==================== spi_flash_seq_flat
`config.mk`:
```
export PLATFORM = sky130hd
export DESIGN_NAME = spi_flash_seq_flat
export DESIGN_NICKNAME = d
export VERILOG_FILES = /design/src/rtl/spi_seq_pkg.sv /design/src/rtl/spi_flash_seq_if.sv /design/src/rtl/spi_seq_byte.sv /design/src/rtl/spi_flash_seq.sv /design/src/flat_wrapper.sv
export SDC_FILE = /design/constraint.sdc
export NUM_CORES = 1
export LEC_CHECK = 0
export ABC_AREA = 1
export CORE_UTILIZATION = 45
export DETAILED_ROUTE_END_ITERATION = 8
export GPL_TIMING_DRIVEN = 1
export PLACE_DENSITY_LB_ADDON = 0.25
export SLEW_MARGIN = 20
export SYNTH_ARGS = -nofsm -noshare
export SYNTH_HDL_FRONTEND = slang
export SYNTH_HIERARCHICAL = 1
export SYNTH_SLANG_ARGS = --single-unit
```
`constraint.sdc`:
```
create_clock -name clk -period 1.62 [get_ports clk]
set_clock_uncertainty 0.05 [all_clocks]
set_input_delay 0.243 -clock clk [delete_from_list [all_inputs] [get_ports clk]]
set_output_delay 0.243 -clock clk [all_outputs]
set_load 0.02 [all_outputs]
```
`src/rtl/spi_seq_pkg.sv`:
```
// spi_seq_pkg: shared states, timing constants and helpers for spi_flash_seq.
// ST_DUMMY exists only when SPI_SEQ_DUMMY_EN is defined.
package spi_seq_pkg;

    localparam logic [2:0] ST_IDLE     = 3'd0;
    localparam logic [2:0] ST_SS_SETUP = 3'd1;
    localparam logic [2:0] ST_CMD      = 3'd2;
    localparam logic [2:0] ST_ADDR     = 3'd3;
`ifdef SPI_SEQ_DUMMY_EN
    localparam logic [2:0] ST_DUMMY    = 3'd4;
`endif
    localparam logic [2:0] ST_DATA     = 3'd5;
    localparam logic [2:0] ST_SS_HOLD  = 3'd6;

    localparam logic [1:0] B_IDLE      = 2'd0;
    localparam logic [1:0] B_ISSUE     = 2'd1;
    localparam logic [1:0] B_WAIT_BUSY = 2'd2;
    localparam logic [1:0] B_WAIT_DONE = 2'd3;

    localparam int SS_SETUP_CYC = 2;
    localparam int SS_HOLD_CYC  = 2;
    localparam int ADDR_BYTES   = 3;
    localparam logic [7:0] FILL_BYTE = 8'h00;

    // Address bytes go out big-endian: index 0 is addr[23:16].
    function automatic logic [7:0] addr_byte(input logic [23:0] a, input logic [1:0] i);
        return i == 2'd0 ? a[23:16] : i == 2'd1 ? a[15:8] : a[7:0];
    endfunction

endpackage

```
`src/rtl/spi_flash_seq_if.sv`:
```
// spi_flash_seq_if: request channel and read-data stream of spi_flash_seq.
interface spi_flash_seq_if #(parameter int LWIDTH = 8);

    logic              req_valid;
    logic              req_ready;
    logic [7:0]        req_op;
    logic [23:0]       req_addr;
    logic [LWIDTH-1:0] req_len;
    logic [7:0]        rd_data;
    logic              rd_valid;
    logic              rd_ready;

    modport master (output req_valid, req_op, req_addr, req_len, rd_ready,
                    input  req_ready, rd_data, rd_valid);

    modport slave  (input  req_valid, req_op, req_addr, req_len, rd_ready,
                    output req_ready, rd_data, rd_valid);

endinterface

```
`src/rtl/spi_seq_byte.sv`:
```
// spi_seq_byte: one-byte ISSUE/WAIT_BUSY/WAIT_DONE handshake with spi_core.
module spi_seq_byte
    import spi_seq_pkg::*;
(
    input  logic       clk,
    input  logic       rst,
    input  logic       start,
    input  logic [7:0] tx_byte,
    input  logic       core_done,
    input  logic [7:0] core_dout,
    output logic       core_cs,
    output logic       core_wr,
    output logic [7:0] core_din,
    output logic       byte_done,
    output logic [7:0] rx_byte
);

    logic [1:0] bs_q, bs_d;
    logic [7:0] din_q, din_d;

    // Advance through the core handshake; a new start may coincide with completion.
    always_comb begin
        byte_done = (bs_q == B_WAIT_DONE) && core_done;
        bs_d      = bs_q == B_ISSUE ? B_WAIT_BUSY :
                    (bs_q == B_WAIT_BUSY) && !core_done ? B_WAIT_DONE :
                    byte_done ? B_IDLE : bs_q;
        din_d     = start ? tx_byte : din_q;
        if (start) bs_d = B_ISSUE;
    end

    // State and the byte held on core_din until the next start.
    always_ff @(posedge clk) begin
        if (rst) begin
            bs_q  <= B_IDLE;
            din_q <= '0;
        end else begin
            bs_q  <= bs_d;
            din_q <= din_d;
        end
    end

    assign core_cs  = bs_q == B_ISSUE;
    assign core_wr  = bs_q == B_ISSUE;
    assign core_din = din_q;
    assign rx_byte  = core_dout;

endmodule

```
`src/rtl/spi_flash_seq.sv`:
```
// spi_flash_seq: flash read sequencer driving spi_core byte by byte and owning ss_n.
// Build option: SPI_SEQ_DUMMY_EN inserts one dummy byte after the address.
module spi_flash_seq
    import spi_seq_pkg::*;
#(
    parameter int LWIDTH = 8
) (
    input  logic                  clk,
    input  logic                  rst,
    spi_flash_seq_if.slave        bus,
    output logic                  busy,
    output logic                  ss_n,
    output logic                  core_cs,
    output logic                  core_wr,
    output logic                  core_rd,
    output logic [7:0]            core_din,
    input  logic [7:0]            core_dout,
    input  logic                  core_done
);

    logic [2:0]        state_q, state_d;
    logic [1:0]        idx_q, idx_d;
    logic [7:0]        op_q, op_d;
    logic [23:0]       addr_q, addr_d;
    logic [LWIDTH-1:0] len_q, len_d;
    logic              rd_valid_q, rd_valid_d;
    logic [7:0]        rd_data_q, rd_data_d;
    logic              start, byte_done;
    logic [7:0]        tx, rx_byte;

    spi_seq_byte u_byte (
        .clk       (clk),
        .rst       (rst),
        .start     (start),
        .tx_byte   (tx),
        .core_done (core_done),
        .core_dout (core_dout),
        .core_cs   (core_cs),
        .core_wr   (core_wr),
        .core_din  (core_din),
        .byte_done (byte_done),
        .rx_byte   (rx_byte)
    );

    // Reset forces ss_n high and blocks requests combinationally; a new request
    // also waits for the core to finish any byte abandoned by a reset.
    assign ss_n          = rst | (state_q == ST_IDLE);
    assign busy          = state_q != ST_IDLE;
    assign core_rd       = 1'b0;
    assign bus.req_ready = ~rst & (state_q == ST_IDLE) & core_done;
    assign bus.rd_valid  = rd_valid_q;
    assign bus.rd_data   = rd_data_q;

    // Phase sequencing; the next byte is started in the same cycle the previous one completes.
    always_comb begin
        state_d    = state_q;
        idx_d      = idx_q;
        op_d       = op_q;
        addr_d     = addr_q;
        len_d      = len_q;
        rd_valid_d = rd_valid_q & ~bus.rd_ready;
        rd_data_d  = rd_data_q;
        start      = 1'b0;
        tx         = FILL_BYTE;
        case (state_q)
            ST_IDLE: if (bus.req_valid && bus.req_ready) begin
                op_d    = bus.req_op;
                addr_d  = bus.req_addr;
                len_d   = bus.req_len;
                idx_d   = '0;
                state_d = ST_SS_SETUP;
            end
            ST_SS_SETUP: if (idx_q == 2'(SS_SETUP_CYC - 1)) begin
                state_d = ST_CMD;
                start   = 1'b1;
                tx      = op_q;
            end else idx_d = idx_q + 2'd1;
            ST_CMD: if (byte_done) begin
                state_d = ST_ADDR;
                idx_d   = '0;
                start   = 1'b1;
                tx      = addr_byte(addr_q, 2'd0);
            end
            ST_ADDR: if (byte_done) begin
                if (idx_q != 2'(ADDR_BYTES - 1)) begin
                    idx_d = idx_q + 2'd1;
                    start = 1'b1;
                    tx    = addr_byte(addr_q, idx_q + 2'd1);
                end else begin
`ifdef SPI_SEQ_DUMMY_EN
                    state_d = ST_DUMMY;
                    start   = 1'b1;
`else
                    state_d = len_q != '0 ? ST_DATA : ST_SS_HOLD;
                    start   = len_q != '0;
                    idx_d   = '0;
`endif
                end
            end
`ifdef SPI_SEQ_DUMMY_EN
            ST_DUMMY: if (byte_done) begin
                state_d = len_q != '0 ? ST_DATA : ST_SS_HOLD;
                start   = len_q != '0;
                idx_d   = '0;
            end
`endif
            ST_DATA: if (byte_done) begin
                rd_valid_d = 1'b1;
                rd_data_d  = rx_byte;
                len_d      = len_q - 1'b1;
            end else if (rd_valid_q && bus.rd_ready) begin
                if (len_q != '0) start = 1'b1;
                else begin
                    state_d = ST_SS_HOLD;
                    idx_d   = '0;
                end
            end
            ST_SS_HOLD: if (idx_q == 2'(SS_HOLD_CYC - 1)) state_d = ST_IDLE;
                        else idx_d = idx_q + 2'd1;
            default: state_d = ST_IDLE;
        endcase
    end

    // Phase registers and the read-data output stage.
    always_ff @(posedge clk) begin
        if (rst) begin
            state_q    <= ST_IDLE;
            idx_q      <= '0;
            op_q       <= '0;
            addr_q     <= '0;
            len_q      <= '0;
            rd_valid_q <= 1'b0;
            rd_data_q  <= '0;
        end else begin
            state_q    <= state_d;
            idx_q      <= idx_d;
            op_q       <= op_d;
            addr_q     <= addr_d;
            len_q      <= len_d;
            rd_valid_q <= rd_valid_d;
            rd_data_q  <= rd_data_d;
        end
    end

endmodule

```
`src/flat_wrapper.sv`:
```
// flat-port wrapper written by rule: the top's interface ports become plain ports
module spi_flash_seq_flat import spi_seq_pkg::*;
#(
    parameter int LWIDTH = 8
)
  (clk, rst, busy, ss_n, core_cs, core_wr, core_rd, core_din, core_dout, core_done, bus_req_valid, bus_req_op, bus_req_addr, bus_req_len, bus_rd_ready, bus_req_ready, bus_rd_data, bus_rd_valid);
  spi_flash_seq_if #(.LWIDTH(LWIDTH)) bus_i ();
  input  logic clk;
  input  logic rst;
  output logic busy;
  output logic ss_n;
  output logic core_cs;
  output logic core_wr;
  output logic core_rd;
  output logic [7:0] core_din;
  input  logic [7:0] core_dout;
  input  logic core_done;
  input wire logic [$bits(bus_i.req_valid)-1:0] bus_req_valid;
  input wire logic [$bits(bus_i.req_op)-1:0] bus_req_op;
  input wire logic [$bits(bus_i.req_addr)-1:0] bus_req_addr;
  input wire logic [$bits(bus_i.req_len)-1:0] bus_req_len;
  input wire logic [$bits(bus_i.rd_ready)-1:0] bus_rd_ready;
  output wire logic [$bits(bus_i.req_ready)-1:0] bus_req_ready;
  output wire logic [$bits(bus_i.rd_data)-1:0] bus_rd_data;
  output wire logic [$bits(bus_i.rd_valid)-1:0] bus_rd_valid;
  assign bus_i.req_valid = bus_req_valid;
  assign bus_i.req_op = bus_req_op;
  assign bus_i.req_addr = bus_req_addr;
  assign bus_i.req_len = bus_req_len;
  assign bus_i.rd_ready = bus_rd_ready;
  assign bus_req_ready = bus_i.req_ready;
  assign bus_rd_data = bus_i.rd_data;
  assign bus_rd_valid = bus_i.rd_valid;
  spi_flash_seq #(.LWIDTH(LWIDTH)) u_core (.clk(clk), .rst(rst), .bus(bus_i), .busy(busy), .ss_n(ss_n), .core_cs(core_cs), .core_wr(core_wr), .core_rd(core_rd), .core_din(core_din), .core_dout(core_dout), .core_done(core_done));
endmodule
```
==================== series_fifo_engine
$ cat src/rtl/series_fifo_engine.sv
// Truncated power-series engine (geometric or exponential) feeding a small result FIFO.
// One series term is accumulated per clock. A finished result waits while the FIFO is
// full, so results are never dropped.
module series_fifo_engine #(
    parameter int unsigned FRAC_W = 16,
    parameter int unsigned INT_W  = 5,
    parameter int unsigned TERMS  = 8,
    parameter int unsigned DEPTH  = 4
) (
    input  logic                      clk,
    input  logic                      rst,
    input  logic                      start,
    input  logic                      mode,
    input  logic [FRAC_W-1:0]         x,
    input  logic                      rdreq,
    output logic                      busy,
    output logic                      done,
    output logic                      full,
    output logic                      empty,
    output logic [INT_W+FRAC_W-1:0]   q,
    output logic [$clog2(DEPTH)-1:0]  usedw
);

    localparam int unsigned PW   = FRAC_W + 1;       // Q1.FRAC_W power / coefficient width
    localparam int unsigned MW   = PW + FRAC_W;      // product width before the shift
    localparam int unsigned RW   = INT_W + FRAC_W;   // result width
    localparam int unsigned AccW = RW + 5;           // headroom for up to 16 terms
    localparam int unsigned PtrW = $clog2(DEPTH);
    localparam int unsigned CntW = PtrW + 1;

    localparam logic [PW-1:0] One   = {1'b1, {FRAC_W{1'b0}}};
    localparam logic [3:0]    KLast = 4'(TERMS - 1);

    // floor(2^FRAC_W / k!) for k = 0..15, packed so entry k sits at bits [k*PW +: PW].
    function automatic logic [16*PW-1:0] gen_coef_rom();
        logic [16*PW-1:0] rom;
        logic [63:0]      fact;
        rom  = '0;
        fact = 64'd1;
        for (int k = 0; k < 16; k++) begin
            if (k > 0) fact = fact * 64'(k);
            rom[k*PW +: PW] = PW'((64'd1 << FRAC_W) / fact);
        end
        return rom;
    endfunction

    localparam logic [16*PW-1:0] CoefRom = gen_coef_rom();

    typedef enum logic [1:0] {StIdle, StCalc, StWait, StPush} state_e;

    state_e              state_q, state_d;
    logic                start_q;
    logic                mode_q, mode_d;
    logic [FRAC_W-1:0]   x_q, x_d;
    logic [3:0]          k_q, k_d;
    logic [PW-1:0]       p_q, p_d;
    logic [AccW-1:0]     acc_q, acc_d;

    logic [RW-1:0]       mem_q [DEPTH];
    logic [PtrW-1:0]     wr_ptr_q, wr_ptr_d, rd_ptr_q, rd_ptr_d;
    logic [CntW-1:0]     cnt_q, cnt_d;
    logic [RW-1:0]       q_q, q_d;

    logic                launch, push, pop;
    logic [PW-1:0]       coef, p_next, term;
    logic [MW-1:0]       p_prod, t_prod;
    logic [RW-1:0]       wr_data;

    assign launch = (state_q == StIdle) && start && !start_q;
    assign push   = (state_q == StPush);
    assign pop    = rdreq && !empty;

    assign full   = (cnt_q == CntW'(DEPTH));
    assign empty  = (cnt_q == '0);
    assign usedw  = cnt_q[PtrW-1:0];
    assign q      = q_q;
    assign busy   = (state_q != StIdle);
    assign done   = push;

    // Term datapath: next power of x and the coefficient-weighted current term.
    always_comb begin
        coef   = mode_q ? CoefRom[k_q*PW +: PW] : One;
        p_prod = {{FRAC_W{1'b0}}, p_q} * {{PW{1'b0}}, x_q};
        t_prod = {{FRAC_W{1'b0}}, p_q} * {{FRAC_W{1'b0}}, coef};
        p_next = PW'(p_prod >> FRAC_W);
        term   = PW'(t_prod >> FRAC_W);
        // Anything beyond the result range clamps to all ones.
        wr_data = (|acc_q[AccW-1:RW]) ? '1 : acc_q[RW-1:0];
    end

    // Next-state logic for the engine FSM.
    always_comb begin
        state_d = state_q;
        unique case (state_q)
            StIdle: if (launch) state_d = StCalc;
            StCalc: if (k_q == KLast) state_d = full ? StWait : StPush;
            // A pop while full frees a slot at this edge; the write happens next cycle.
            StWait: if (!full || rdreq) state_d = StPush;
            StPush: state_d = StIdle;
            default: state_d = StIdle;
        endcase
    end

    // Operand capture at launch and per-term accumulation during CALC.
    always_comb begin
        mode_d = mode_q;
        x_d    = x_q;
        k_d    = k_q;
        p_d    = p_q;
        acc_d  = acc_q;
        if (launch) begin
            mode_d = mode;
            x_d    = x;
            k_d    = '0;
            p_d    = One;
            acc_d  = '0;
        end else if (state_q == StCalc) begin
            k_d   = k_q + 4'd1;
            p_d   = p_next;
            acc_d = acc_q + AccW'(term);
        end
    end

    // FIFO pointer, occupancy and read-register next state.
    always_comb begin
        wr_ptr_d = push ? wr_ptr_q + PtrW'(1) : wr_ptr_q;
        rd_ptr_d = pop ? rd_ptr_q + PtrW'(1) : rd_ptr_q;
        q_d      = pop ? mem_q[rd_ptr_q] : q_q;
        cnt_d    = cnt_q;
        if (push && !pop) begin
            cnt_d = cnt_q + CntW'(1);
        end else if (pop && !push) begin
            cnt_d = cnt_q - CntW'(1);
        end
    end

    // Control and datapath registers.
    always_ff @(posedge clk or negedge rst) begin
        if (!rst) begin
            state_q  <= StIdle;
            start_q  <= 1'b0;
            mode_q   <= 1'b0;
            x_q      <= '0;
            k_q      <= '0;
            p_q      <= '0;
            acc_q    <= '0;
            wr_ptr_q <= '0;
            rd_ptr_q <= '0;
            cnt_q    <= '0;
            q_q      <= '0;
        end else begin
            state_q  <= state_d;
            start_q  <= start;
            mode_q   <= mode_d;
            x_q      <= x_d;
            k_q      <= k_d;
            p_q      <= p_d;
            acc_q    <= acc_d;
            wr_ptr_q <= wr_ptr_d;
            rd_ptr_q <= rd_ptr_d;
            cnt_q    <= cnt_d;
            q_q      <= q_d;
        end
    end

    // FIFO storage; contents are only observed through valid pops, so no reset is needed.
    always_ff @(posedge clk) begin
        if (push) mem_q[wr_ptr_q] <= wr_data;
    end

endmodule
$ cat config.mk
export PLATFORM = sky130hd
export DESIGN_NAME = series_fifo_engine
export DESIGN_NICKNAME = d
export VERILOG_FILES = /design/src/rtl/series_fifo_engine.sv
export SDC_FILE = /design/constraint.sdc
export NUM_CORES = 1
export LEC_CHECK = 0
export CAP_MARGIN = 20
export CORE_ASPECT_RATIO = 0.9
export CORE_MARGIN = 3
export CORE_UTILIZATION = 65
export DETAILED_ROUTE_END_ITERATION = 10
export GPL_ROUTABILITY_DRIVEN = 0
export MAX_ROUTING_LAYER = met4
export PLACE_DENSITY_LB_ADDON = 0.08
export SETUP_SLACK_MARGIN = 0.15
export SLEW_MARGIN = 20
export SYNTH_ARGS = -nofsm -noshare
export SYNTH_HDL_FRONTEND = slang
export SYNTH_SLANG_ARGS = --single-unit
$ cat constraint.sdc
create_clock -name clk -period 21.4 [get_ports clk]
set_input_delay 6.42 -clock clk [delete_from_list [all_inputs] [get_ports clk]]
set_output_delay 6.42 -clock clk [all_outputs]
set_load 0.005 [all_outputs]
==================== wedding_light
$ cat src/rtl/wedding_light.sv
// Self-running 16-lamp wedding-light sequencer: converge, drain, optional blink, then sweep.
// Define WEDDING_LIGHT_BLINK_EN to include the four-step BLINK phase (36-step period instead of 32).
module wedding_light #(
  parameter int unsigned STEP_CYCLES = 1
) (
  input  logic        clk,
  input  logic        rst,
  output logic [15:0] q
);

  // A STEP_CYCLES of 0 behaves like 1, so the tick fires when the prescaler sits at 0.
  localparam logic [15:0] StepLast = (STEP_CYCLES == 0) ? 16'd0 : 16'(STEP_CYCLES - 1);

`ifdef WEDDING_LIGHT_BLINK_EN
  localparam logic [5:0] IdxLast   = 6'd35;
  localparam logic [5:0] SweepBase = 6'd20;
`else
  localparam logic [5:0] IdxLast   = 6'd31;
  localparam logic [5:0] SweepBase = 6'd16;
`endif

  logic [15:0] pre_q, pre_d;
  logic [5:0]  idx_q, idx_d;
  logic [15:0] q_q, q_d;
  logic        tick;

  function automatic logic [15:0] pattern(input logic [5:0] i);
    logic [15:0] v;
    v = 16'h0000;
    if (i < 6'd16) begin
      case (i[3:0])
        4'd0:    v = 16'h8001;
        4'd1:    v = 16'hC003;
        4'd2:    v = 16'hE007;
        4'd3:    v = 16'hF00F;
        4'd4:    v = 16'hF81F;
        4'd5:    v = 16'hFC3F;
        4'd6:    v = 16'hFE7F;
        4'd7:    v = 16'hFFFF;
        4'd8:    v = 16'hFE7F;
        4'd9:    v = 16'hFC3F;
        4'd10:   v = 16'hF81F;
        4'd11:   v = 16'hF00F;
        4'd12:   v = 16'hE007;
        4'd13:   v = 16'hC003;
        4'd14:   v = 16'h8001;
        default: v = 16'h0000;
      endcase
    end
`ifdef WEDDING_LIGHT_BLINK_EN
    else if (i < SweepBase) begin
      v = i[0] ? 16'h5555 : 16'hAAAA;
    end
`endif
    else begin
      v = 16'h0001 << (i - SweepBase);
    end
    return v;
  endfunction

  always_comb begin
    tick  = (pre_q == StepLast);
    pre_d = tick ? 16'd0 : pre_q + 16'd1;
    idx_d = idx_q;
    q_d   = q_q;
    if (tick) begin
      q_d   = pattern(idx_q);
      idx_d = (idx_q == IdxLast) ? 6'd0 : idx_q + 6'd1;
    end
  end

  always_ff @(posedge clk or negedge rst) begin
    if (!rst) begin
      pre_q <= 16'd0;
      idx_q <= 6'd0;
      q_q   <= 16'h0000;
    end else begin
      pre_q <= pre_d;
      idx_q <= idx_d;
      q_q   <= q_d;
    end
  end

  assign q = q_q;

endmodule

$ cat config.mk
export PLATFORM = sky130hd
export DESIGN_NAME = wedding_light
export DESIGN_NICKNAME = d
export VERILOG_FILES = /design/src/rtl/wedding_light.sv
export SDC_FILE = /design/constraint.sdc
export NUM_CORES = 1
export LEC_CHECK = 0
export CAP_MARGIN = 20
export CORE_MARGIN = 5
export CORE_UTILIZATION = 40
export DETAILED_ROUTE_END_ITERATION = 12
export DONT_BUFFER_PORTS = 1
export PLACE_DENSITY = 0.57
export SYNTH_ARGS = -nofsm -noshare
export SYNTH_HDL_FRONTEND = slang
export SYNTH_SLANG_ARGS = --single-unit
export TNS_END_PERCENT = 100
$ cat constraint.sdc
create_clock -name clk -period 5.5 [get_ports clk]
set_clock_uncertainty 0.2 [all_clocks]
set_input_delay 0.825 -clock clk [delete_from_list [all_inputs] [get_ports clk]]
set_output_delay 0.825 -clock clk [all_outputs]
set_load 0.03 [all_outputs]
==================== serial_adder
**src/rtl/serial_adder.sv**
```systemverilog
// serial_adder: bit-serial WIDTH-bit adder built around one full-adder slice.
// Operands are shifted LSB-first through the slice, one bit per clock, and the
// result is assembled in a shift register. The result is published on Sum and
// CarryOut in a single DONE cycle.
// Optional feature: define SERIAL_ADDER_SUB_EN to add a Sub input that turns
// the operation into A-B (two's complement, CarryOut = no borrow).
module serial_adder #(
  parameter int WIDTH = 8
) (
  input  logic             clk,
  input  logic             rst,
  input  logic             start,
`ifdef SERIAL_ADDER_SUB_EN
  input  logic             Sub,
`endif
  input  logic [WIDTH-1:0] A,
  input  logic [WIDTH-1:0] B,
  input  logic             CarryIn,
  output logic             busy,
  output logic             done,
  output logic [WIDTH-1:0] Sum,
  output logic             CarryOut
);

  localparam int CW = $clog2(WIDTH) + 1;
  localparam logic [CW-1:0] LAST_BIT = CW'(WIDTH - 1);

  typedef enum logic [1:0] {
    IDLE,
    SHIFT,
    DONE
  } state_t;

  state_t           state_q, state_d;
  logic [WIDTH-1:0] opa_q, opa_d;
  logic [WIDTH-1:0] opb_q, opb_d;
  logic [WIDTH-1:0] res_q, res_d;
  logic [WIDTH-1:0] sum_q, sum_d;
  logic             carry_q, carry_d;
  logic             cout_q, cout_d;
  logic [CW-1:0]    cnt_q, cnt_d;

  // Operand B and the initial carry as they enter the working registers.
  logic [WIDTH-1:0] load_b;
  logic             load_carry;

`ifdef SERIAL_ADDER_SUB_EN
  // Subtraction is A + ~B + 1; CarryIn plays no part in that case.
  assign load_b     = Sub ? ~B : B;
  assign load_carry = Sub ? 1'b1 : CarryIn;
`else
  assign load_b     = B;
  assign load_carry = CarryIn;
`endif

  // The single full-adder slice working on the current LSBs.
  logic slice_sum;
  logic slice_carry;
  assign slice_sum   = opa_q[0] ^ opb_q[0] ^ carry_q;
  assign slice_carry = (opa_q[0] & opb_q[0]) | (opa_q[0] & carry_q) | (opb_q[0] & carry_q);

  // Next-state and datapath update for the IDLE -> SHIFT -> DONE sequence.
  always_comb begin
    // NOTE: every _d gets its hold value first so no path leaves one unassigned,
    // which would otherwise infer a latch.
    state_d = state_q;
    opa_d   = opa_q;
    opb_d   = opb_q;
    res_d   = res_q;
    sum_d   = sum_q;
    carry_d = carry_q;
    cout_d  = cout_q;
    cnt_d   = cnt_q;

    unique case (state_q)
      IDLE: begin
        if (start) begin
          opa_d   = A;
          opb_d   = load_b;
          carry_d = load_carry;
          cnt_d   = '0;
          state_d = SHIFT;
        end
      end
      SHIFT: begin
        opa_d   = opa_q >> 1;
        opb_d   = opb_q >> 1;
        carry_d = slice_carry;
        res_d   = {slice_sum, res_q[WIDTH-1:1]};
        cnt_d   = cnt_q + CW'(1);
        if (cnt_q == LAST_BIT) begin
          // Publish the complete result so it is visible during DONE.
          sum_d   = {slice_sum, res_q[WIDTH-1:1]};
          cout_d  = slice_carry;
          state_d = DONE;
        end
      end
      DONE: begin
        state_d = IDLE;
      end
      default: begin
        state_d = IDLE;
      end
    endcase
  end

  // State and datapath registers with synchronous, active-high reset.
  always_ff @(posedge clk) begin
    // NOTE: registers are written with <= so every flop samples the values from
    // before this edge, independent of statement order.
    if (rst) begin
      state_q <= IDLE;
      opa_q   <= '0;
      opb_q   <= '0;
      res_q   <= '0;
      sum_q   <= '0;
      carry_q <= 1'b0;
      cout_q  <= 1'b0;
      cnt_q   <= '0;
    end else begin
      state_q <= state_d;
      opa_q   <= opa_d;
      opb_q   <= opb_d;
      res_q   <= res_d;
      sum_q   <= sum_d;
      carry_q <= carry_d;
      cout_q  <= cout_d;
      cnt_q   <= cnt_d;
    end
  end

  assign busy     = (state_q != IDLE);
  assign done     = (state_q == DONE);
  assign Sum      = sum_q;
  assign CarryOut = cout_q;

endmodule

```
**config.mk**
```make
export PLATFORM = sky130hd
export DESIGN_NAME = serial_adder
export DESIGN_NICKNAME = d
export VERILOG_FILES = /design/src/rtl/serial_adder.sv
export SDC_FILE = /design/constraint.sdc
export NUM_CORES = 1
export LEC_CHECK = 0
export CORE_ASPECT_RATIO = 0.9
export CORE_UTILIZATION = 39
export DETAILED_ROUTE_END_ITERATION = 7
export PLACE_DENSITY = 0.61
export SYNTH_ARGS = -nofsm -noshare
export SYNTH_HDL_FRONTEND = slang
export SYNTH_SLANG_ARGS = --single-unit
```
**constraint.sdc**
```tcl
create_clock -name clk -period 1.4 [get_ports clk]
set_clock_uncertainty 0.15 [all_clocks]
set_input_delay 0.28 -clock clk [delete_from_list [all_inputs] [get_ports clk]]
set_output_delay 0.28 -clock clk [all_outputs]
set_load 0.01 [all_outputs]
```
Figure 1. Clock distribution (wedding_light).
The bar under the picture is 20 um long.
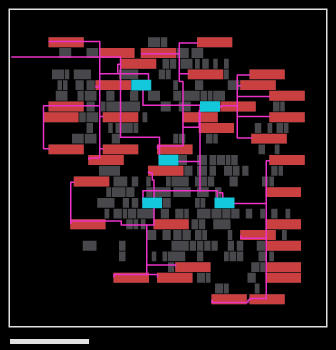
[magenta] clock wires | length: 497 um
[cyan] clock drivers | count: 5
[red] flip-flops | count: 38
flops lie	all over the die
latest clock arrival within the worst-skew pair: 290 ps

==> results.txt, wedding_light <==
Implementation results

The run finished with clean final reports. The script parses the final routing iteration and logs DRC violations as 0. Per the Yosys statistics, synthesis produced 207 cells. The critical path endpoint is q[8]. The aggregate negative setup slack is 0 ps. The basic-gate share of the synthesized area counting and, or, nand and nor cells is a little over a fifth. The arithmetic-cell share of the synthesized area counting full adders, half adders and majority gates is 6.33%. The number of clock sinks seen by CTS is 38. The dominant kind of cell is flip-flops and latches. The area growth from synthesis to final layout is 7.28%. The normalized max-slew margin is between 40% and 50%. The first-pass GRT wire length is 6980 um. The initial antenna violation count is 0. Timing would allow up to 0.452 GHz. For reference, the final report shows the max-slew violation count at 0.

On the final layout, the worst hold slack is 24.4 ps. The number of distinct library cells after synthesis is 31. No sink is reached through more buffers than the 2 on the longest clock path. The endpoint class of the critical path is a register. The area recorded from the Yosys report for this design is 0.00198 mm^2. The tree is rooted in a clkbuf_8.

Cells fill 44.6% of the core in the end. Before placement the cells fill 41.6% of the core. The via count of the first global-routing pass is ~1.4k. The worst setup path is of the reg -> reg kind. The TritonCTS clock tree is built.

After clock tree synthesis, the repair step resized 0 gates. The half-perimeter wire length after detailed placement is 2690 um.
## wedding_light: layer usage
layer	routed length (um)	vias to the layer above	track usage, %
li1	-	727	-
met1	1950	708	18.9
met2	1740	40	21.4
met3	256	5	4.48
met4	42	0	3.89
met5	0	-	0
## wedding_light: Yosys cell counts (6+ instances only)
| library cell | number | area share (%) |
|---|---|---|
| xnor2_1 | 8 | 3.5 |
| a21oi_1 | 17 | 4.3 |
| a31oi_1 | 13 | 4.1 |
| dfrtp_1 | 38 | 48 |
| xor2_1 | 6 | 2.7 |
| o21ai_0 | 6 | 1.5 |
| nand2_1 | 8 | 1.5 |
| nand3_1 | 16 | 4.1 |
| inv_1 | 12 | 2.3 |
| nor2_1 | 26 | 4.9 |
| ha_1 | 10 | 6.3 |
| nor3_1 | 7 | 1.8 |
## wedding_light: state kept, by name (all words and copies together) (netlist names)
register and flops:
q 16, pre_q 16, idx_q 6
## wedding_light: worst max-delay path: stages, from the launching register on
cell and delay, ps:
dfrtp_1 450, inv_1 70, ha_1 270, nand2_1 90
nor4_1 680, a21oi_1 190, a21oi_1 190
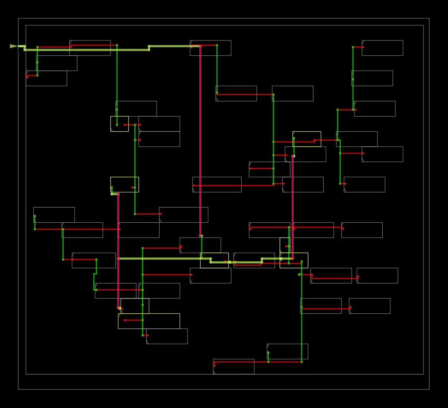
Figure 2: serial_adder, the clock network.
clock sink count: 39
clock buffer count from CTS: 5
latest clock arrival within the worst-skew pair: 290 ps
clock buf count: 5

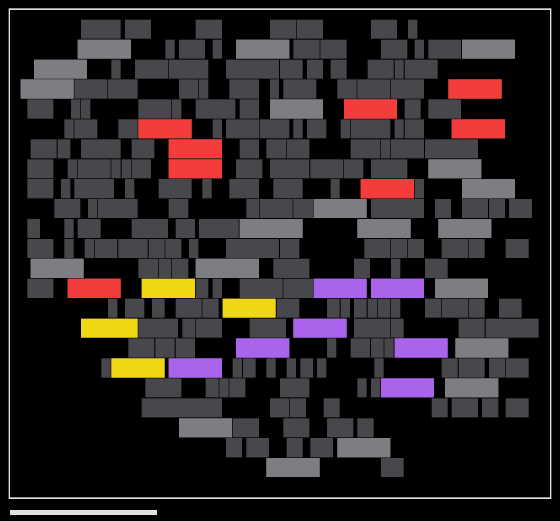
Figure 3: serial_adder, where the registers sit.
The bar under the picture is 20 um long. Other sequential cells in the stronger grey, the rest of the logic in the fainter grey.
colour	signal	sequential cells
yellow	`cnt_q`	4
red	`opb_q`	8
purple	`res_q`	7
not coloured	20
register area: 790 um^2

==> results.txt, serial_adder <==
Implementation results

Per the CTS log, the root buffer master is clkbuf_8. The worst register-to-register path has a setup slack of 10 ps. The total wire length is 3720 um.

In the synthesized netlist, the number of instances is 191. The fill cell total of the finished layout is 405. Setup repair after global routing could not meet its margin everywhere. The highest metal layer with signal wires is met4. The worst hold slack is ~300 ps.

The maximum fanout count along the critical path is 4. The post-route fraction of the period consumed by the critical path is 99.9%. After synthesis, the largest family of logic cells by area is AND-OR/OR-AND gates. Tap insertion was completed with a little over 60 tapcells. The count of H-tree levels built during CTS is 2. In the Yosys report, the sequential cells make up 43.2% of the chip area. The flow ran to the end, and the final reports show no timing, DRC or antenna violations.

Data on the critical path arrives at its endpoint at 970 ps. Per the run summary, max-cap violations total 0. Counting the warning lines in the Yosys log gives 0. The per-cell via count in the routed design is 4.78.
==> serial_adder: synthesized netlist by cell type <==
master / instances / area share (%)
buf_2: 3 / 0.83
nand3_1: 2 / 0.55
o21bai_1: 1 / 0.42
nand2_1: 16 / 3.3
nor3b_2: 1 / 0.69
o22ai_1: 6 / 2.1
or3_1: 1 / 0.35
nor2_1: 31 / 6.4
a22oi_1: 1 / 0.42
a211oi_1: 6 / 2.5
nor3_4: 1 / 0.90
a21oi_1: 8 / 2.2
clkbuf_8: 3 / 2.3
dfxtp_1: 39 / 43
and2b_2: 1 / 0.49
buf_4: 3 / 1.2
o21ba_1: 1 / 0.55
clkbuf_1: 2 / 0.42
o2bb2ai_1: 9 / 4.4
inv_1: 3 / 0.62
nand2b_1: 21 / 7.3
fa_1: 1 / 1.1
o211a_1: 1 / 0.55
nor3_1: 2 / 0.55
a31oi_1: 1 / 0.35
buf_6: 4 / 2.5
ha_1: 1 / 0.69
a211oi_2: 9 / 6.2
o21ai_0: 1 / 0.28
mux2i_1: 10 / 5.5
a32oi_1: 2 / 0.97
==> serial_adder: worst max-delay path: cells and delay by family (launching register included) <==
kind,cells,cell delay [ps]
flops,1,390
buf+inv,2,200
simple gates,1,90
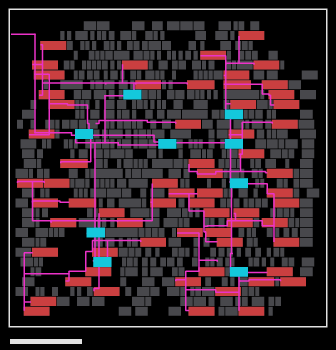
Figure 4: spi_flash_seq_flat, clock distribution.
The bar under the picture is 20 um long.
[red] flip-flops | count: 64
[cyan] clock drivers | count: 9
[magenta] clock wires | length: 820 um
flops lie	all over the die

==> results.txt, spi_flash_seq_flat <==
Implementation results

The die boundary height is ~87 um. The post-route fraction of the period consumed by the critical path is 100%. In this run, placement finished with an instance count of around 660. The number of setup violations in the final report is 1. The cell type that accounts for the most area after synthesis is dfxtp_1. In the synthesized netlist the dominant register cell turns out to be dfxtp_1. Buffers added to address setup during post-CTS repair amount to 0. Setup repair after global routing could not meet its margin everywhere. The final reports fail on negative setup slack. In this run the mean area of a mapped cell was 6.82 um^2.

The final report gives the standard cell area, fillers excluded, as 0.00467 mm^2. The synthesis report gives the async set-or-reset register share as 0%. The routed layout reports a DRC error count of 0. The synthesis run identifies the leading combinational cell family as simple AND/OR/NAND/NOR gates.

The well tap count is 96. The run finished, with violations left. The number of nets with antenna violations after detailed routing is 0. In the synthesized netlist, the cells that appear most often are nand2_1 (92), nor2_1 (66), dfxtp_1 (64). After Yosys synthesis, full adders, half adders and majority gates account for about 2.7% of the synthesized area. Entering global routing, the biggest net connects roughly 44 pins. The number of buffers created by CTS is 9. The worst register-to-register path has a depth of 8. The mux share of post-synthesis cell area is 0%. For flop-to-flop paths, the worst setup slack is -6 ps.

Counting instances, the worst hold path has a depth of 2. The number of nets handed over by synthesis was 540. The worst path in the final design needs a cycle of about 1600 ps, including I/O delays and setup. The timing report gives the clock slew at the launch and capture registers of the worst setup and hold paths as roughly 80 ps. The end point of the worst hold path is u_core/addr_q[7]. In this run the worst hold path is classified as reg -> reg. The initial antenna violation count is 0. The capturing point of the worst reg2reg path is u_core/op_q[6]. The final timing report gives a worst setup slack of -5.70 ps.
-- spi_flash_seq_flat: sequential cells by signal, indices dropped and copies added (netlist names) --
| name | count |
|---|---|
| u_core/len_q | 8 |
| u_core/idx_q | 2 |
| u_core/addr_q | 24 |
| u_core/bus.rd_valid | 1 |
| u_core/u_byte/bs_q | 2 |
| u_core/bus.rd_data | 8 |
| u_core/op_q | 8 |
| u_core/u_byte/core_din | 8 |
| u_core/state_q | 3 |
-- spi_flash_seq_flat: layer usage --
| metal | up-vias | GRT usage, % | share of wire [%] |
|---|---|---|---|
| li1 | 1749 | - | - |
| met1 | 1583 | 29.6 | 44 |
| met2 | 111 | 39.4 | 48 |
| met3 | 26 | 4.27 | 5.5 |
| met4 | 0 | 10.9 | 2.6 |
| met5 | - | 0 | 0 |
-- spi_flash_seq_flat: worst min-delay path: stages (launching register included) --
cell,delay (ps)
dfxtp_1,310
nand2_1,60
a21oi_1,50
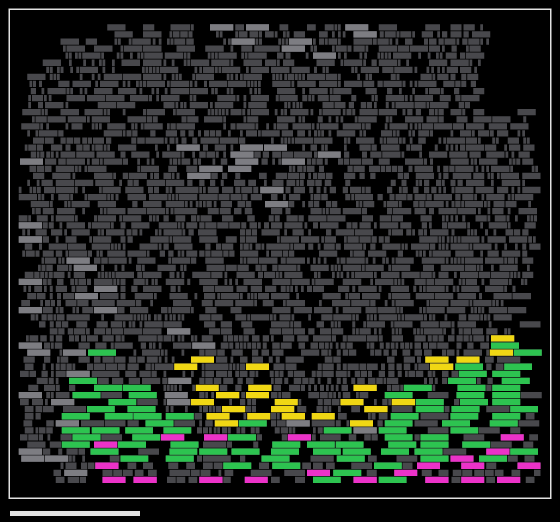
Figure 5: series_fifo_engine, where the registers sit.
The bar under the picture is 50 um long. Other sequential cells in the stronger grey, the rest of the logic in the fainter grey.
colour	signal	sequential cells
yellow	`acc_q`	26
green	`mem_q`	84
magenta	`q`	21
utilization after layout: 71.0%
register area: 0.00490 mm^2

==> results.txt, series_fifo_engine <==
Implementation results

The flow ran to the end, and the final reports show no timing, DRC or antenna violations. The number of buffers inserted by port buffering is between 40 and 50. Of all cell types, the one taking the most synthesized area is fa_1. The cell-mix breakdown from Yosys lists the simple-gate area share as 14.4%. In the final layout, excluding clock inverters the inverter count is 490. The largest family of logic cells by area is adder cells.

CTS reports a maximum clock tree buffer depth of 2. The number of clock sinks seen by CTS is 179. After detailed routing, the total wire length is roughly 52,000 um.

Once layout is done, the placed cells without fillers occupy 0.0253 mm^2. The setup path with the least slack is of type reg -> reg. The clock-cell share of area is 2.37%.

The maximum clock skew at final layout is 16.8 ps. The normalized max-slew margin is 26.8%. The flow inserted 469 tap cells.

The actual transition at the worst max-transition pin is 1100 ps. The remaining global-route overflow is 0. By area the synthesized netlist is led by fa_1 (30%), ha_1 (15%), edfxtp_1 (11%). The horizontal die dimension is 208 um. Per the final layout report, the fraction of cells sized above drive strength 1 comes to 4.98%.

1,634 cells are multi-input combinational gates. The kind of start point of the critical path is a register. The total cell area reported by yosys after synthesis is 0.0238 mm^2.

The multi-input logic area is ~0.017 mm^2. In this run the clock root is driven by a clkbuf_16. In this run the number of H-tree levels came out at 4. On the worst setup and hold paths after CTS, the clock-pin slew comes to 80 ps. The final hold violation count is 0. The total of flip-flops plus latches after synthesis is between 150 and 200. Per the timing report, the biggest fanout along the worst path comes to 22. The via count of the first global-routing pass came to 17.7k.
[series_fifo_engine: layer usage]
metal	track usage, %	routed length, um
met5	-	0
met4	4.56	533
met3	5.97	3510
met2	47.8	25300
met1	40.1	23000
[series_fifo_engine: worst min-delay path by stage]
| stage | start | endpoint | slack (ps) |
|---|---|---|---|
| 3_3_place_gp | cnt_q[2] | cnt_q[2] | 480 |
| 2_1_floorplan | cnt_q[2] | cnt_q[2] | 460 |
| 5_1_grt | q[10] | q[10] | 520 |
| 3_5_place_dp | cnt_q[2] | cnt_q[2] | 480 |
| 6_report | cnt_q[2] | cnt_q[2] | 500 |
| 4_1_cts | cnt_q[2] | cnt_q[2] | 500 |
[series_fifo_engine: state kept, by name, indices dropped and copies added (netlist names), 3 cells and up]
name / flops
mem_q: 84
k_q: 4
cnt_q: 3
acc_q: 26
x_q: 16
p_q: 17
q: 21

==================== instr_fetch_unit
## src/rtl/instr_fetch_unit_pkg.sv

```systemverilog
// Shared definitions for the instruction fetch unit: FSM states, the NOP opcode
// and the opcode values that the control unit's decode table also uses.
package instr_fetch_unit_pkg;

    typedef enum logic [1:0] {
        ST_IDLE = 2'd0,
        ST_REQ  = 2'd1,
        ST_WAIT = 2'd2
    } fetch_state_t;

    localparam int unsigned OPCODE_W = 8;

    // A timeout loads NOP into IR, and the control unit decodes NOP as a restart.
    localparam logic [OPCODE_W-1:0] OP_NOP = 8'h00;
    localparam logic [OPCODE_W-1:0] OP_ADD = 8'h01;
    localparam logic [OPCODE_W-1:0] OP_SUB = 8'h02;
    localparam logic [OPCODE_W-1:0] OP_AND = 8'h03;
    localparam logic [OPCODE_W-1:0] OP_OR  = 8'h04;
    localparam logic [OPCODE_W-1:0] OP_XOR = 8'h05;
    localparam logic [OPCODE_W-1:0] OP_NOT = 8'h06;
    localparam logic [OPCODE_W-1:0] OP_SHL = 8'h07;
    localparam logic [OPCODE_W-1:0] OP_SHR = 8'h08;
    localparam logic [OPCODE_W-1:0] OP_LD  = 8'h10;
    localparam logic [OPCODE_W-1:0] OP_ST  = 8'h11;
    localparam logic [OPCODE_W-1:0] OP_JMP = 8'h18;
    localparam logic [OPCODE_W-1:0] OP_JZ  = 8'h19;
    localparam logic [OPCODE_W-1:0] OP_CMP = 8'h1F;

endpackage

```

## src/rtl/instr_fetch_unit_pc_counter.sv

```systemverilog
// Program counter: a register with synchronous reset and an increment enable.
// The increment wraps modulo 2^ADDR_W.
module pc_counter #(
    parameter int unsigned       ADDR_W   = 8,
    parameter logic [ADDR_W-1:0] RESET_PC = '0
) (
    input  logic              clock,
    input  logic              reset,
    input  logic              inc,
    output logic [ADDR_W-1:0] pc
);

    always_ff @(posedge clock) begin
        if (reset) begin
            pc <= RESET_PC;
        end else if (inc) begin
            pc <= pc + 1'b1;
        end
    end

endmodule

```

## src/rtl/instr_fetch_unit.sv

```systemverilog
// Instruction fetch unit. It owns the PC and fetches opcodes over a req/ack
// interface to program memory. A fetch that gets no ack in time is aborted.
import instr_fetch_unit_pkg::*;

module instr_fetch_unit #(
    parameter int unsigned       ADDR_W   = 8,
    parameter int unsigned       INSTR_W  = 8,
    parameter logic [ADDR_W-1:0] RESET_PC = '0,
    parameter int unsigned       TIMEOUT  = 15
) (
    input  logic               clock,
    input  logic               reset,
    input  logic               ir_load,
    input  logic               pc_load,
    output logic               mem_req,
    output logic [ADDR_W-1:0]  mem_addr,
    input  logic [INSTR_W-1:0] mem_rdata,
    input  logic               mem_ack,
    output logic [INSTR_W-1:0] IR,
    output logic [ADDR_W-1:0]  pc,
    output logic               ir_valid,
    output logic               busy,
    output logic               fault
);

    localparam logic [7:0] CNT_LAST = 8'(TIMEOUT - 1);

    fetch_state_t       state_q, state_d;
    logic               req_q, req_d;
    logic [ADDR_W-1:0]  addr_q, addr_d;
    logic [INSTR_W-1:0] ir_q, ir_d;
    logic               valid_q, valid_d;
    logic               fault_q, fault_d;
    logic [7:0]         cnt_q, cnt_d;

    pc_counter #(
        .ADDR_W   (ADDR_W),
        .RESET_PC (RESET_PC)
    ) u_pc_counter (
        .clock (clock),
        .reset (reset),
        .inc   (pc_load),
        .pc    (pc)
    );

    always_ff @(posedge clock) begin
        if (reset) begin
            state_q <= ST_IDLE;
            req_q   <= 1'b0;
            addr_q  <= '0;
            ir_q    <= '0;
            valid_q <= 1'b0;
            fault_q <= 1'b0;
            cnt_q   <= '0;
        end else begin
            state_q <= state_d;
            req_q   <= req_d;
            addr_q  <= addr_d;
            ir_q    <= ir_d;
            valid_q <= valid_d;
            fault_q <= fault_d;
            cnt_q   <= cnt_d;
        end
    end

    always_comb begin
        state_d = state_q;
        req_d   = req_q;
        addr_d  = addr_q;
        ir_d    = ir_q;
        valid_d = valid_q;
        fault_d = fault_q;
        cnt_d   = cnt_q;

        case (state_q)
            ST_IDLE: begin
                // The address is captured here, so a pc_load on the same edge
                // still fetches from the pre-increment PC.
                if (ir_load) begin
                    addr_d  = pc;
                    req_d   = 1'b1;
                    valid_d = 1'b0;
                    state_d = ST_REQ;
                end
            end
            ST_REQ: begin
                if (mem_ack) begin
                    ir_d    = mem_rdata;
                    valid_d = 1'b1;
                    req_d   = 1'b0;
                    state_d = ST_IDLE;
                end else begin
                    cnt_d   = '0;
                    state_d = ST_WAIT;
                end
            end
            ST_WAIT: begin
                if (mem_ack) begin
                    ir_d    = mem_rdata;
                    valid_d = 1'b1;
                    req_d   = 1'b0;
                    state_d = ST_IDLE;
                end else if (cnt_q == CNT_LAST) begin
                    ir_d    = INSTR_W'(OP_NOP);
                    valid_d = 1'b0;
                    fault_d = 1'b1;
                    req_d   = 1'b0;
                    state_d = ST_IDLE;
                end else begin
                    cnt_d = cnt_q + 8'd1;
                end
            end
            default: begin
                req_d   = 1'b0;
                state_d = ST_IDLE;
            end
        endcase
    end

    assign mem_req  = req_q;
    assign mem_addr = addr_q;
    assign IR       = ir_q;
    assign ir_valid = valid_q;
    assign fault    = fault_q;
    assign busy     = (state_q != ST_IDLE);

endmodule

```

## config.mk

```make
export PLATFORM = sky130hd
export DESIGN_NAME = instr_fetch_unit
export DESIGN_NICKNAME = d
export VERILOG_FILES = /design/src/rtl/instr_fetch_unit_pkg.sv /design/src/rtl/instr_fetch_unit_pc_counter.sv /design/src/rtl/instr_fetch_unit.sv
export SDC_FILE = /design/constraint.sdc
export NUM_CORES = 1
export LEC_CHECK = 0
export CAP_MARGIN = 30
export CORE_MARGIN = 10
export CORE_UTILIZATION = 43
export CTS_CLUSTER_DIAMETER = 100
export DETAILED_ROUTE_END_ITERATION = 10
export GPL_ROUTABILITY_DRIVEN = 1
export PLACE_DENSITY = 0.79
export SLEW_MARGIN = 20
export SYNTH_ARGS = -nofsm -noshare
export SYNTH_HDL_FRONTEND = slang
export SYNTH_SLANG_ARGS = --single-unit
```

## constraint.sdc

```tcl
create_clock -name clock -period 1.6 [get_ports clock]
set_clock_uncertainty 0.1 [all_clocks]
set_input_delay 0.32 -clock clock [delete_from_list [all_inputs] [get_ports clock]]
set_output_delay 0.32 -clock clock [all_outputs]
set_load 0.02 [all_outputs]
```

==================== wb_serializer_fifo
==> src/rtl/wb_serializer_fifo.sv <==
// Wishbone-slave frame serializer. The CPU pushes packed frames of SYMS symbols
// ({k, byte} each) into a frame FIFO. A single-clock FSM pops them and shifts them
// out bit-serially. Each bit is held for DIV+1 clocks, and the bit order is
// selectable per frame.
// Ports:
//   CLK_I, RST_I            clock, synchronous active-high reset
//   CYC_I/STB_I/WE_I        Wishbone cycle, strobe, write enable
//   ADR_I[3:2]              register select: 0 TXDATA, 1 CTRL, 2 STATUS, 3 unmapped
//   DAT_I / DAT_O           write data / read data (0 unless reading a mapped register)
//   ACK_O / ERR_O           combinational acknowledge / error
//   data_o, valid_o, eot_o  serial bit, bit-valid, end-of-frame pulse
module wb_serializer_fifo #(
  parameter int unsigned SYMS       = 3,
  parameter int unsigned SYM_W      = 9,
  parameter int unsigned FIFO_DEPTH = 4,
  parameter int unsigned DIV_W      = 16,
  parameter logic        IDLE_LVL   = 1'b0
) (
  input  logic        CLK_I,
  input  logic        RST_I,
  input  logic        CYC_I,
  input  logic        STB_I,
  input  logic        WE_I,
  input  logic [31:0] ADR_I,
  input  logic [31:0] DAT_I,
  output logic [31:0] DAT_O,
  output logic        ACK_O,
  output logic        ERR_O,
  output logic        data_o,
  output logic        valid_o,
  output logic        eot_o
);

  localparam int unsigned FRAME_W = SYMS * SYM_W;
  localparam int unsigned AW      = (FIFO_DEPTH > 1) ? $clog2(FIFO_DEPTH) : 1;
  localparam int unsigned LW      = AW + 1;
  localparam int unsigned CW      = (FRAME_W > 1) ? $clog2(FRAME_W) : 1;
  localparam logic [LW-1:0] LVL_FULL = LW'(FIFO_DEPTH);
  localparam logic [CW-1:0] CNT_LAST = CW'(FRAME_W - 1);

  typedef enum logic [0:0] {StIdle, StShift} state_e;

  state_e               state_q, state_d;
  logic                 en_q, msb_q, ovf_q;
  logic [DIV_W-1:0]     div_q;
  logic [FRAME_W-1:0]   mem [FIFO_DEPTH];
  logic [AW-1:0]        wr_ptr_q, rd_ptr_q;
  logic [LW-1:0]        level_q;
  logic [FRAME_W-1:0]   shreg_q, shreg_d;
  logic [CW-1:0]        bit_cnt_q, bit_cnt_d;
  logic [DIV_W-1:0]     div_cnt_q, div_cnt_d, div_lat_q, div_lat_d;
  logic                 msb_lat_q, msb_lat_d;

  logic        req, full, empty, push, pop, flush, ctrl_wr, stat_wr, ovf_set;
  logic        bit_end, start_ok;
  logic [31:0] ctrl_rd, stat_rd;
  logic        unused_bits;

  assign unused_bits = ^{ADR_I[31:4], ADR_I[1:0], DAT_I};

  assign req   = CYC_I & STB_I;
  assign full  = (level_q == LVL_FULL);
  assign empty = (level_q == '0);
  assign flush = ctrl_wr & DAT_I[2];

  always_comb begin
    ctrl_rd                 = '0;
    ctrl_rd[0]              = en_q;
    ctrl_rd[1]              = msb_q;
    ctrl_rd[DIV_W+15:16]    = div_q;
    stat_rd                 = '0;
    stat_rd[0]              = (state_q == StShift);
    stat_rd[1]              = empty;
    stat_rd[2]              = full;
    stat_rd[3]              = ovf_q;
    stat_rd[15:8]           = 8'(level_q);
  end

  // Bus decode; full is judged on the registered level, ignoring any same-cycle pop.
  always_comb begin
    ACK_O   = 1'b0;
    ERR_O   = 1'b0;
    DAT_O   = '0;
    push    = 1'b0;
    ctrl_wr = 1'b0;
    stat_wr = 1'b0;
    ovf_set = 1'b0;
    unique case (ADR_I[3:2])
      2'd0: begin
        if (WE_I) begin
          if (full) begin
            ERR_O   = req;
            ovf_set = req;
          end else begin
            ACK_O = req;
            push  = req;
          end
        end else begin
          ERR_O = req;
        end
      end
      2'd1: begin
        ACK_O   = req;
        ctrl_wr = req & WE_I;
        if (req && !WE_I) DAT_O = ctrl_rd;
      end
      2'd2: begin
        ACK_O   = req;
        stat_wr = req & WE_I;
        if (req && !WE_I) DAT_O = stat_rd;
      end
      default: ERR_O = req;
    endcase
  end

  // Serializer FSM. A pop both leaves IDLE and chains frames back-to-back.
  always_comb begin
    state_d   = state_q;
    shreg_d   = shreg_q;
    bit_cnt_d = bit_cnt_q;
    div_cnt_d = div_cnt_q;
    div_lat_d = div_lat_q;
    msb_lat_d = msb_lat_q;
    pop       = 1'b0;
    eot_o     = 1'b0;
    valid_o   = 1'b0;
    data_o    = IDLE_LVL;
    bit_end   = (div_cnt_q == div_lat_q);
    start_ok  = en_q & ~empty;
    unique case (state_q)
      StIdle: begin
        if (start_ok) begin
          pop     = 1'b1;
          state_d = StShift;
        end
      end
      StShift: begin
        valid_o = 1'b1;
        data_o  = msb_lat_q ? shreg_q[FRAME_W-1] : shreg_q[0];
        if (bit_end) begin
          div_cnt_d = '0;
          if (bit_cnt_q == CNT_LAST) begin
            eot_o = 1'b1;
            if (start_ok) pop = 1'b1;
            else          state_d = StIdle;
          end else begin
            bit_cnt_d = bit_cnt_q + 1'b1;
            shreg_d   = msb_lat_q ? (shreg_q << 1) : (shreg_q >> 1);
          end
        end else begin
          div_cnt_d = div_cnt_q + 1'b1;
        end
      end
      default: state_d = StIdle;
    endcase
    if (pop) begin
      shreg_d   = mem[rd_ptr_q];
      bit_cnt_d = '0;
      div_cnt_d = '0;
      div_lat_d = div_q;
      msb_lat_d = msb_q;
    end
  end

  always_ff @(posedge CLK_I) begin
    if (push && !flush) mem[wr_ptr_q] <= DAT_I[FRAME_W-1:0];
  end

  always_ff @(posedge CLK_I) begin
    if (RST_I) begin
      state_q   <= StIdle;
      en_q      <= 1'b0;
      msb_q     <= 1'b0;
      div_q     <= '0;
      ovf_q     <= 1'b0;
      wr_ptr_q  <= '0;
      rd_ptr_q  <= '0;
      level_q   <= '0;
      shreg_q   <= '0;
      bit_cnt_q <= '0;
      div_cnt_q <= '0;
      div_lat_q <= '0;
      msb_lat_q <= 1'b0;
    end else begin
      state_q   <= state_d;
      shreg_q   <= shreg_d;
      bit_cnt_q <= bit_cnt_d;
      div_cnt_q <= div_cnt_d;
      div_lat_q <= div_lat_d;
      msb_lat_q <= msb_lat_d;
      if (ctrl_wr) begin
        en_q  <= DAT_I[0];
        msb_q <= DAT_I[1];
        div_q <= DAT_I[DIV_W+15:16];
      end
      if (ovf_set)                 ovf_q <= 1'b1;
      else if (stat_wr && DAT_I[3]) ovf_q <= 1'b0;
      // Flush empties the queue but leaves the frame already in the shift register alone.
      if (flush) begin
        rd_ptr_q <= wr_ptr_q;
        level_q  <= '0;
      end else begin
        if (push) wr_ptr_q <= wr_ptr_q + 1'b1;
        if (pop)  rd_ptr_q <= rd_ptr_q + 1'b1;
        if (push && !pop)      level_q <= level_q + 1'b1;
        else if (pop && !push) level_q <= level_q - 1'b1;
      end
    end
  end

endmodule

==> config.mk <==
export PLATFORM = sky130hd
export DESIGN_NAME = wb_serializer_fifo
export DESIGN_NICKNAME = d
export VERILOG_FILES = /design/src/rtl/wb_serializer_fifo.sv
export SDC_FILE = /design/constraint.sdc
export NUM_CORES = 1
export LEC_CHECK = 0
export ABC_AREA = 1
export CORE_ASPECT_RATIO = 1.1
export CORE_MARGIN = 5
export CORE_UTILIZATION = 56
export CTS_CLUSTER_SIZE = 14
export DETAILED_ROUTE_END_ITERATION = 8
export MAX_ROUTING_LAYER = met4
export PLACE_DENSITY_LB_ADDON = 0.12
export SLEW_MARGIN = 25
export SYNTH_ARGS = -nofsm -noshare
export SYNTH_HDL_FRONTEND = slang
export SYNTH_SLANG_ARGS = --single-unit
==> constraint.sdc <==
create_clock -name CLK_I -period 4.2 [get_ports CLK_I]
set_clock_uncertainty 0.2 [all_clocks]
set_input_delay 0.84 -clock CLK_I [delete_from_list [all_inputs] [get_ports CLK_I]]
set_output_delay 0.84 -clock CLK_I [all_outputs]
set_load 0.01 [all_outputs]
==================== ex_pipe_reg
==> src/rtl/ex_pipe_pkg.sv <==
// ex_pipe_pkg: shared widths, defaults and helpers for the EX pipeline
// register slice (ex_pipe_reg / ex_pipe_ctrl).
package ex_pipe_pkg;

    // Instruction field widths carried in EX payloads
    localparam int OPCODE_W   = 7;
    localparam int FUNCT7_W   = 7;
    localparam int FUNCT3_W   = 3;
    localparam int FUNCT3Y_W  = 3;
    localparam int FUNCT2R4_W = 2;
    localparam int RD_GROUP_W = 2;
    localparam int RD_INDEX_W = 5;
    localparam int PC_OPT_W   = 1;

    // Data path widths
    localparam int RF_DATA_W  = 32;
    localparam int M_DATA_W   = 512;

    // Slice defaults and fixed side-band widths
    localparam int EX_DATA_W_DEFAULT = 128;
    localparam int EX_DEPTH_DEFAULT  = 2;
    localparam int EX_DEPTH_MAX      = 8;
    localparam int COUNT_W           = 4;
    localparam int STALL_W           = 32;

    // Decoded control fields of an EX payload
    typedef struct packed {
        logic [OPCODE_W-1:0]   opcode;
        logic [FUNCT7_W-1:0]   funct7;
        logic [FUNCT3_W-1:0]   funct3;
        logic [FUNCT3Y_W-1:0]  funct3y;
        logic [FUNCT2R4_W-1:0] funct2r4;
        logic [RD_GROUP_W-1:0] rd_group;
        logic [RD_INDEX_W-1:0] rd_index;
        logic [PC_OPT_W-1:0]   pc_opt;
    } ex_ctrl_fields_t;

    localparam int EX_CTRL_FIELDS_W = $bits(ex_ctrl_fields_t);

    // Per-cycle transfer classification, {push, pop}
    typedef enum logic [1:0] {
        XFER_IDLE = 2'b00,
        XFER_POP  = 2'b01,
        XFER_PUSH = 2'b10,
        XFER_BOTH = 2'b11
    } xfer_e;

    // Pointer width: ceil(log2(depth)), but never narrower than one bit
    function automatic int ptr_width(input int depth);
        return (depth <= 1) ? 1 : $clog2(depth);
    endfunction

endpackage

==> src/rtl/ex_pipe_ctrl.sv <==
// ex_pipe_ctrl: pointer, occupancy and ready/valid control for ex_pipe_reg.
// Optional stall counter is built only when EX_PIPE_STALL_CNT_EN is defined;
// otherwise o_stall_cnt is a constant zero.
module ex_pipe_ctrl
    import ex_pipe_pkg::*;
#(
    parameter int DEPTH = EX_DEPTH_DEFAULT,
    parameter int PTR_W = ptr_width(DEPTH)
) (
    input  logic               clk,
    input  logic               rst,
    input  logic               i_in_valid,
    input  logic               i_out_ready,
    input  logic               i_flush,
    output logic               o_in_ready,
    output logic               o_out_valid,
    output logic               o_push,
    output logic [PTR_W-1:0]   o_wr_ptr,
    output logic [PTR_W-1:0]   o_rd_ptr,
    output logic [COUNT_W-1:0] o_count,
    output logic [STALL_W-1:0] o_stall_cnt
);

    localparam logic [PTR_W-1:0]   PTR_LAST  = PTR_W'(DEPTH - 1);
    localparam logic [COUNT_W-1:0] COUNT_MAX = COUNT_W'(DEPTH);

    logic [COUNT_W-1:0] r_count;
    logic [COUNT_W-1:0] w_count_nxt;
    logic [PTR_W-1:0]   r_wr_ptr;
    logic [PTR_W-1:0]   r_rd_ptr;
    logic               w_out_valid;
    logic               w_in_ready;
    logic               w_push;
    logic               w_pop;
    xfer_e              w_xfer;

    // Wrap explicitly at DEPTH-1 so non-power-of-two depths work
    function automatic logic [PTR_W-1:0] f_ptr_inc(input logic [PTR_W-1:0] p);
        if (p == PTR_LAST) begin
            return '0;
        end
        return p + 1'b1;
    endfunction

    assign w_out_valid = (r_count != '0);

    // Depth 1 must pass backpressure through to allow push-while-full;
    // deeper buffers decouple out_ready from in_ready.
    generate
        if (DEPTH == 1) begin : g_ready_pass
            assign w_in_ready = i_out_ready | ~w_out_valid;
        end else begin : g_ready_reg
            assign w_in_ready = (r_count < COUNT_MAX);
        end
    endgenerate

    assign w_push = i_in_valid & w_in_ready & ~i_flush;
    assign w_pop  = w_out_valid & i_out_ready;

    // Next occupancy from the push/pop combination of this cycle
    always_comb begin
        w_xfer      = xfer_e'({w_push, w_pop});
        w_count_nxt = r_count;
        case (w_xfer)
            XFER_PUSH: w_count_nxt = r_count + 1'b1;
            XFER_POP:  w_count_nxt = r_count - 1'b1;
            default:   w_count_nxt = r_count;
        endcase
    end

    // Occupancy and pointer state; flush outranks push and pop
    always_ff @(posedge clk or negedge rst) begin
        if (!rst) begin
            r_count  <= '0;
            r_wr_ptr <= '0;
            r_rd_ptr <= '0;
        end else if (i_flush) begin
            r_count  <= '0;
            r_wr_ptr <= '0;
            r_rd_ptr <= '0;
        end else begin
            r_count <= w_count_nxt;
            if (w_push) begin
                r_wr_ptr <= f_ptr_inc(r_wr_ptr);
            end
            if (w_pop) begin
                r_rd_ptr <= f_ptr_inc(r_rd_ptr);
            end
        end
    end

`ifdef EX_PIPE_STALL_CNT_EN
    logic [STALL_W-1:0] r_stall_cnt;

    // Count cycles where the head is held by downstream; saturates, ignores flush
    always_ff @(posedge clk or negedge rst) begin
        if (!rst) begin
            r_stall_cnt <= '0;
        end else if (w_out_valid && !i_out_ready && (r_stall_cnt != '1)) begin
            r_stall_cnt <= r_stall_cnt + 1'b1;
        end
    end

    assign o_stall_cnt = r_stall_cnt;
`else
    assign o_stall_cnt = '0;
`endif

    assign o_in_ready  = w_in_ready;
    assign o_out_valid = w_out_valid;
    assign o_push      = w_push;
    assign o_wr_ptr    = r_wr_ptr;
    assign o_rd_ptr    = r_rd_ptr;
    assign o_count     = r_count;

endmodule

==> src/rtl/ex_pipe_reg.sv <==
// ex_pipe_reg: DEPTH-entry valid/ready pipeline register for EX payloads.
// Control lives in ex_pipe_ctrl; payload storage is here and is never reset.
// Build option: define EX_PIPE_STALL_CNT_EN to enable the stall_cnt counter.
module ex_pipe_reg
    import ex_pipe_pkg::*;
#(
    parameter int DATA_W = EX_DATA_W_DEFAULT,
    parameter int DEPTH  = EX_DEPTH_DEFAULT
) (
    input  logic               clk,
    input  logic               rst,
    input  logic               in_valid,
    output logic               in_ready,
    input  logic [DATA_W-1:0]  in_data,
    output logic               out_valid,
    input  logic               out_ready,
    output logic [DATA_W-1:0]  out_data,
    input  logic               flush,
    output logic [COUNT_W-1:0] count,
    output logic [STALL_W-1:0] stall_cnt
);

    localparam int PTR_W = ptr_width(DEPTH);

    logic             w_push;
    logic [PTR_W-1:0] w_wr_ptr;
    logic [PTR_W-1:0] w_rd_ptr;

    ex_pipe_ctrl #(
        .DEPTH (DEPTH),
        .PTR_W (PTR_W)
    ) u_ctrl (
        .clk         (clk),
        .rst         (rst),
        .i_in_valid  (in_valid),
        .i_out_ready (out_ready),
        .i_flush     (flush),
        .o_in_ready  (in_ready),
        .o_out_valid (out_valid),
        .o_push      (w_push),
        .o_wr_ptr    (w_wr_ptr),
        .o_rd_ptr    (w_rd_ptr),
        .o_count     (count),
        .o_stall_cnt (stall_cnt)
    );

    generate
        if (DEPTH == 1) begin : g_single
            logic [DATA_W-1:0] r_data;

            // Single slot: pointers are always zero, store directly
            always_ff @(posedge clk) begin
                if (w_push) begin
                    r_data <= in_data;
                end
            end

            assign out_data = r_data;
        end else begin : g_array
            logic [DATA_W-1:0] r_mem [DEPTH];

            // Write the accepted payload at the write pointer
            always_ff @(posedge clk) begin
                if (w_push) begin
                    r_mem[w_wr_ptr] <= in_data;
                end
            end

            assign out_data = r_mem[w_rd_ptr];
        end
    endgenerate

endmodule

==> config.mk <==
export PLATFORM = sky130hd
export DESIGN_NAME = ex_pipe_reg
export DESIGN_NICKNAME = d
export VERILOG_FILES = /design/src/rtl/ex_pipe_pkg.sv /design/src/rtl/ex_pipe_ctrl.sv /design/src/rtl/ex_pipe_reg.sv
export SDC_FILE = /design/constraint.sdc
export NUM_CORES = 1
export LEC_CHECK = 0
export ABC_AREA = 1
export CAP_MARGIN = 20
export CORE_MARGIN = 5
export CORE_UTILIZATION = 52
export CTS_BUF_LIST = sky130_fd_sc_hd__clkbuf_4
export DETAILED_ROUTE_END_ITERATION = 10
export PLACE_DENSITY = 0.87
export SLEW_MARGIN = 10
export SYNTH_ARGS = -nofsm -noshare
export SYNTH_HDL_FRONTEND = slang
export SYNTH_SLANG_ARGS = --single-unit
==> constraint.sdc <==
create_clock -name clk -period 27.5 [get_ports clk]
set_input_delay 5.5 -clock clk [delete_from_list [all_inputs] [get_ports clk]]
set_output_delay 5.5 -clock clk [all_outputs]
set_load 0.02 [all_outputs]
==================== imem_program_loader_flat
--- config.mk ---
export PLATFORM = sky130hd
export DESIGN_NAME = imem_program_loader_flat
export DESIGN_NICKNAME = d
export VERILOG_FILES = /design/src/rtl/imem_program_loader_if.sv /design/src/rtl/imem_program_loader.sv /design/src/flat_wrapper.sv
export SDC_FILE = /design/constraint.sdc
export NUM_CORES = 1
export LEC_CHECK = 0
export CORE_MARGIN = 1
export CORE_UTILIZATION = 51
export CTS_CLUSTER_DIAMETER = 200
export DETAILED_ROUTE_END_ITERATION = 6
export GPL_TIMING_DRIVEN = 0
export PLACE_DENSITY = 0.82
export SLEW_MARGIN = 20
export SYNTH_ARGS = -nofsm -noshare
export SYNTH_HDL_FRONTEND = slang
export SYNTH_SLANG_ARGS = --single-unit
--- constraint.sdc ---
create_clock -name clk -period 3.5 [get_ports clk]
set_input_delay 0.525 -clock clk [delete_from_list [all_inputs] [get_ports clk]]
set_output_delay 0.525 -clock clk [all_outputs]
set_load 0.05 [all_outputs]
--- src/rtl/imem_program_loader_if.sv ---
// Signal bundle between a byte-stream host and the program loader.
// Carries the host byte link, the imem write port and the core-reset/status outputs.
interface imem_program_loader_if #(
    parameter int ADDR_WIDTH = 8
);
    logic                  start;
    logic                  in_valid;
    logic [7:0]            in_data;
    logic                  in_ready;
    logic                  imem_we;
    logic [ADDR_WIDTH-1:0] imem_addr;
    logic [31:0]           imem_wdata;
    logic                  cpu_rst;
    logic                  done;
    logic                  error;
    logic [ADDR_WIDTH:0]   words_loaded;

    modport master (
        output start, in_valid, in_data,
        input  in_ready, imem_we, imem_addr, imem_wdata, cpu_rst, done, error, words_loaded
    );

    modport slave (
        input  start, in_valid, in_data,
        output in_ready, imem_we, imem_addr, imem_wdata, cpu_rst, done, error, words_loaded
    );
endinterface

--- src/rtl/imem_program_loader.sv ---
// Loads a framed, XOR-checksummed byte stream into imem as little-endian words.
// Holds the core in reset until the image is complete and its checksum matches.
module imem_program_loader #(
    parameter int          ADDR_WIDTH = 8,
    parameter int unsigned BASE_ADDR  = 0,
    parameter int unsigned RESET_HOLD = 4
) (
    input logic                  clk,
    input logic                  rst,
    imem_program_loader_if.slave bus
);
    typedef enum logic [2:0] {
        S_IDLE, S_LEN0, S_LEN1, S_DATA, S_CSUM, S_RELEASE, S_RUN, S_ERROR
    } state_t;

    localparam logic [ADDR_WIDTH-1:0] BASE      = ADDR_WIDTH'(BASE_ADDR);
    localparam logic [16:0]           MAX_WORDS = 17'(2 ** ADDR_WIDTH);
    localparam logic [7:0]            HOLD_LAST = 8'(RESET_HOLD - 1);
    localparam logic [ADDR_WIDTH:0]   WORD_ONE  = (ADDR_WIDTH + 1)'(1);

    state_t                state, state_next;
    logic                  ready, byte_in, accept, word_done;
    logic [7:0]            acc, len_lo, hold_cnt;
    logic [16:0]           len_full;
    logic [ADDR_WIDTH:0]   word_total, word_cnt, words_q;
    logic [1:0]            byte_idx;
    logic [23:0]           word_buf;
    logic                  we_q;
    logic [ADDR_WIDTH-1:0] addr_q;
    logic [31:0]           wdata_q;

    // A byte offered together with start is never taken: start wins.
    assign byte_in  = bus.in_valid & ~bus.start;
    assign accept   = ready & bus.in_valid;
    assign len_full = {1'b0, bus.in_data, len_lo};

    always_comb begin
        // NOTE: defaults first so no path through the case leaves a signal unassigned (no latch).
        state_next = state;
        ready      = 1'b0;
        word_done  = 1'b0;
        case (state)
            S_LEN0: begin
                ready = ~bus.start;
                if (byte_in) state_next = S_LEN1;
            end
            S_LEN1: begin
                ready = ~bus.start;
                if (byte_in) begin
                    if (len_full > MAX_WORDS)  state_next = S_ERROR;
                    else if (len_full == '0)   state_next = S_CSUM;
                    else                       state_next = S_DATA;
                end
            end
            S_DATA: begin
                ready = ~bus.start;
                if (byte_in && byte_idx == 2'd3) begin
                    word_done = 1'b1;
                    if (word_cnt + WORD_ONE == word_total) state_next = S_CSUM;
                end
            end
            S_CSUM: begin
                ready = ~bus.start;
                if (byte_in) state_next = (bus.in_data == acc) ? S_RELEASE : S_ERROR;
            end
            S_RELEASE: begin
                if (hold_cnt == HOLD_LAST) state_next = S_RUN;
            end
            default: ;
        endcase
        if (bus.start) state_next = S_LEN0;
    end

    // NOTE: sequential state uses <= so every flop samples pre-edge values regardless of block order.
    always_ff @(posedge clk or posedge rst) begin
        if (rst) state <= S_IDLE;
        else     state <= state_next;
    end

    always_ff @(posedge clk or posedge rst) begin
        if (rst) begin
            acc        <= '0;
            len_lo     <= '0;
            hold_cnt   <= '0;
            word_total <= '0;
            word_cnt   <= '0;
            words_q    <= '0;
            byte_idx   <= '0;
            word_buf   <= '0;
            we_q       <= 1'b0;
            addr_q     <= BASE;
            wdata_q    <= '0;
        end else begin
            we_q <= word_done;
            if (word_done) begin
                addr_q  <= BASE + word_cnt[ADDR_WIDTH-1:0];
                wdata_q <= {bus.in_data, word_buf};
                words_q <= words_q + WORD_ONE;
            end
            // A restart drops the partial word; a write issued last cycle has already left.
            if (bus.start) begin
                acc      <= '0;
                hold_cnt <= '0;
                word_cnt <= '0;
                words_q  <= '0;
                byte_idx <= '0;
                word_buf <= '0;
            end else begin
                if (accept) acc <= acc ^ bus.in_data;
                case (state)
                    S_LEN0: if (accept) len_lo <= bus.in_data;
                    S_LEN1: if (accept) word_total <= len_full[ADDR_WIDTH:0];
                    S_DATA: begin
                        if (accept) begin
                            byte_idx <= byte_idx + 2'd1;
                            case (byte_idx)
                                2'd0:    word_buf[7:0]   <= bus.in_data;
                                2'd1:    word_buf[15:8]  <= bus.in_data;
                                2'd2:    word_buf[23:16] <= bus.in_data;
                                default: word_cnt        <= word_cnt + WORD_ONE;
                            endcase
                        end
                    end
                    S_RELEASE: hold_cnt <= hold_cnt + 8'd1;
                    default: ;
                endcase
            end
        end
    end

    assign bus.in_ready     = ready;
    assign bus.imem_we      = we_q;
    assign bus.imem_addr    = addr_q;
    assign bus.imem_wdata   = wdata_q;
    assign bus.words_loaded = words_q;
    assign bus.cpu_rst      = (state != S_RUN);
    assign bus.done         = (state == S_RUN);
    assign bus.error        = (state == S_ERROR);
endmodule

--- src/flat_wrapper.sv ---
// flat-port wrapper written by rule: the top's interface ports become plain ports
module imem_program_loader_flat 
#(
    parameter int          ADDR_WIDTH = 8,
    parameter int unsigned BASE_ADDR  = 0,
    parameter int unsigned RESET_HOLD = 4
)
  (clk, rst, bus_start, bus_in_valid, bus_in_data, bus_in_ready, bus_imem_we, bus_imem_addr, bus_imem_wdata, bus_cpu_rst, bus_done, bus_error, bus_words_loaded);
  imem_program_loader_if #(.ADDR_WIDTH(ADDR_WIDTH)) bus_i ();
  input logic clk;
  input logic rst;
  input wire logic [$bits(bus_i.start)-1:0] bus_start;
  input wire logic [$bits(bus_i.in_valid)-1:0] bus_in_valid;
  input wire logic [$bits(bus_i.in_data)-1:0] bus_in_data;
  output wire logic [$bits(bus_i.in_ready)-1:0] bus_in_ready;
  output wire logic [$bits(bus_i.imem_we)-1:0] bus_imem_we;
  output wire logic [$bits(bus_i.imem_addr)-1:0] bus_imem_addr;
  output wire logic [$bits(bus_i.imem_wdata)-1:0] bus_imem_wdata;
  output wire logic [$bits(bus_i.cpu_rst)-1:0] bus_cpu_rst;
  output wire logic [$bits(bus_i.done)-1:0] bus_done;
  output wire logic [$bits(bus_i.error)-1:0] bus_error;
  output wire logic [$bits(bus_i.words_loaded)-1:0] bus_words_loaded;
  assign bus_i.start = bus_start;
  assign bus_i.in_valid = bus_in_valid;
  assign bus_i.in_data = bus_in_data;
  assign bus_in_ready = bus_i.in_ready;
  assign bus_imem_we = bus_i.imem_we;
  assign bus_imem_addr = bus_i.imem_addr;
  assign bus_imem_wdata = bus_i.imem_wdata;
  assign bus_cpu_rst = bus_i.cpu_rst;
  assign bus_done = bus_i.done;
  assign bus_error = bus_i.error;
  assign bus_words_loaded = bus_i.words_loaded;
  imem_program_loader #(.ADDR_WIDTH(ADDR_WIDTH), .BASE_ADDR(BASE_ADDR), .RESET_HOLD(RESET_HOLD)) u_core (.clk(clk), .rst(rst), .bus(bus_i));
endmodule
Figure 6. Where the registers sit (instr_fetch_unit).
The bar under the picture is 20 um long. Other sequential cells in the stronger grey, the rest of the logic in the fainter grey.
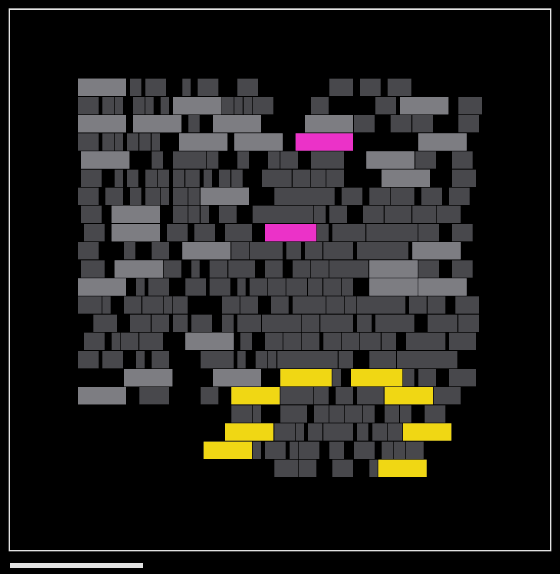
colour	signal	sequential cells
magenta	`state_q`	2
yellow	`cnt_q`	8
not coloured	27
register area: 748 um^2
Seq area share: 29.0%
Seq. pwr: 0.976 mW
utilization after layout: 71.0%

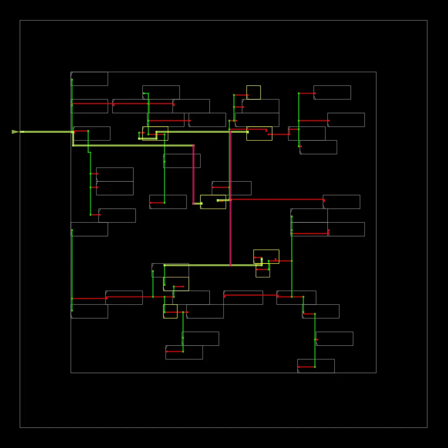
Figure 7: instr_fetch_unit, the clock network.
clock buf count: 5
seq_cells: 37
power dissipated in the clock network: 0.652 mW
clock buffer count from CTS: 5

==> results.txt, instr_fetch_unit <==
Implementation results

The checks that failed: negative setup slack. The final hold violation count is 0. The switching power summed over all nets is ~0.6 mW. After layout, the worst setup slack is -207 ps. The most prevalent standard cell on the critical path is buf_6. Per the finish-stage timing summary, setup violations number 7. The total I/O pin count is 41. Synthesis handed over a netlist of 175 instances. Per the skew report, the later register of the worst-skew pair sees a clock latency of 290 ps.

The script parses the final routing iteration and logs DRC violations as 0. The fraction of power consumed by sequential logic is 47.1%. VDD sags by at most 0.571 mV. The effective utilization at floorplan is 44.0%. The total chip power is approximately 2.1 mW.

The number of buffers inserted for hold repair after clock tree synthesis is 0. Among all stages on the critical path, the maximum delay recorded is just under 500 ps. Per the detail_route report, the via count comes to 1,563. The flow ran to the end, but the final reports show violations. Per the post-route antenna check, the number of violating nets is 0. The kind of start point of the critical path is a register. The netlist area before placement is ~0.0016 mm^2. In this run the tools logged warnings totalling 34. Max fanout on the critical path was recorded as 5. Setup slack on the worst path after placement came out at -371 ps. The total wire length is 4630 um. The total global routing track utilization is ~13%. The die boundary height is 81.0 um. The count of TritonRoute iterations in the first routing pass is 4. The largest area contributor in the netlist is dfxtp_1. The reported max-cap violation count is 0.
[instr_fetch_unit: final timing paths]
path,start,endpoint,slack (ps),cells past startpoint
worst max-delay path,state_q[0],cnt_q[1],-210,8
worst min-delay path,mem_addr[6],mem_addr[6],350,2
worst max register to register,state_q[0],cnt_q[1],-210,8
worst min register to register,mem_addr[6],mem_addr[6],350,2
[instr_fetch_unit: layer usage]
metal  up-vias  GRT usage [%]  wire [um]
li1        780              -          -
met2        56           20.7       2090
met4         0           5.02        117
met5         -              0          0
met3        16           6.73        427
met1       711           15.7       2000
[instr_fetch_unit: layout make-up]
cell class,instances,area share (%)
timing repair buffer,78,26.4
inverter,4,1.07
clock buffer,5,2.67
clock inverter,3,0.873
multi-input combinational,128,37.7
tap,48,2.33
sequential,37,29.0
[instr_fetch_unit: logic make-up (layout without fill, tap and decap cells)]
logic type | after synthesis | in the layout | synth area share [%]
buf+inv | 10 | 90 | 2.42
compound gates | 43 | 43 | 17.1
mux | 3 | 3 | 1.88
fa+ha+maj | 8 | 8 | 6.26
xor+xnor | 9 | 9 | 4.93
flops | 37 | 37 | 46.3
simple gates | 65 | 65 | 21.1
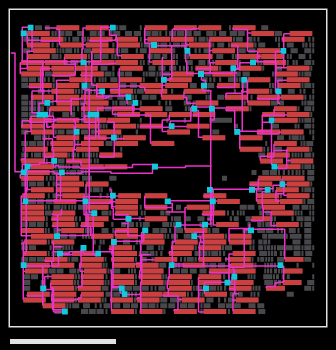
Figure 8: ex_pipe_reg, clock distribution.
The bar under the picture is 50 um long.
[cyan] clock drivers | count: 67
[magenta] clock wires | length: 3,230 um
[red] flip-flops | count: 262
flops lie	all over the die
power dissipated in the clock network: 0.310 mW
final clock skew: 52.2 ps

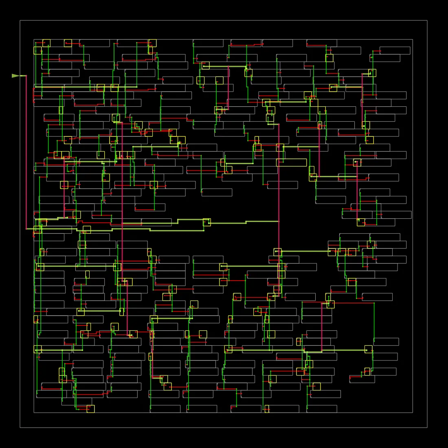
Figure 9: ex_pipe_reg, the clock network.
latest clock arrival within the worst-skew pair: 630 ps
seq_cells: 262
clock buf count: 90
clock buffer count from CTS: 67
clock sink count: 262

==> results.txt, ex_pipe_reg <==
Implementation results

The critical path endpoint is out_data[57]. From bottom edge to top edge, the die measures approximately 150 um. The power report attributes to the combinational group a share of between 30% and 40%. Per the detail_route report, vias per standard cell equal 4.92. Endpoints with negative setup slack in the final report add up to 0.

For this design the top-level I/O count stands at 299. Looking at the max-slew report, the worst-margin pin has a slew of approximately 940 ps. The instance count of the mapped netlist is 765. The arrival time of data at the worst endpoint is listed as 3580 ps. The xor and xnor fraction of the mapped netlist area is 0%.

Per the synthesis report, the adder-cell share of the synthesized area is 0.251%. TritonCTS built the clock tree. The critical path launch point is u_ctrl.o_rd_ptr. Note that the worst hold path type here is reg -> reg. The number of gates resized after CTS was 0. For met1 alone, demand over resource in global routing was 21.5%. On the reported timing paths, the clock transition at the registers reads 60 ps. Per the OpenROAD floorplan log, the area of the core is 0.0188 mm^2. The register with the most flip-flops in the layout has 256 of them.

The portion of synthesized cell area occupied by the leading cell type is slightly below 80%. Summed over all instances, the cell type with the most area after synthesis is edfxtp_1. The maximum achievable frequency is roughly 0.11 GHz. The mux share of post-synthesis cell area is 0%.

On the critical path, the stage with the largest delay is an instance of buf_4. The hold path startpoint is u_ctrl.o_wr_ptr. Entering global routing, the biggest net connects 88 pins. Per STA, the highest per-stage delay on the worst path measures 800 ps.

The first-pass GRT wire length is between 30,000 and 40,000 um. The number of buffers inserted by port buffering is ~270. The final timing summary puts the cycle share of the worst path at 33.0%. The kind of start point of the critical path is a register.

Per the final layout report, the fraction of cells sized above drive strength 1 comes to 10.5%. The reported max-cap violation count is 0. The via count of the first global-routing pass was 7,220.

The clock network power share is 26.3%. The count of non-filler cells in the finished layout is 1,358. The flow ran to the end, and the final reports show no timing, DRC or antenna violations. The half-perimeter wire length after detailed placement is 15,300 um. The final critical-path required period is 9080 ps.
==> ex_pipe_reg: metrics by stage <==
stage | util, % | hold WS [ps] | area, um^2 | worst slack, ps | power, mW
finish | 72.2 | 556 | 13600 | 18420 | 1.18
global route | 72.2 | 587 | 13600 | 18140 | 1.24
CTS | 72.2 | 549 | 13600 | 18270 | 1.19
detailed placement | 67.9 | 541 | 12700 | 18960 | 0.878
global placement | 67.9 | 530 | 12700 | 19000 | 0.868
floorplan | - | 458 | 10100 | 12320 | 0.707
==> ex_pipe_reg: final cells by class <==
| type | count | area, um^2 |
|---|---|---|
| Clock buffer | 90 | 676 |
| Timing Repair Buffer | 273 | 2720 |
| Clock inverter | 25 | 129 |
| Fill cell | 1173 | 5220 |
| Tap cell | 234 | 293 |
| Multi-Input combinational cell | 461 | 1850 |
| Antenna cell | 1 | 2.50 |
| Sequential cell | 262 | 7840 |
| Inverter | 12 | 47.5 |
==> ex_pipe_reg: critical path: cells and delay by family, from the launching register on <==
family / cells / cell delay (ps)
and+or+nand+nor: 2 / 260
DFF: 1 / 760
buffers and inverters: 3 / 1930
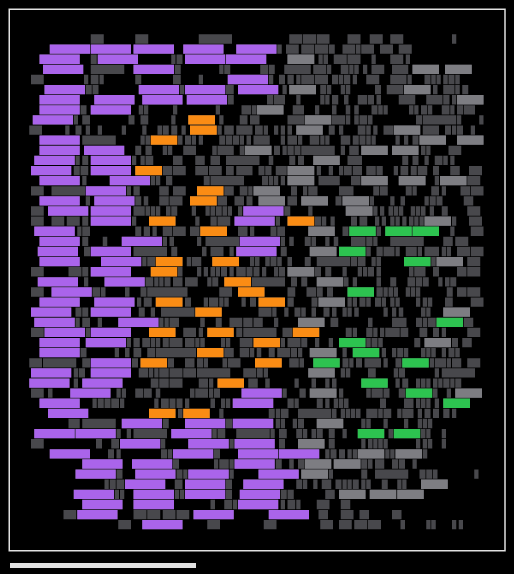
Figure 10: wb_serializer_fifo, where the registers sit.
The bar under the picture is 50 um long. Other sequential cells in the stronger grey, the rest of the logic in the fainter grey.
colour	signal	sequential cells
green	`div_cnt_q`	16
orange	`shreg_q`	27
purple	`mem`	108
register area: 0.00512 mm^2
Seq area share: 47.5%

==> results.txt, wb_serializer_fifo <==
Implementation results

The worst hold path begins at div_lat_q[2]. The highest layer touched by signal routing is met4. The most critical min-delay path falls under reg -> reg.

The leakage power in the latest report is a little under 4 nW. In the CTS report, the clock slew at the register clock pins of the worst setup and hold paths is listed as 60 ps. The core area is 0.0163 mm^2. After global routing, the most crowded layer is met2.

In this run, the number of DRC markers left after iteration 0 of detailed routing was between 500 and 600. The count of buffer and inverter cells on the critical path is 4. The worst path in the final design needs a cycle of between 3000 and 4000 ps, including I/O delays and setup.

The number of setup violations in the final report is 0. The sequential element share of the synthesized area is a little under three fifths. The commonest register cell after synthesis is edfxtp_1. Total power normalized to cell area comes to ~380 mW/mm^2. The number of flip-flops under the largest register name is 108. The data required time at the worst endpoint is 3160 ps. The cell resize tally after clock tree synthesis is 0.

The internal power of the cells is 3.27 mW. The report gives the cell count of the worst hold path as 2. The slowest cell on the critical path is clkdlybuf4s50_1. The number of clock sinks seen by CTS is 202.

For reference, full adder, half adder and majority cells occupy between 1.5 and 2% of the area reported after synthesis. The reg-to-reg setup timing slack is 1280 ps. Of the total power, registers draw 50.9%. In this run, synthesis inferred between 100 and 150 flip-flops with an integrated enable.

The synthesis stats list as the most numerous cell nor2_1. Cells with a size suffix above 1 make up under 10% of the layout. The detailed router put a total of 9170 um of wire on met1. In the detailed route, the total length drawn on met3 is 952 um.

The run finished with clean final reports. Combinational cells account for 3.5% of the total power. The largest voltage drop on the vdd net is around 0.35 mV. met2 track demand over resource after global routing is 36.6%. The transition time recorded at the tightest slew-check pin is between 800 and 900 ps. Once the clock tree was built, the setup fixing pass inserted 0 buffers. The via count of the first global-routing pass is 6,591.

The largest area contributor in the netlist is edfxtp_1.
[wb_serializer_fifo: through the flow]
| stage | instance area (um^2) | power (mW) | util, % | setup slack (ps) |
|---|---|---|---|---|
| finish | 10800 | 4.12 | 66.2 | 351 |
| global route | 10800 | 4.25 | 66.2 | 192 |
| CTS | 10800 | 4.14 | 66.2 | 320 |
| detailed placement | 10100 | 2.28 | 61.8 | 305 |
| global placement | 10100 | 2.28 | 61.8 | 358 |
| floorplan | 9330 | 2.21 | - | 518 |
[wb_serializer_fifo: final cells by class]
cell class | instances | area (um^2) | share of cell area (%)
Sequential cell | 202 | 5120 | 47.5
Multi-Input combinational cell | 688 | 3530 | 32.7
Timing Repair Buffer | 86 | 811 | 7.51
Clock buffer | 25 | 583 | 5.40
Inverter | 94 | 353 | 3.27
Tap cell | 204 | 255 | 2.37
Clock inverter | 15 | 133 | 1.23
[wb_serializer_fifo: worst register-to-register path: stages, from the launching register on]
cell and delay, ps:
dfxtp_1 470, inv_2 50, nand2_1 50, nand2_1 50, nor2_1 130, nand2_1 100, nor2_4 130, nand2_4 110
nand2_4 490, nand2_4 100, ha_1 230, inv_1 100, fa_1 420, mux2i_1 130, nor2_1 60
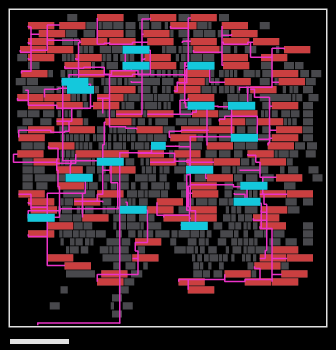
Figure 11: imem_program_loader_flat, clock distribution.
The bar under the picture is 20 um long.
[cyan] clock drivers | count: 17
[magenta] clock wires | length: 1,510 um
[red] flip-flops | count: 121
flops lie	all over the die
power dissipated in the clock network: 1.91 mW
final clock skew: 9.84 ps
Clock power frac: 44.0%

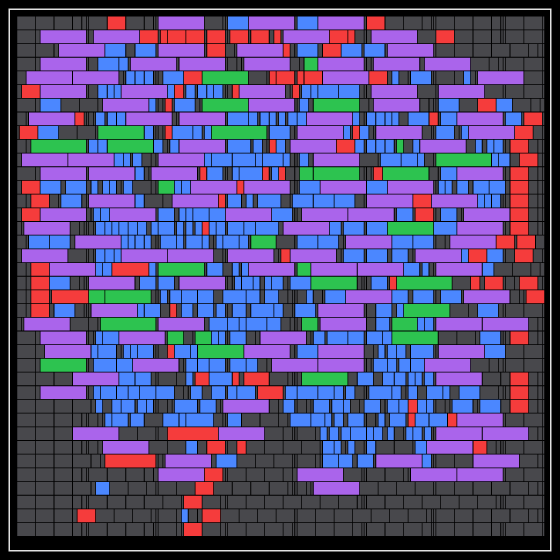
Figure 12: imem_program_loader_flat, cell classes on the final placement.
Fill, decap, tap and diode cells in grey.
colour	class	cells
blue	combinational and other logic	354
green	clock drivers and dummy loads	32
red	other buffers and delay cells	96
purple	flops	121
Seq area share: 42.4%
final design area excluding fillers: 0.00714 mm^2
area inside the core boundary: 0.0108 mm^2
utilization after layout: 65.8%

==> results.txt, imem_program_loader_flat <==
Implementation results

During I/O placement, the number of pins put on the boundary was 66. Leaving out fill and tap cells, the most frequent cells in the layout are dfrtp_1 (121), mux2_2 (58), clkdlybuf4s50_1 (56). After synthesis, the largest area contributor takes up 53.5% of total cell area. The total global routing track utilization is 24.5%. The flow ran to the end, and the final reports show no timing, DRC or antenna violations.

The post-place instance area is 0.00649 mm^2. After floorplanning, the die was sized to cover 0.0115 mm^2. Internal power comes to 3.14 mW. The data required time at the worst endpoint is 2970 ps. The first global-routing pass estimated 21,300 um of wire. The final-stage net count is 611. The number of buffers created by CTS is 17. The half-perimeter wire length after detailed placement is between 9000 and 10,000 um.

The share of the Yosys chip area taken by registers is 53.5%. The first routing iteration left approximately 290 violations. The number of gates on the worst path with buffers counted is 5. The TritonCTS clock tree is built. Per the detail_route report, routed wire per instance is approximately 18 um. The final critical-path required period is 2900 ps. The startpoint of the worst-slack reg-to-reg timing path is u_core.word_cnt[0]. The maximum achievable frequency is 0.344 GHz.
[imem_program_loader_flat: cells by family after synthesis]
logic type | count (synthesis) | share of synthesized area (%)
buf+inv | 43 | 3.54
mux | 61 | 12.1
compound gates | 59 | 6.68
flops | 121 | 53.5
simple gates | 173 | 15.2
fa+ha+maj | 9 | 1.99
xor+xnor | 45 | 6.97
[imem_program_loader_flat: synthesized netlist by cell type, types with 7 or more instances]
master    number
dfrtp_1      121
buf_2          9
o21ai_0       12
nor2_1        38
a21oi_1       25
mux2_2        58
ha_1           9
inv_1          7
nand3_1       34
clkbuf_1      21
xor2_1        24
nand2_1       53
xnor2_1       21
[imem_program_loader_flat: metal layers]
layer  vias up  global-route usage (%)  part of all wire, %
li1       1933                       -                    -
met1      2136                    30.8                   41
met2       177                    40.8                   51
met3        41                    4.96                  5.6
met4         0                    11.4                  2.2
met5         -                       0                    0
[imem_program_loader_flat: layout make-up]
type	count	area, um^2	share of cell area, %
buffer	36	174	2.44
inverter	7	30.0	0.421
timing repair buffer	60	656	9.18
clock buffer	19	432	6.05
tap	140	175	2.45
clock inverter	13	216	3.03
multi-input combinational	347	2430	34.0
sequential	121	3030	42.4

==> layout pictures side by side <==
Routed metal, one colour a layer.
image #1
The bar under the picture is 20 um long. Only two layers are drawn.
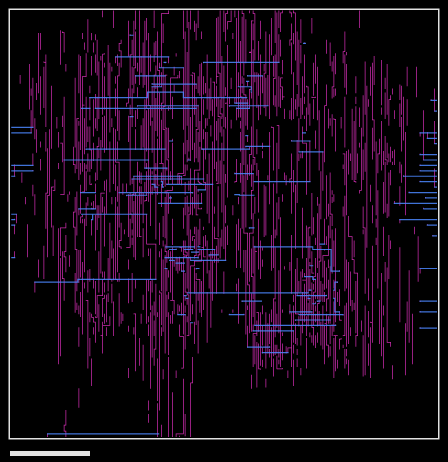
image #2
The bar under the picture is 50 um long. Only two layers are drawn.
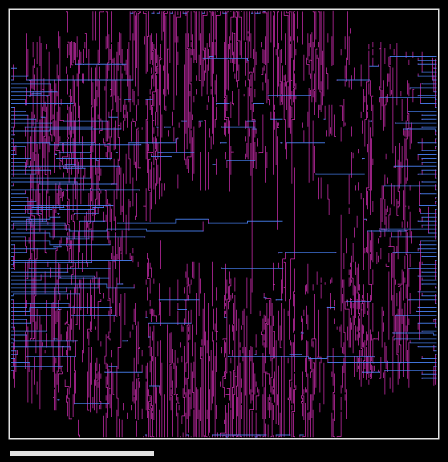
image #3
The bar under the picture is 20 um long. Only two layers are drawn.
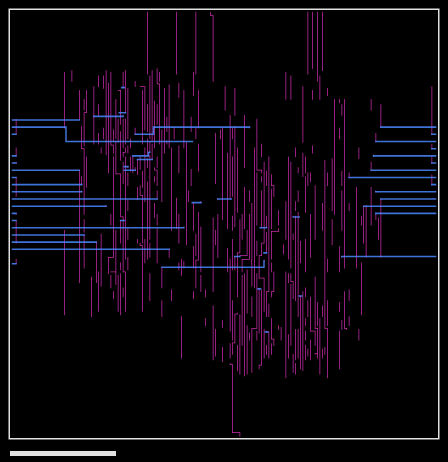
image #4
The bar under the picture is 50 um long. Only two layers are drawn.
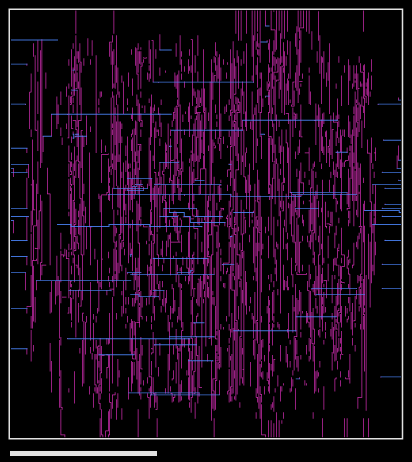
For ex_pipe_reg, see image #2.
For instr_fetch_unit, see image #3.
For imem_program_loader_flat, see image #1.
For wb_serializer_fifo, see image #4.
- least wire: image #3
- smallest die: image #3

Key to image #3:
colour	layer	wire length
magenta	metal 2	2,090 um
blue	metal 3	427 um


==================== uart_imem_loader
Figure 13. Cell classes on the final placement (uart_imem_loader).
Fill, decap, tap and diode cells in grey.
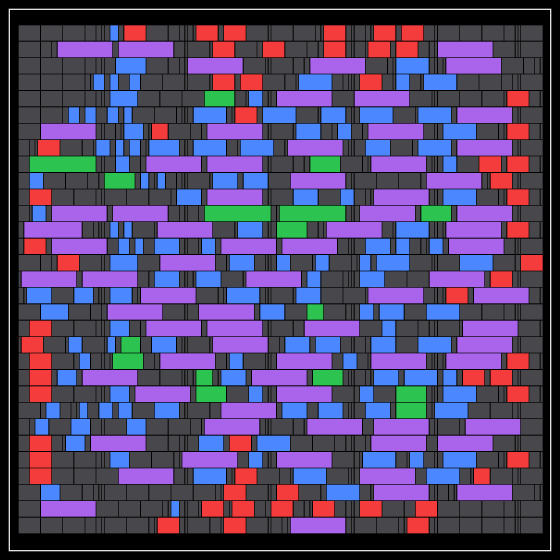

File: src/rtl/loader_pkg.sv
// Shared types and constants for the UART instruction-memory loader.
package loader_pkg;

    typedef enum logic [1:0] {
        COLLECT = 2'd0,
        WRITE   = 2'd1,
        DONE    = 2'd2
    } loader_state_t;

    localparam int unsigned BYTE_W = 8;
    localparam int unsigned WORD_W = 32;
    localparam logic [WORD_W-1:0] TERM_WORD_DEFAULT = 32'hFFFF_FFFF;

endpackage

File: src/rtl/uart_byte_packer.sv
// Rising-edge byte capture and little-endian 4-byte word assembly.
// Optional inter-byte timeout flush when LOADER_TIMEOUT_EN is defined.
module uart_byte_packer
    import loader_pkg::*;
#(
    parameter int unsigned TIMEOUT_CYCLES = 1000000
) (
    input  logic                clk,
    input  logic                rst,
    input  logic                enable,
    input  logic                collect,
    input  logic                rx_valid,
    input  logic [BYTE_W-1:0]   rx_data,
    input  logic                rx_break,
    output logic                word_valid,
    output logic [WORD_W-1:0]   word
);

    localparam int unsigned SHIFT_W = WORD_W - BYTE_W;

    if (TIMEOUT_CYCLES == 0) begin : g_bad_timeout
        $error("uart_byte_packer: TIMEOUT_CYCLES must be nonzero");
    end

    logic               valid_q;
    logic [1:0]         cnt_q;
    logic [SHIFT_W-1:0] shift_q;
    logic               take_c;
    logic               discard_c;
    logic               timeout_c;

    assign take_c    = rx_valid & ~valid_q & enable;
    assign discard_c = (rx_break & collect) | timeout_c;

`ifdef LOADER_TIMEOUT_EN
    localparam int unsigned IDLE_W = $clog2(TIMEOUT_CYCLES + 1);

    logic [IDLE_W-1:0] idle_q;

    // A byte arriving on the expiry cycle wins over the flush.
    assign timeout_c = collect && (cnt_q != 2'd0) && !take_c &&
                       (idle_q == IDLE_W'(TIMEOUT_CYCLES - 1));

    always_ff @(posedge clk or posedge rst) begin
        if (rst) begin
            idle_q <= '0;
        end else if (take_c || discard_c || (cnt_q == 2'd0)) begin
            idle_q <= '0;
        end else if (collect) begin
            idle_q <= idle_q + IDLE_W'(1);
        end
    end
`else
    assign timeout_c = 1'b0;
`endif

    // Bytes enter at the top so the first byte ends up in the low lane.
    always_ff @(posedge clk or posedge rst) begin
        if (rst) begin
            valid_q <= 1'b0;
            cnt_q   <= 2'd0;
            shift_q <= '0;
        end else begin
            valid_q <= rx_valid;
            if (discard_c) begin
                cnt_q <= 2'd0;
            end else if (take_c) begin
                cnt_q   <= cnt_q + 2'd1;
                shift_q <= {rx_data, shift_q[SHIFT_W-1:BYTE_W]};
            end
        end
    end

    assign word_valid = take_c & ~discard_c & (cnt_q == 2'd3);
    assign word       = {rx_data, shift_q};

endmodule

File: src/rtl/uart_imem_loader.sv
// Loads 32-bit instruction words received over UART into instruction memory.
// Define LOADER_TIMEOUT_EN to flush stale partial words after TIMEOUT_CYCLES idle.
module uart_imem_loader
    import loader_pkg::*;
#(
    parameter int unsigned        ADDR_W         = 8,
    parameter logic [WORD_W-1:0]  TERM_WORD      = TERM_WORD_DEFAULT,
    parameter int unsigned        TIMEOUT_CYCLES = 1000000
) (
    input  logic                clk,
    input  logic                rst,
    input  logic                uart_rx_valid,
    input  logic [BYTE_W-1:0]   uart_rx_data,
    input  logic                uart_rx_break,
    output logic                imem_we,
    output logic [ADDR_W-1:0]   imem_addr,
    output logic [WORD_W-1:0]   imem_wdata,
    output logic                write_done,
    output logic                overflow,
    output logic                cpu_rst
);

    localparam logic [ADDR_W-1:0] ADDR_LAST = '1;

    loader_state_t     state_q, state_d;
    logic              we_d;
    logic [ADDR_W-1:0] addr_d;
    logic [WORD_W-1:0] wdata_d;
    logic              done_d;
    logic              ovf_d;
    logic              cpu_rst_d;
    logic              word_valid;
    logic [WORD_W-1:0] word;

    uart_byte_packer #(
        .TIMEOUT_CYCLES (TIMEOUT_CYCLES)
    ) u_packer (
        .clk        (clk),
        .rst        (rst),
        .enable     (state_q != DONE),
        .collect    (state_q == COLLECT),
        .rx_valid   (uart_rx_valid),
        .rx_data    (uart_rx_data),
        .rx_break   (uart_rx_break),
        .word_valid (word_valid),
        .word       (word)
    );

    always_ff @(posedge clk or posedge rst) begin
        if (rst) begin
            state_q    <= COLLECT;
            imem_we    <= 1'b0;
            imem_addr  <= '0;
            imem_wdata <= '0;
            write_done <= 1'b0;
            overflow   <= 1'b0;
            cpu_rst    <= 1'b1;
        end else begin
            state_q    <= state_d;
            imem_we    <= we_d;
            imem_addr  <= addr_d;
            imem_wdata <= wdata_d;
            write_done <= done_d;
            overflow   <= ovf_d;
            cpu_rst    <= cpu_rst_d;
        end
    end

    // The write strobe is raised on entry to WRITE so it lines up with that state.
    always_comb begin
        state_d   = state_q;
        we_d      = 1'b0;
        addr_d    = imem_addr;
        wdata_d   = imem_wdata;
        done_d    = write_done;
        ovf_d     = overflow;
        cpu_rst_d = cpu_rst;
        unique case (state_q)
            COLLECT: begin
                if (word_valid) begin
                    state_d = WRITE;
                    wdata_d = word;
                    we_d    = (word != TERM_WORD);
                end
            end
            WRITE: begin
                if (imem_wdata == TERM_WORD) begin
                    state_d   = DONE;
                    done_d    = 1'b1;
                    cpu_rst_d = 1'b0;
                end else if (imem_addr == ADDR_LAST) begin
                    state_d   = DONE;
                    done_d    = 1'b1;
                    ovf_d     = 1'b1;
                    cpu_rst_d = 1'b0;
                end else begin
                    state_d = COLLECT;
                    addr_d  = imem_addr + ADDR_W'(1);
                end
            end
            DONE: begin
                state_d = DONE;
            end
            default: begin
                state_d = COLLECT;
            end
        endcase
    end

endmodule
File: config.mk
export PLATFORM = sky130hd
export DESIGN_NAME = uart_imem_loader
export DESIGN_NICKNAME = d
export VERILOG_FILES = /design/src/rtl/loader_pkg.sv /design/src/rtl/uart_byte_packer.sv /design/src/rtl/uart_imem_loader.sv
export SDC_FILE = /design/constraint.sdc
export NUM_CORES = 1
export LEC_CHECK = 0
export CELL_PAD_IN_SITES_DETAIL_PLACEMENT = 1
export CELL_PAD_IN_SITES_GLOBAL_PLACEMENT = 1
export CORE_UTILIZATION = 40
export DETAILED_ROUTE_END_ITERATION = 16
export PLACE_DENSITY_LB_ADDON = 0.1
export SYNTH_ARGS = -nofsm -noshare
export SYNTH_HDL_FRONTEND = slang
export SYNTH_SLANG_ARGS = --single-unit
File: constraint.sdc
create_clock -name clk -period 6.03 [get_ports clk]
set_input_delay 1.206 -clock clk [delete_from_list [all_inputs] [get_ports clk]]
set_output_delay 1.206 -clock clk [all_outputs]
set_load 0.1 [all_outputs]
==================== attack_map_collect
`src/rtl/attack_map_collect_pkg.sv`:
```
// Shared chess encodings plus the state and back-rank constants used by the
// attack-map collector.
package attack_map_collect_pkg;

  localparam int CHESS_PIECE_WIDTH = 4;

  // Piece codes (one square = CHESS_PIECE_WIDTH bits)
  localparam logic [3:0] EMPTY_POSN   = 4'd0;
  localparam logic [3:0] WHITE_PAWN   = 4'd1;
  localparam logic [3:0] WHITE_KNIGHT = 4'd2;
  localparam logic [3:0] WHITE_BISHOP = 4'd3;
  localparam logic [3:0] WHITE_ROOK   = 4'd4;
  localparam logic [3:0] WHITE_QUEEN  = 4'd5;
  localparam logic [3:0] WHITE_KING   = 4'd6;
  localparam logic [3:0] BLACK_PAWN   = 4'd9;
  localparam logic [3:0] BLACK_KNIGHT = 4'd10;
  localparam logic [3:0] BLACK_BISHOP = 4'd11;
  localparam logic [3:0] BLACK_ROOK   = 4'd12;
  localparam logic [3:0] BLACK_QUEEN  = 4'd13;
  localparam logic [3:0] BLACK_KING   = 4'd14;

  // Attacking side selector
  localparam int WHITE_ATTACK = 0;
  localparam int BLACK_ATTACK = 1;

  // Home rows of each side
  localparam logic [2:0] BACK_RANK_WHITE = 3'd0;
  localparam logic [2:0] BACK_RANK_BLACK = 3'd7;

  typedef enum logic [1:0] {
    ST_IDLE    = 2'd0,
    ST_COLLECT = 2'd1,
    ST_SCAN    = 2'd2,
    ST_DONE    = 2'd3
  } state_e;

  // True when the three consecutive squares starting at (rank, col) are all
  // unattacked. col must be <= 5 so the span stays inside the rank.
  function automatic logic span_clear(input logic [63:0] map,
                                      input logic [2:0]  rank,
                                      input logic [2:0]  col);
    logic [5:0] base;
    base = {rank, col};
    return ~|map[base +: 3];
  endfunction

endpackage

```
`src/rtl/attack_map_collect_row_king_find.sv`:
```
// Combinational search of one board row for a king code; reports whether it
// is present and the lowest column holding it.
module row_king_find
  import attack_map_collect_pkg::*;
#(
  parameter int PIECE_WIDTH = CHESS_PIECE_WIDTH,
  parameter int SIDE_WIDTH  = 8*PIECE_WIDTH
) (
  input  logic [SIDE_WIDTH-1:0]  row_i,
  input  logic [PIECE_WIDTH-1:0] king_code_i,
  output logic                   hit_o,
  output logic [2:0]             col_o
);

  // Scan high to low so the last match assigned is the lowest column
  always_comb begin
    hit_o = 1'b0;
    col_o = 3'd0;
    for (int c = 7; c >= 0; c--) begin
      if (row_i[c*PIECE_WIDTH +: PIECE_WIDTH] == king_code_i) begin
        hit_o = 1'b1;
        col_o = 3'(c);
      end
    end
  end

endmodule

```
`src/rtl/attack_map_collect.sv`:
```
// Collects the per-square attack bank pulses into one attack map, then walks
// the latched board row by row to find the defending king, and publishes
// check / castling-path safety with a valid/ready handshake.
module attack_map_collect
  import attack_map_collect_pkg::*;
#(
  parameter int PIECE_WIDTH = CHESS_PIECE_WIDTH,
  parameter int SIDE_WIDTH  = 8*PIECE_WIDTH,
  parameter int BOARD_WIDTH = 64*PIECE_WIDTH,
  parameter int ATTACKER    = WHITE_ATTACK
) (
  input  logic                   clk,
  input  logic                   reset,
  input  logic [BOARD_WIDTH-1:0] board,
  input  logic                   board_valid,
  input  logic [63:0]            attacked,
  input  logic [63:0]            attacked_valid,
  output logic                   busy,
  output logic                   out_valid,
  input  logic                   out_ready,
  output logic [63:0]            attack_map,
  output logic                   king_found,
  output logic [5:0]             king_sq,
  output logic                   in_check,
  output logic                   castle_short_safe,
  output logic                   castle_long_safe
);

  localparam logic [PIECE_WIDTH-1:0] KING_CODE =
    (ATTACKER == WHITE_ATTACK) ? PIECE_WIDTH'(BLACK_KING) : PIECE_WIDTH'(WHITE_KING);
  localparam logic [2:0] BACK_RANK =
    (ATTACKER == WHITE_ATTACK) ? BACK_RANK_BLACK : BACK_RANK_WHITE;

  state_e                 state_q, state_d;
  logic [BOARD_WIDTH-1:0] board_q, board_d;
  logic [63:0]            mask_q, mask_d;
  logic [2:0]             row_q, row_d;
  logic [63:0]            map_q, map_d;
  logic                   kf_q, kf_d;
  logic [5:0]             ksq_q, ksq_d;
  logic                   chk_q, chk_d;
  logic                   cs_q, cs_d;
  logic                   cl_q, cl_d;
  logic                   ov_q, ov_d;

  logic [SIDE_WIDTH-1:0]  row_bits;
  logic                   row_hit;
  logic [2:0]             row_col;

  assign row_bits = board_q[int'(row_q)*SIDE_WIDTH +: SIDE_WIDTH];

  row_king_find #(
    .PIECE_WIDTH (PIECE_WIDTH),
    .SIDE_WIDTH  (SIDE_WIDTH)
  ) u_row_find (
    .row_i       (row_bits),
    .king_code_i (KING_CODE),
    .hit_o       (row_hit),
    .col_o       (row_col)
  );

  // Next-state and result-register updates for the collect/scan sequence
  always_comb begin
    state_d = state_q;
    board_d = board_q;
    mask_d  = mask_q;
    row_d   = row_q;
    map_d   = map_q;
    kf_d    = kf_q;
    ksq_d   = ksq_q;
    chk_d   = chk_q;
    cs_d    = cs_q;
    cl_d    = cl_q;
    ov_d    = ov_q;
    case (state_q)
      ST_IDLE: begin
        if (board_valid) begin
          board_d = board;
          mask_d  = '0;
          map_d   = '0;
          kf_d    = 1'b0;
          ksq_d   = '0;
          chk_d   = 1'b0;
          row_d   = '0;
          state_d = ST_COLLECT;
        end
      end
      ST_COLLECT: begin
        // Latest pulse on a square overrides any earlier one
        mask_d = mask_q | attacked_valid;
        map_d  = (map_q & ~attacked_valid) | (attacked & attacked_valid);
        if (&mask_d) begin
          row_d   = '0;
          state_d = ST_SCAN;
        end
      end
      ST_SCAN: begin
        if (!kf_q && row_hit) begin
          kf_d  = 1'b1;
          ksq_d = {row_q, row_col};
          chk_d = map_q[{row_q, row_col}];
        end
        row_d = row_q + 3'd1;
        if (row_q == 3'd7) begin
          cs_d    = span_clear(map_q, BACK_RANK, 3'd4);
          cl_d    = span_clear(map_q, BACK_RANK, 3'd2);
          ov_d    = 1'b1;
          state_d = ST_DONE;
        end
      end
      ST_DONE: begin
        // out_valid is always high here, so ready alone completes the handshake
        if (out_ready) begin
          ov_d    = 1'b0;
          state_d = ST_IDLE;
        end
      end
      default: state_d = ST_IDLE;
    endcase
  end

  // State register with synchronous reset
  always_ff @(posedge clk) begin
    if (reset) begin
      state_q <= ST_IDLE;
      board_q <= '0;
      mask_q  <= '0;
      row_q   <= '0;
      map_q   <= '0;
      kf_q    <= 1'b0;
      ksq_q   <= '0;
      chk_q   <= 1'b0;
      cs_q    <= 1'b0;
      cl_q    <= 1'b0;
      ov_q    <= 1'b0;
    end else begin
      state_q <= state_d;
      board_q <= board_d;
      mask_q  <= mask_d;
      row_q   <= row_d;
      map_q   <= map_d;
      kf_q    <= kf_d;
      ksq_q   <= ksq_d;
      chk_q   <= chk_d;
      cs_q    <= cs_d;
      cl_q    <= cl_d;
      ov_q    <= ov_d;
    end
  end

  assign busy              = (state_q != ST_IDLE);
  assign out_valid         = ov_q;
  assign attack_map        = map_q;
  assign king_found        = kf_q;
  assign king_sq           = ksq_q;
  assign in_check          = chk_q;
  assign castle_short_safe = cs_q;
  assign castle_long_safe  = cl_q;

endmodule

```
`config.mk`:
```
export PLATFORM = sky130hd
export DESIGN_NAME = attack_map_collect
export DESIGN_NICKNAME = d
export VERILOG_FILES = /design/src/rtl/attack_map_collect_pkg.sv /design/src/rtl/attack_map_collect_row_king_find.sv /design/src/rtl/attack_map_collect.sv
export SDC_FILE = /design/constraint.sdc
export NUM_CORES = 1
export LEC_CHECK = 0
export CELL_PAD_IN_SITES_DETAIL_PLACEMENT = 0
export CELL_PAD_IN_SITES_GLOBAL_PLACEMENT = 1
export CORE_ASPECT_RATIO = 0.8
export CORE_MARGIN = 1
export CORE_UTILIZATION = 30
export CTS_CLUSTER_DIAMETER = 200
export DETAILED_ROUTE_END_ITERATION = 7
export PLACE_DENSITY_LB_ADDON = 0.1
export SYNTH_ARGS = -nofsm -noshare
export SYNTH_HDL_FRONTEND = slang
export SYNTH_HIERARCHICAL = 1
export SYNTH_SLANG_ARGS = --single-unit
```
`constraint.sdc`:
```
create_clock -name clk -period 7.2 [get_ports clk]
set_input_delay 1.44 -clock clk [delete_from_list [all_inputs] [get_ports clk]]
set_output_delay 1.44 -clock clk [all_outputs]
set_load 0.01 [all_outputs]
```
==================== rv_fetch_stage
--- src/rtl/rv_pkg.sv ---
// Shared constants for the RV front-end blocks.
package rv_pkg;

   localparam int          XLEN             = 32;
   localparam logic [31:0] DEFAULT_RESET_PC = 32'h0000_0000;
   localparam int          INSTR_ALIGN      = 2;
   localparam logic [31:0] NOP              = 32'h0000_0013;

endpackage

--- src/rtl/fetch_fifo.sv ---
// Synchronous FIFO of {pc, instr} pairs with flush; head is read combinationally.
module fetch_fifo
   import rv_pkg::*;
#(
   parameter int WIDTH = XLEN,
   parameter int DEPTH = 2
) (
   input  logic                     clk,
   input  logic                     rst,
   input  logic                     push,
   input  logic                     pop,
   input  logic                     flush,
   input  logic [WIDTH-1:0]         push_pc,
   input  logic [WIDTH-1:0]         push_instr,
   output logic [WIDTH-1:0]         head_pc,
   output logic [WIDTH-1:0]         head_instr,
   output logic                     full,
   output logic                     empty,
   output logic [$clog2(DEPTH):0]   count
);

   localparam int AW = $clog2(DEPTH);

   logic [WIDTH-1:0] mem_pc    [DEPTH];
   logic [WIDTH-1:0] mem_instr [DEPTH];
   logic [AW-1:0]    wr_ptr, rd_ptr;
   logic             do_push, do_pop;

   assign empty   = (count == '0);
   assign full    = (count == (AW+1)'(DEPTH));
   assign do_pop  = pop & ~empty;
   assign do_push = push & (~full | do_pop);

   assign head_pc    = mem_pc[rd_ptr];
   assign head_instr = mem_instr[rd_ptr];

   always_ff @(posedge clk) begin
      if (rst || flush) begin
         wr_ptr <= '0;
         rd_ptr <= '0;
         count  <= '0;
      end else begin
         if (do_push) wr_ptr <= wr_ptr + AW'(1);
         if (do_pop)  rd_ptr <= rd_ptr + AW'(1);
         count <= count + (AW+1)'(do_push) - (AW+1)'(do_pop);
      end
   end

   // Storage carries no reset; only the pointers define what is valid.
   always_ff @(posedge clk) begin
      if (do_push) begin
         mem_pc[wr_ptr]    <= push_pc;
         mem_instr[wr_ptr] <= push_instr;
      end
   end

endmodule

--- src/rtl/rv_fetch_stage.sv ---
// Instruction fetch stage: owns the PC, issues in-order word fetches, pairs
// responses with their address and buffers them for decode; handles redirects.
module rv_fetch_stage
   import rv_pkg::*;
#(
   parameter int               WIDTH    = XLEN,
   parameter logic [WIDTH-1:0] RESET_PC = WIDTH'(DEFAULT_RESET_PC),
   parameter int               DEPTH    = 2
) (
   input  logic             clk,
   input  logic             rst,
   output logic             imem_req_valid,
   output logic [WIDTH-1:0] imem_req_addr,
   input  logic             imem_req_ready,
   input  logic             imem_rsp_valid,
   input  logic [WIDTH-1:0] imem_rsp_data,
   input  logic             redirect_valid,
   input  logic [WIDTH-1:0] redirect_pc,
   output logic             out_valid,
   output logic [WIDTH-1:0] out_pc,
   output logic [WIDTH-1:0] out_instr,
   input  logic             out_ready
);

   localparam int CW = $clog2(DEPTH) + 2;

   logic [WIDTH-1:0]       pc;
   logic [CW-1:0]          inflight, drop, occupancy;
   logic [$clog2(DEPTH):0] out_count, aq_count;
   logic                   out_empty, out_full, aq_empty, aq_full;
   logic [WIDTH-1:0]       head_pc, head_instr, aq_pc, aq_instr;
   logic                   vld_p1, pop, accept, rsp_ok, rsp_keep;
   logic                   unused_sig;

   // Issue: credit from a same-cycle output transfer lets fetch run back-to-back.
   assign vld_p1         = ~rst & ~out_empty;
   assign pop            = vld_p1 & out_ready;
   assign occupancy      = inflight + CW'(out_count) - CW'(pop);
   assign imem_req_valid = ~rst & ~redirect_valid & (occupancy < CW'(DEPTH));
   assign imem_req_addr  = {pc[WIDTH-1:INSTR_ALIGN], {INSTR_ALIGN{1'b0}}};
   assign accept         = imem_req_valid & imem_req_ready;

   // A response with nothing outstanding is ignored rather than corrupting the counters.
   assign rsp_ok   = imem_rsp_valid & (inflight != '0);
   assign rsp_keep = rsp_ok & (drop == '0) & ~redirect_valid;

   always_ff @(posedge clk) begin
      if (rst) begin
         pc       <= RESET_PC;
         inflight <= '0;
         drop     <= '0;
      end else if (redirect_valid) begin
         pc       <= {redirect_pc[WIDTH-1:INSTR_ALIGN], {INSTR_ALIGN{1'b0}}};
         inflight <= inflight - CW'(rsp_ok);
         drop     <= inflight - CW'(rsp_ok);
      end else begin
         if (accept) pc <= imem_req_addr + WIDTH'(4);
         inflight <= inflight + CW'(accept) - CW'(rsp_ok);
         if (rsp_ok && drop != '0) drop <= drop - CW'(1);
      end
   end

   // Address queue tags responses still owed to the current stream.
   fetch_fifo #(.WIDTH(WIDTH), .DEPTH(DEPTH)) u_addr_q (
      .clk        (clk),
      .rst        (rst),
      .push       (accept),
      .pop        (rsp_keep),
      .flush      (redirect_valid),
      .push_pc    (imem_req_addr),
      .push_instr ('0),
      .head_pc    (aq_pc),
      .head_instr (aq_instr),
      .full       (aq_full),
      .empty      (aq_empty),
      .count      (aq_count)
   );

   // Stage p1: registered {pc, instr} pairs presented to decode.
   fetch_fifo #(.WIDTH(WIDTH), .DEPTH(DEPTH)) u_out_q (
      .clk        (clk),
      .rst        (rst),
      .push       (rsp_keep),
      .pop        (pop & ~redirect_valid),
      .flush      (redirect_valid),
      .push_pc    (aq_pc),
      .push_instr (imem_rsp_data),
      .head_pc    (head_pc),
      .head_instr (head_instr),
      .full       (out_full),
      .empty      (out_empty),
      .count      (out_count)
   );

   assign out_valid = vld_p1;
   assign out_pc    = rst ? '0 : head_pc;
   assign out_instr = rst ? '0 : head_instr;

   assign unused_sig = ^{redirect_pc[INSTR_ALIGN-1:0], aq_instr, aq_full, aq_empty,
                         aq_count, out_full};

   assert property (@(posedge clk) disable iff (rst) imem_rsp_valid |-> (inflight != '0));

endmodule
--- config.mk ---
export PLATFORM = sky130hd
export DESIGN_NAME = rv_fetch_stage
export DESIGN_NICKNAME = d
export VERILOG_FILES = /design/src/rtl/rv_pkg.sv /design/src/rtl/fetch_fifo.sv /design/src/rtl/rv_fetch_stage.sv
export SDC_FILE = /design/constraint.sdc
export NUM_CORES = 1
export LEC_CHECK = 0
export CELL_PAD_IN_SITES_DETAIL_PLACEMENT = 0
export CELL_PAD_IN_SITES_GLOBAL_PLACEMENT = 2
export CORE_ASPECT_RATIO = 1.25
export CORE_MARGIN = 2
export CORE_UTILIZATION = 30
export CTS_BUF_LIST = sky130_fd_sc_hd__clkbuf_4 sky130_fd_sc_hd__clkbuf_8
export DETAILED_ROUTE_END_ITERATION = 8
export PLACE_DENSITY = 0.67
export SLEW_MARGIN = 25
export SYNTH_ARGS = -nofsm -noshare
export SYNTH_HDL_FRONTEND = slang
export SYNTH_SLANG_ARGS = --single-unit
export TNS_END_PERCENT = 30
--- constraint.sdc ---
create_clock -name clk -period 7.7 [get_ports clk]
set_input_delay 2.31 -clock clk [delete_from_list [all_inputs] [get_ports clk]]
set_output_delay 2.31 -clock clk [all_outputs]
set_load 0.1 [all_outputs]
Figure 14. Clock distribution (uart_imem_loader).
The bar under the picture is 20 um long.
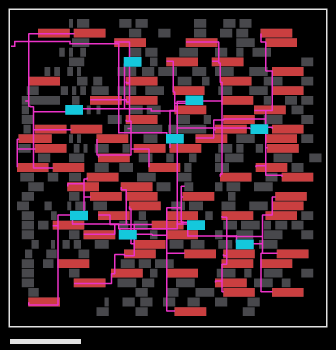
[magenta] clock wires | length: 886 um
[cyan] clock drivers | count: 9
[red] flip-flops | count: 73
routed clock nets	10
flops lie	all over the die
final clock skew: 5.17 ps
Clock power frac: 33.0%
power dissipated in the clock network: 0.471 mW
latest clock arrival within the worst-skew pair: 340 ps

## Picture notes: Figure 13
colour	class	cells
blue	combinational and other logic	123
green	clock drivers and dummy loads	16
red	other buffers and delay cells	57
purple	flops	73
Std-Cell Rows: 31
utilization after layout: 53.9%
Seq area share: 46.3%
final design area excluding fillers: 0.00395 mm^2

==> results.txt, uart_imem_loader <==
Implementation results

The run finished with clean final reports. In this run the vertical extent of the chip is 89.5 um. In the finished design the tool counted flip-flops and latches totalling 73. The via count of the first global-routing pass is 1,994.

The startpoint identified for the worst hold timing path is cpu_rst. The count of buffer and inverter cells on the critical path is 2. The final layout report lists a non-clock inverter count of 4. For reference, the post-synthesis area per instance comes to 15.2 um^2. Max-slew check failures listed in the final report amount to 0. Registers take between 0.0015 and 0.002 mm^2. The basic-gate share of the synthesized area counting and, or, nand and nor cells is 8.54%. The reported max-cap violation count is 0. The congestion estimate from routability-driven global placement came to 0.675.

The number of buffers inserted for hold repair after clock tree synthesis is 0. The area fraction in compound gates is 2.33%. Looking at the VDD voltage map, the peak drop is 0.209 mV. The largest family of logic cells by area is multiplexers.

The number of setup violations in the final report is 0.
uart_imem_loader: worst min path at each step:
stage | to | slack, ps
after global routing | cpu_rst | 500
after CTS | cpu_rst | 490
final | cpu_rst | 490
after global placement | write_done | 460
after floorplan | u_packer.cnt_q[1] | 500
after detailed placement | write_done | 460
uart_imem_loader: per-layer routing:
metal	GRT usage, %	vias up
met3	7.20	7
met5	0	-
met4	4.76	0
met1	23.8	947
met2	29.9	38
li1	-	861
uart_imem_loader: where the power goes:
group	switching (mW)	internal, mW	leakage, nW
logic	0.209	0.112	0.750
registers	0.0742	0.563	0.957
clock network	0.184	0.287	0.119
total	0.467	0.962	1.83
uart_imem_loader: Yosys cell counts (all sizes together), types with 2 or more instances:
cell and count:
inv 4, and4 2, xnor2 6, dfrtp 72, nand2b 2, buf 4
a21oi 6, nor2b 2, ha 2, nand2 6, mux2 57, nor2 2
and3 2, nor4 4, clkbuf 2, o21ai 3, nand4 19
uart_imem_loader: registers in the layout, indices dropped and copies added, names as in the netlist:
name and cells:
cpu_rst 1, imem_addr 8, imem_wdata 32, imem_we 1, overflow 1, state_q 2
u_packer.cnt_q 2, u_packer.shift_q 24, u_packer.valid_q 1, write_done 1
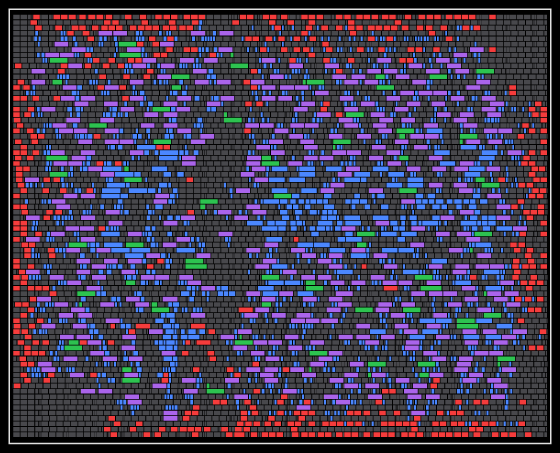
Figure 15: attack_map_collect, cell classes on the final placement.
Fill, decap, tap and diode cells in grey.
colour	class	cells
purple	flops	400
green	clock drivers and dummy loads	80
red	other buffers and delay cells	473
blue	combinational and other logic	1,472
Std-Cell Rows: 78
final design area excluding fillers: 0.0240 mm^2
Seq area share: 33.4%
utilization after layout: 42.2%

==> results.txt, attack_map_collect <==
Implementation results

The routed length on met2 is ~37,000 um. The flow ran to the end, and the final reports show no timing, DRC or antenna violations. According to the CTS report, the clock sink count is around 400.

The fraction of layout instances using a drive strength above 1 is 8.58%. At the end of the flow, the number of nets in the layout was approximately 2.8k. For reference, the top cells by count after synthesis are nand2_1 (659), dfxtp_1 (400), a21oi_1 (334). The worst setup margin is 2110 ps. The wire-length estimate of the detail-placed layout is 52,000 um. The commonest register cell after synthesis is dfxtp_1.

The fraction of power consumed by sequential logic is 38.3%. Per the detail_route log, the uppermost layer with routed signals is met5. Looking at the clock tree report, the H-tree level count equals 2.

Per the log, the first TritonRoute iteration ended with a DRC count of approximately 1.2k. Setup repair after global routing left no endpoint under its margin. The netlist area before placement is 0.0173 mm^2.
-- attack_map_collect: path summary, 6_finish.rpt --
kind                            cells past startpoint          from  slack (ps)            to
worst min register to register                      2  board_q[225]         450  board_q[225]
worst max register to register                     12      row_q[0]        2110      in_check
worst min-delay path                                2  board_q[225]         450  board_q[225]
worst max-delay path                               12      row_q[0]        2110      in_check
-- attack_map_collect: area by class of cell --
| cell class | count | area, um^2 | area share [%] |
|---|---|---|---|
| Antenna cell | 2 | 5.00 | 0.0208 |
| Clock buffer | 61 | 1320 | 5.48 |
| Clock inverter | 19 | 233 | 0.969 |
| Inverter | 8 | 30.0 | 0.125 |
| Multi-Input combinational cell | 1464 | 8680 | 36.2 |
| Sequential cell | 400 | 8020 | 33.4 |
| Tap cell | 760 | 951 | 3.96 |
| Timing Repair Buffer | 473 | 4780 | 19.9 |
-- attack_map_collect: worst max-delay path, cell delays in order, from the launching register on --
cell	delay [ps]
dfxtp_4	770
buf_12	390
mux4_2	560
mux2_2	280
xor2_1	170
nor4_4	330
a211oi_1	150
o22ai_2	870
mux4_1	680
mux2_2	280
a211oi_2	210
o32a_2	190
o21ai_2	50
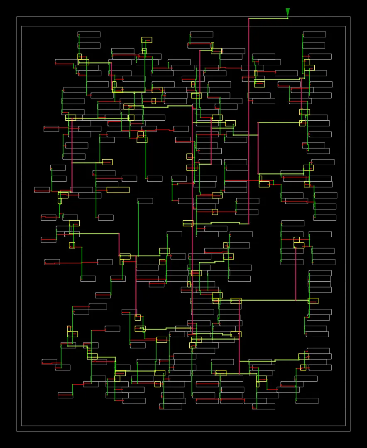
Figure 16: rv_fetch_stage, the clock network.
power dissipated in the clock network: 1.08 mW
latest clock arrival within the worst-skew pair: 550 ps

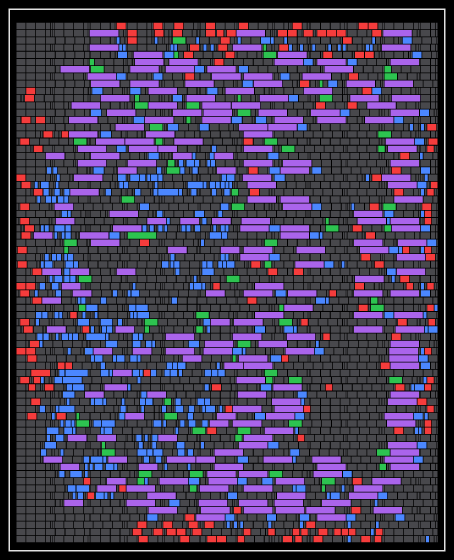
Figure 17: rv_fetch_stage, cell classes on the final placement.
Fill, decap, tap and diode cells in grey.
colour	class	cells
green	clock drivers and dummy loads	73
red	other buffers and delay cells	174
blue	combinational and other logic	432
purple	flops	230
Std-Cell Rows: 72
final design area excluding fillers: 0.0123 mm^2

==> results.txt, rv_fetch_stage <==
Implementation results

The flow ran to the end, and the final reports show no timing, DRC or antenna violations. The final design was reported to hold multi-input combinational gates totalling ~410. The worst setup margin is approximately 900 ps.

The class of the most critical hold timing path is reg -> reg. The global router reports that the layer with the highest usage is met2. The layout report lists the combined flip-flop and latch area as approximately 0.0064 mm^2. Per the layout report, the design carries between 150 and 200 non-clock buffers. Across all register-to-register paths, the minimum setup slack is 4020 ps. The STA report counts the stages on the worst setup path as 9.

After synthesis, the largest family of logic cells by area is multiplexers. The largest registers in the layout are u_out_q.mem_instr: 64 flops, u_addr_q.mem_pc: 60 flops, u_out_q.mem_pc: 60 flops. The detail-routed net length per standard cell is 17.6 um.

The number of buffers inserted by port buffering is 161. The mean area per synthesized cell is 13.6 um^2. The synthesized netlist was found by Yosys to have 698 cells. The core area is 0.0311 mm^2. The multi-input logic area is around 0.0029 mm^2.

The largest net degree at the start of global routing is 63. The first global-routing pass estimated roughly 35,000 um of wire. The initial antenna violation count is 0.

The power of the combinational group is 0.798 mW.
==> rv_fetch_stage: cell usage after synthesis, types with 4 or more instances <==
master | n | share of area [%]
o211ai_1 | 5 | 0.39
a31oi_1 | 19 | 1.2
nor2_1 | 92 | 3.6
a21oi_1 | 24 | 1.3
clkbuf_1 | 22 | 0.87
and3_1 | 9 | 0.59
buf_2 | 6 | 0.32
nand2_1 | 39 | 1.5
or3_1 | 5 | 0.33
inv_1 | 17 | 0.67
and2_1 | 9 | 0.59
buf_4 | 5 | 0.39
edfxtp_1 | 184 | 58
xnor2_1 | 10 | 0.92
nand2b_1 | 4 | 0.26
mux2_2 | 31 | 3.7
nand3_1 | 7 | 0.37
nand4_1 | 10 | 0.66
o21ai_0 | 18 | 0.95
xor2_1 | 4 | 0.37
dfxtp_1 | 46 | 9.7
buf_1 | 5 | 0.20
ha_1 | 13 | 1.7
mux2i_1 | 62 | 6.5
==> rv_fetch_stage: per-layer routing <==
layer | up-vias | part of all wire [%]
li1 | 2956 | -
met1 | 2949 | 41
met2 | 165 | 52
met3 | 35 | 5.5
met4 | 0 | 1.9
met5 | - | 0

==> screenshots <==
Where the registers sit.
panel A
The bar under the picture is 100 um long. Other sequential cells in the stronger grey, the rest of the logic in the fainter grey.
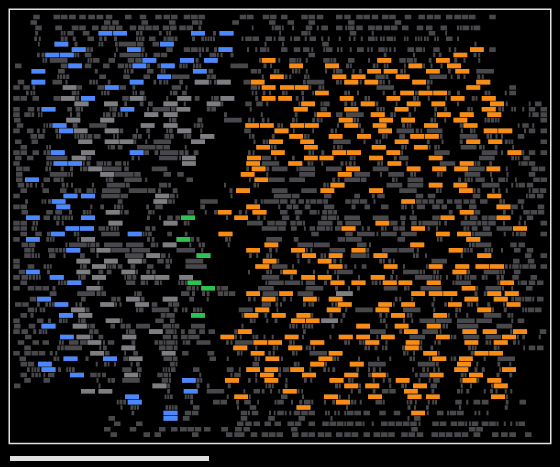
panel B
The bar under the picture is 20 um long. Other sequential cells in the stronger grey, the rest of the logic in the fainter grey.
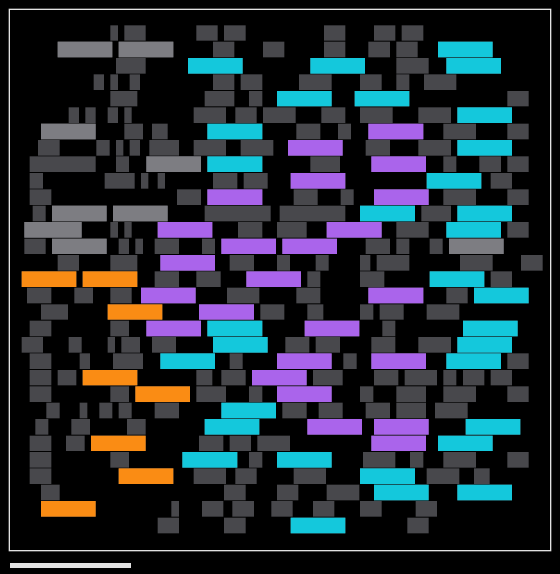
panel C
The bar under the picture is 50 um long. Other sequential cells in the stronger grey, the rest of the logic in the fainter grey.
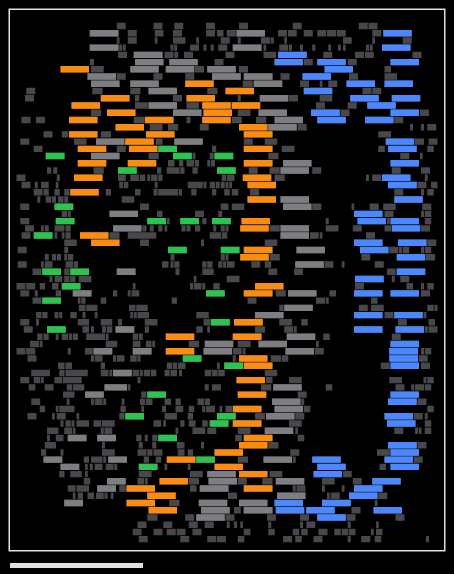
attack_map_collect: panel A
rv_fetch_stage: panel C
uart_imem_loader: panel B

Key to panel A:
colour	signal	sequential cells
blue	`attack_map`	64
green	`king_sq`	6
orange	`board_q`	256



==> gallery <==
Routed metal, one colour a layer.
Plate I
The bar under the picture is 50 um long. Only two layers are drawn.
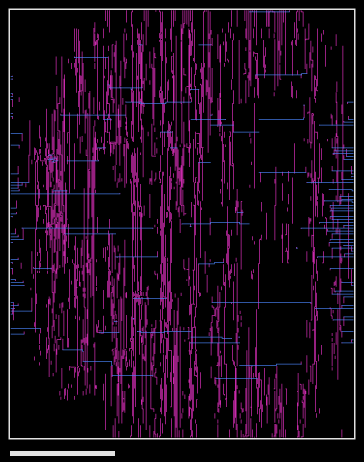
Plate II
The bar under the picture is 20 um long. Only two layers are drawn.
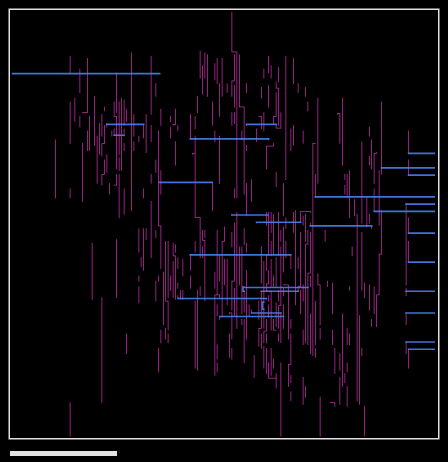
Plate III
The bar under the picture is 20 um long. Only two layers are drawn.
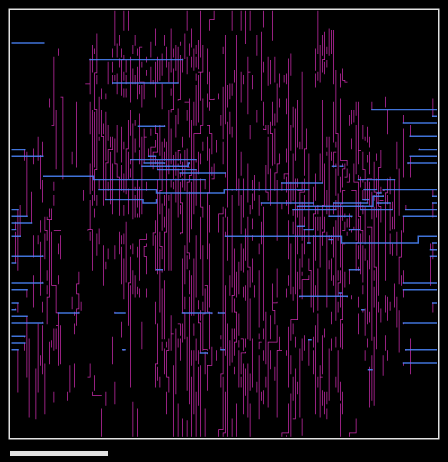
Plate IV
The bar under the picture is 100 um long. Only two layers are drawn.
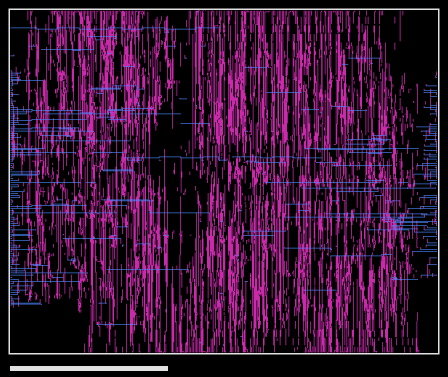
Plate V
The bar under the picture is 20 um long. Only two layers are drawn.
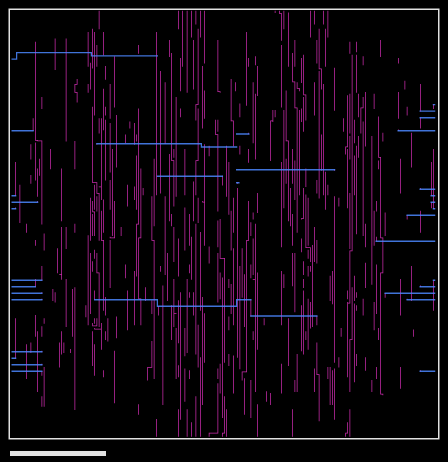
Plate VI
The bar under the picture is 50 um long. Only two layers are drawn.
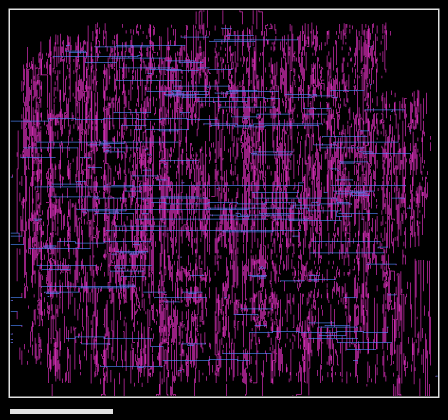
Of these, largest die: Plate IV
uart_imem_loader: Plate V
wedding_light: Plate II
rv_fetch_stage: Plate I
series_fifo_engine: Plate VI
spi_flash_seq_flat: Plate III
attack_map_collect: Plate IV

Key to Plate I:
colour	layer	wire length
blue	metal 3	1,260 um
magenta	metal 2	12,000 um


## Gallery

Where the registers sit.
(a)
The bar under the picture is 50 um long. Other sequential cells in the stronger grey, the rest of the logic in the fainter grey.
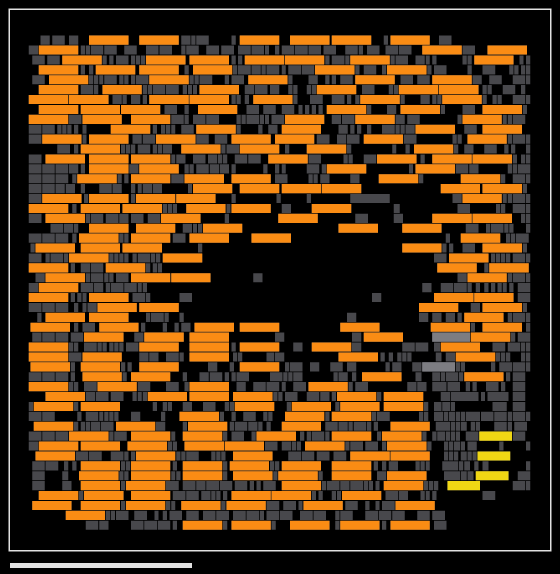
(b)
The bar under the picture is 20 um long. Other sequential cells in the stronger grey, the rest of the logic in the fainter grey.
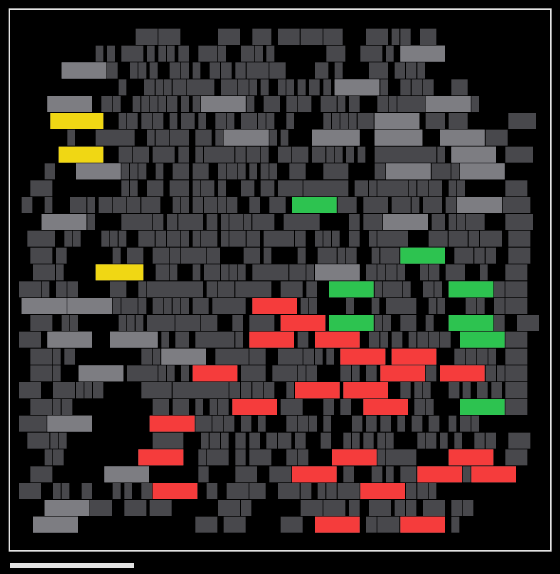
(c)
The bar under the picture is 20 um long. Other sequential cells in the stronger grey, the rest of the logic in the fainter grey.
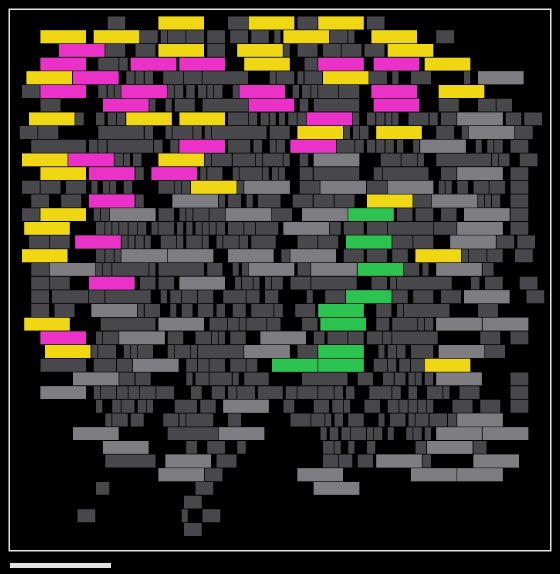
(d)
The bar under the picture is 20 um long. Other sequential cells in the stronger grey, the rest of the logic in the fainter grey.
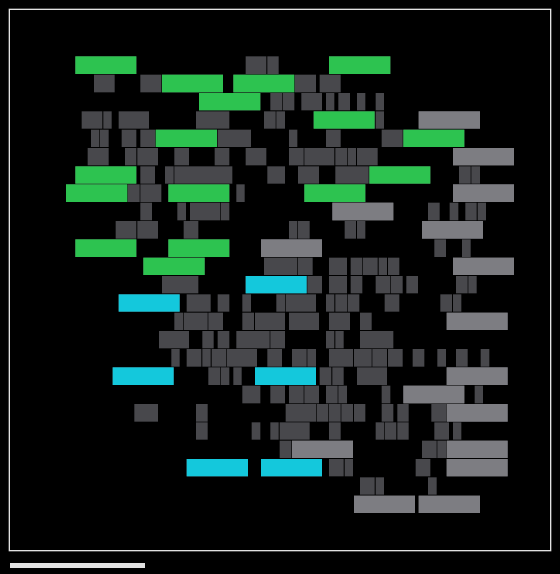
| picture | from |
|---|---|
| (d) | wedding_light |
| (c) | imem_program_loader_flat |
| (b) | spi_flash_seq_flat |
| (a) | ex_pipe_reg |
- largest die: (a)
- most cells: (a)

Key to (d):
colour	signal	sequential cells
green	`pre_q`	16
cyan	`idx_q`	6
not coloured	16

No activity file was given, so power comes from the tool's default toggle rates.
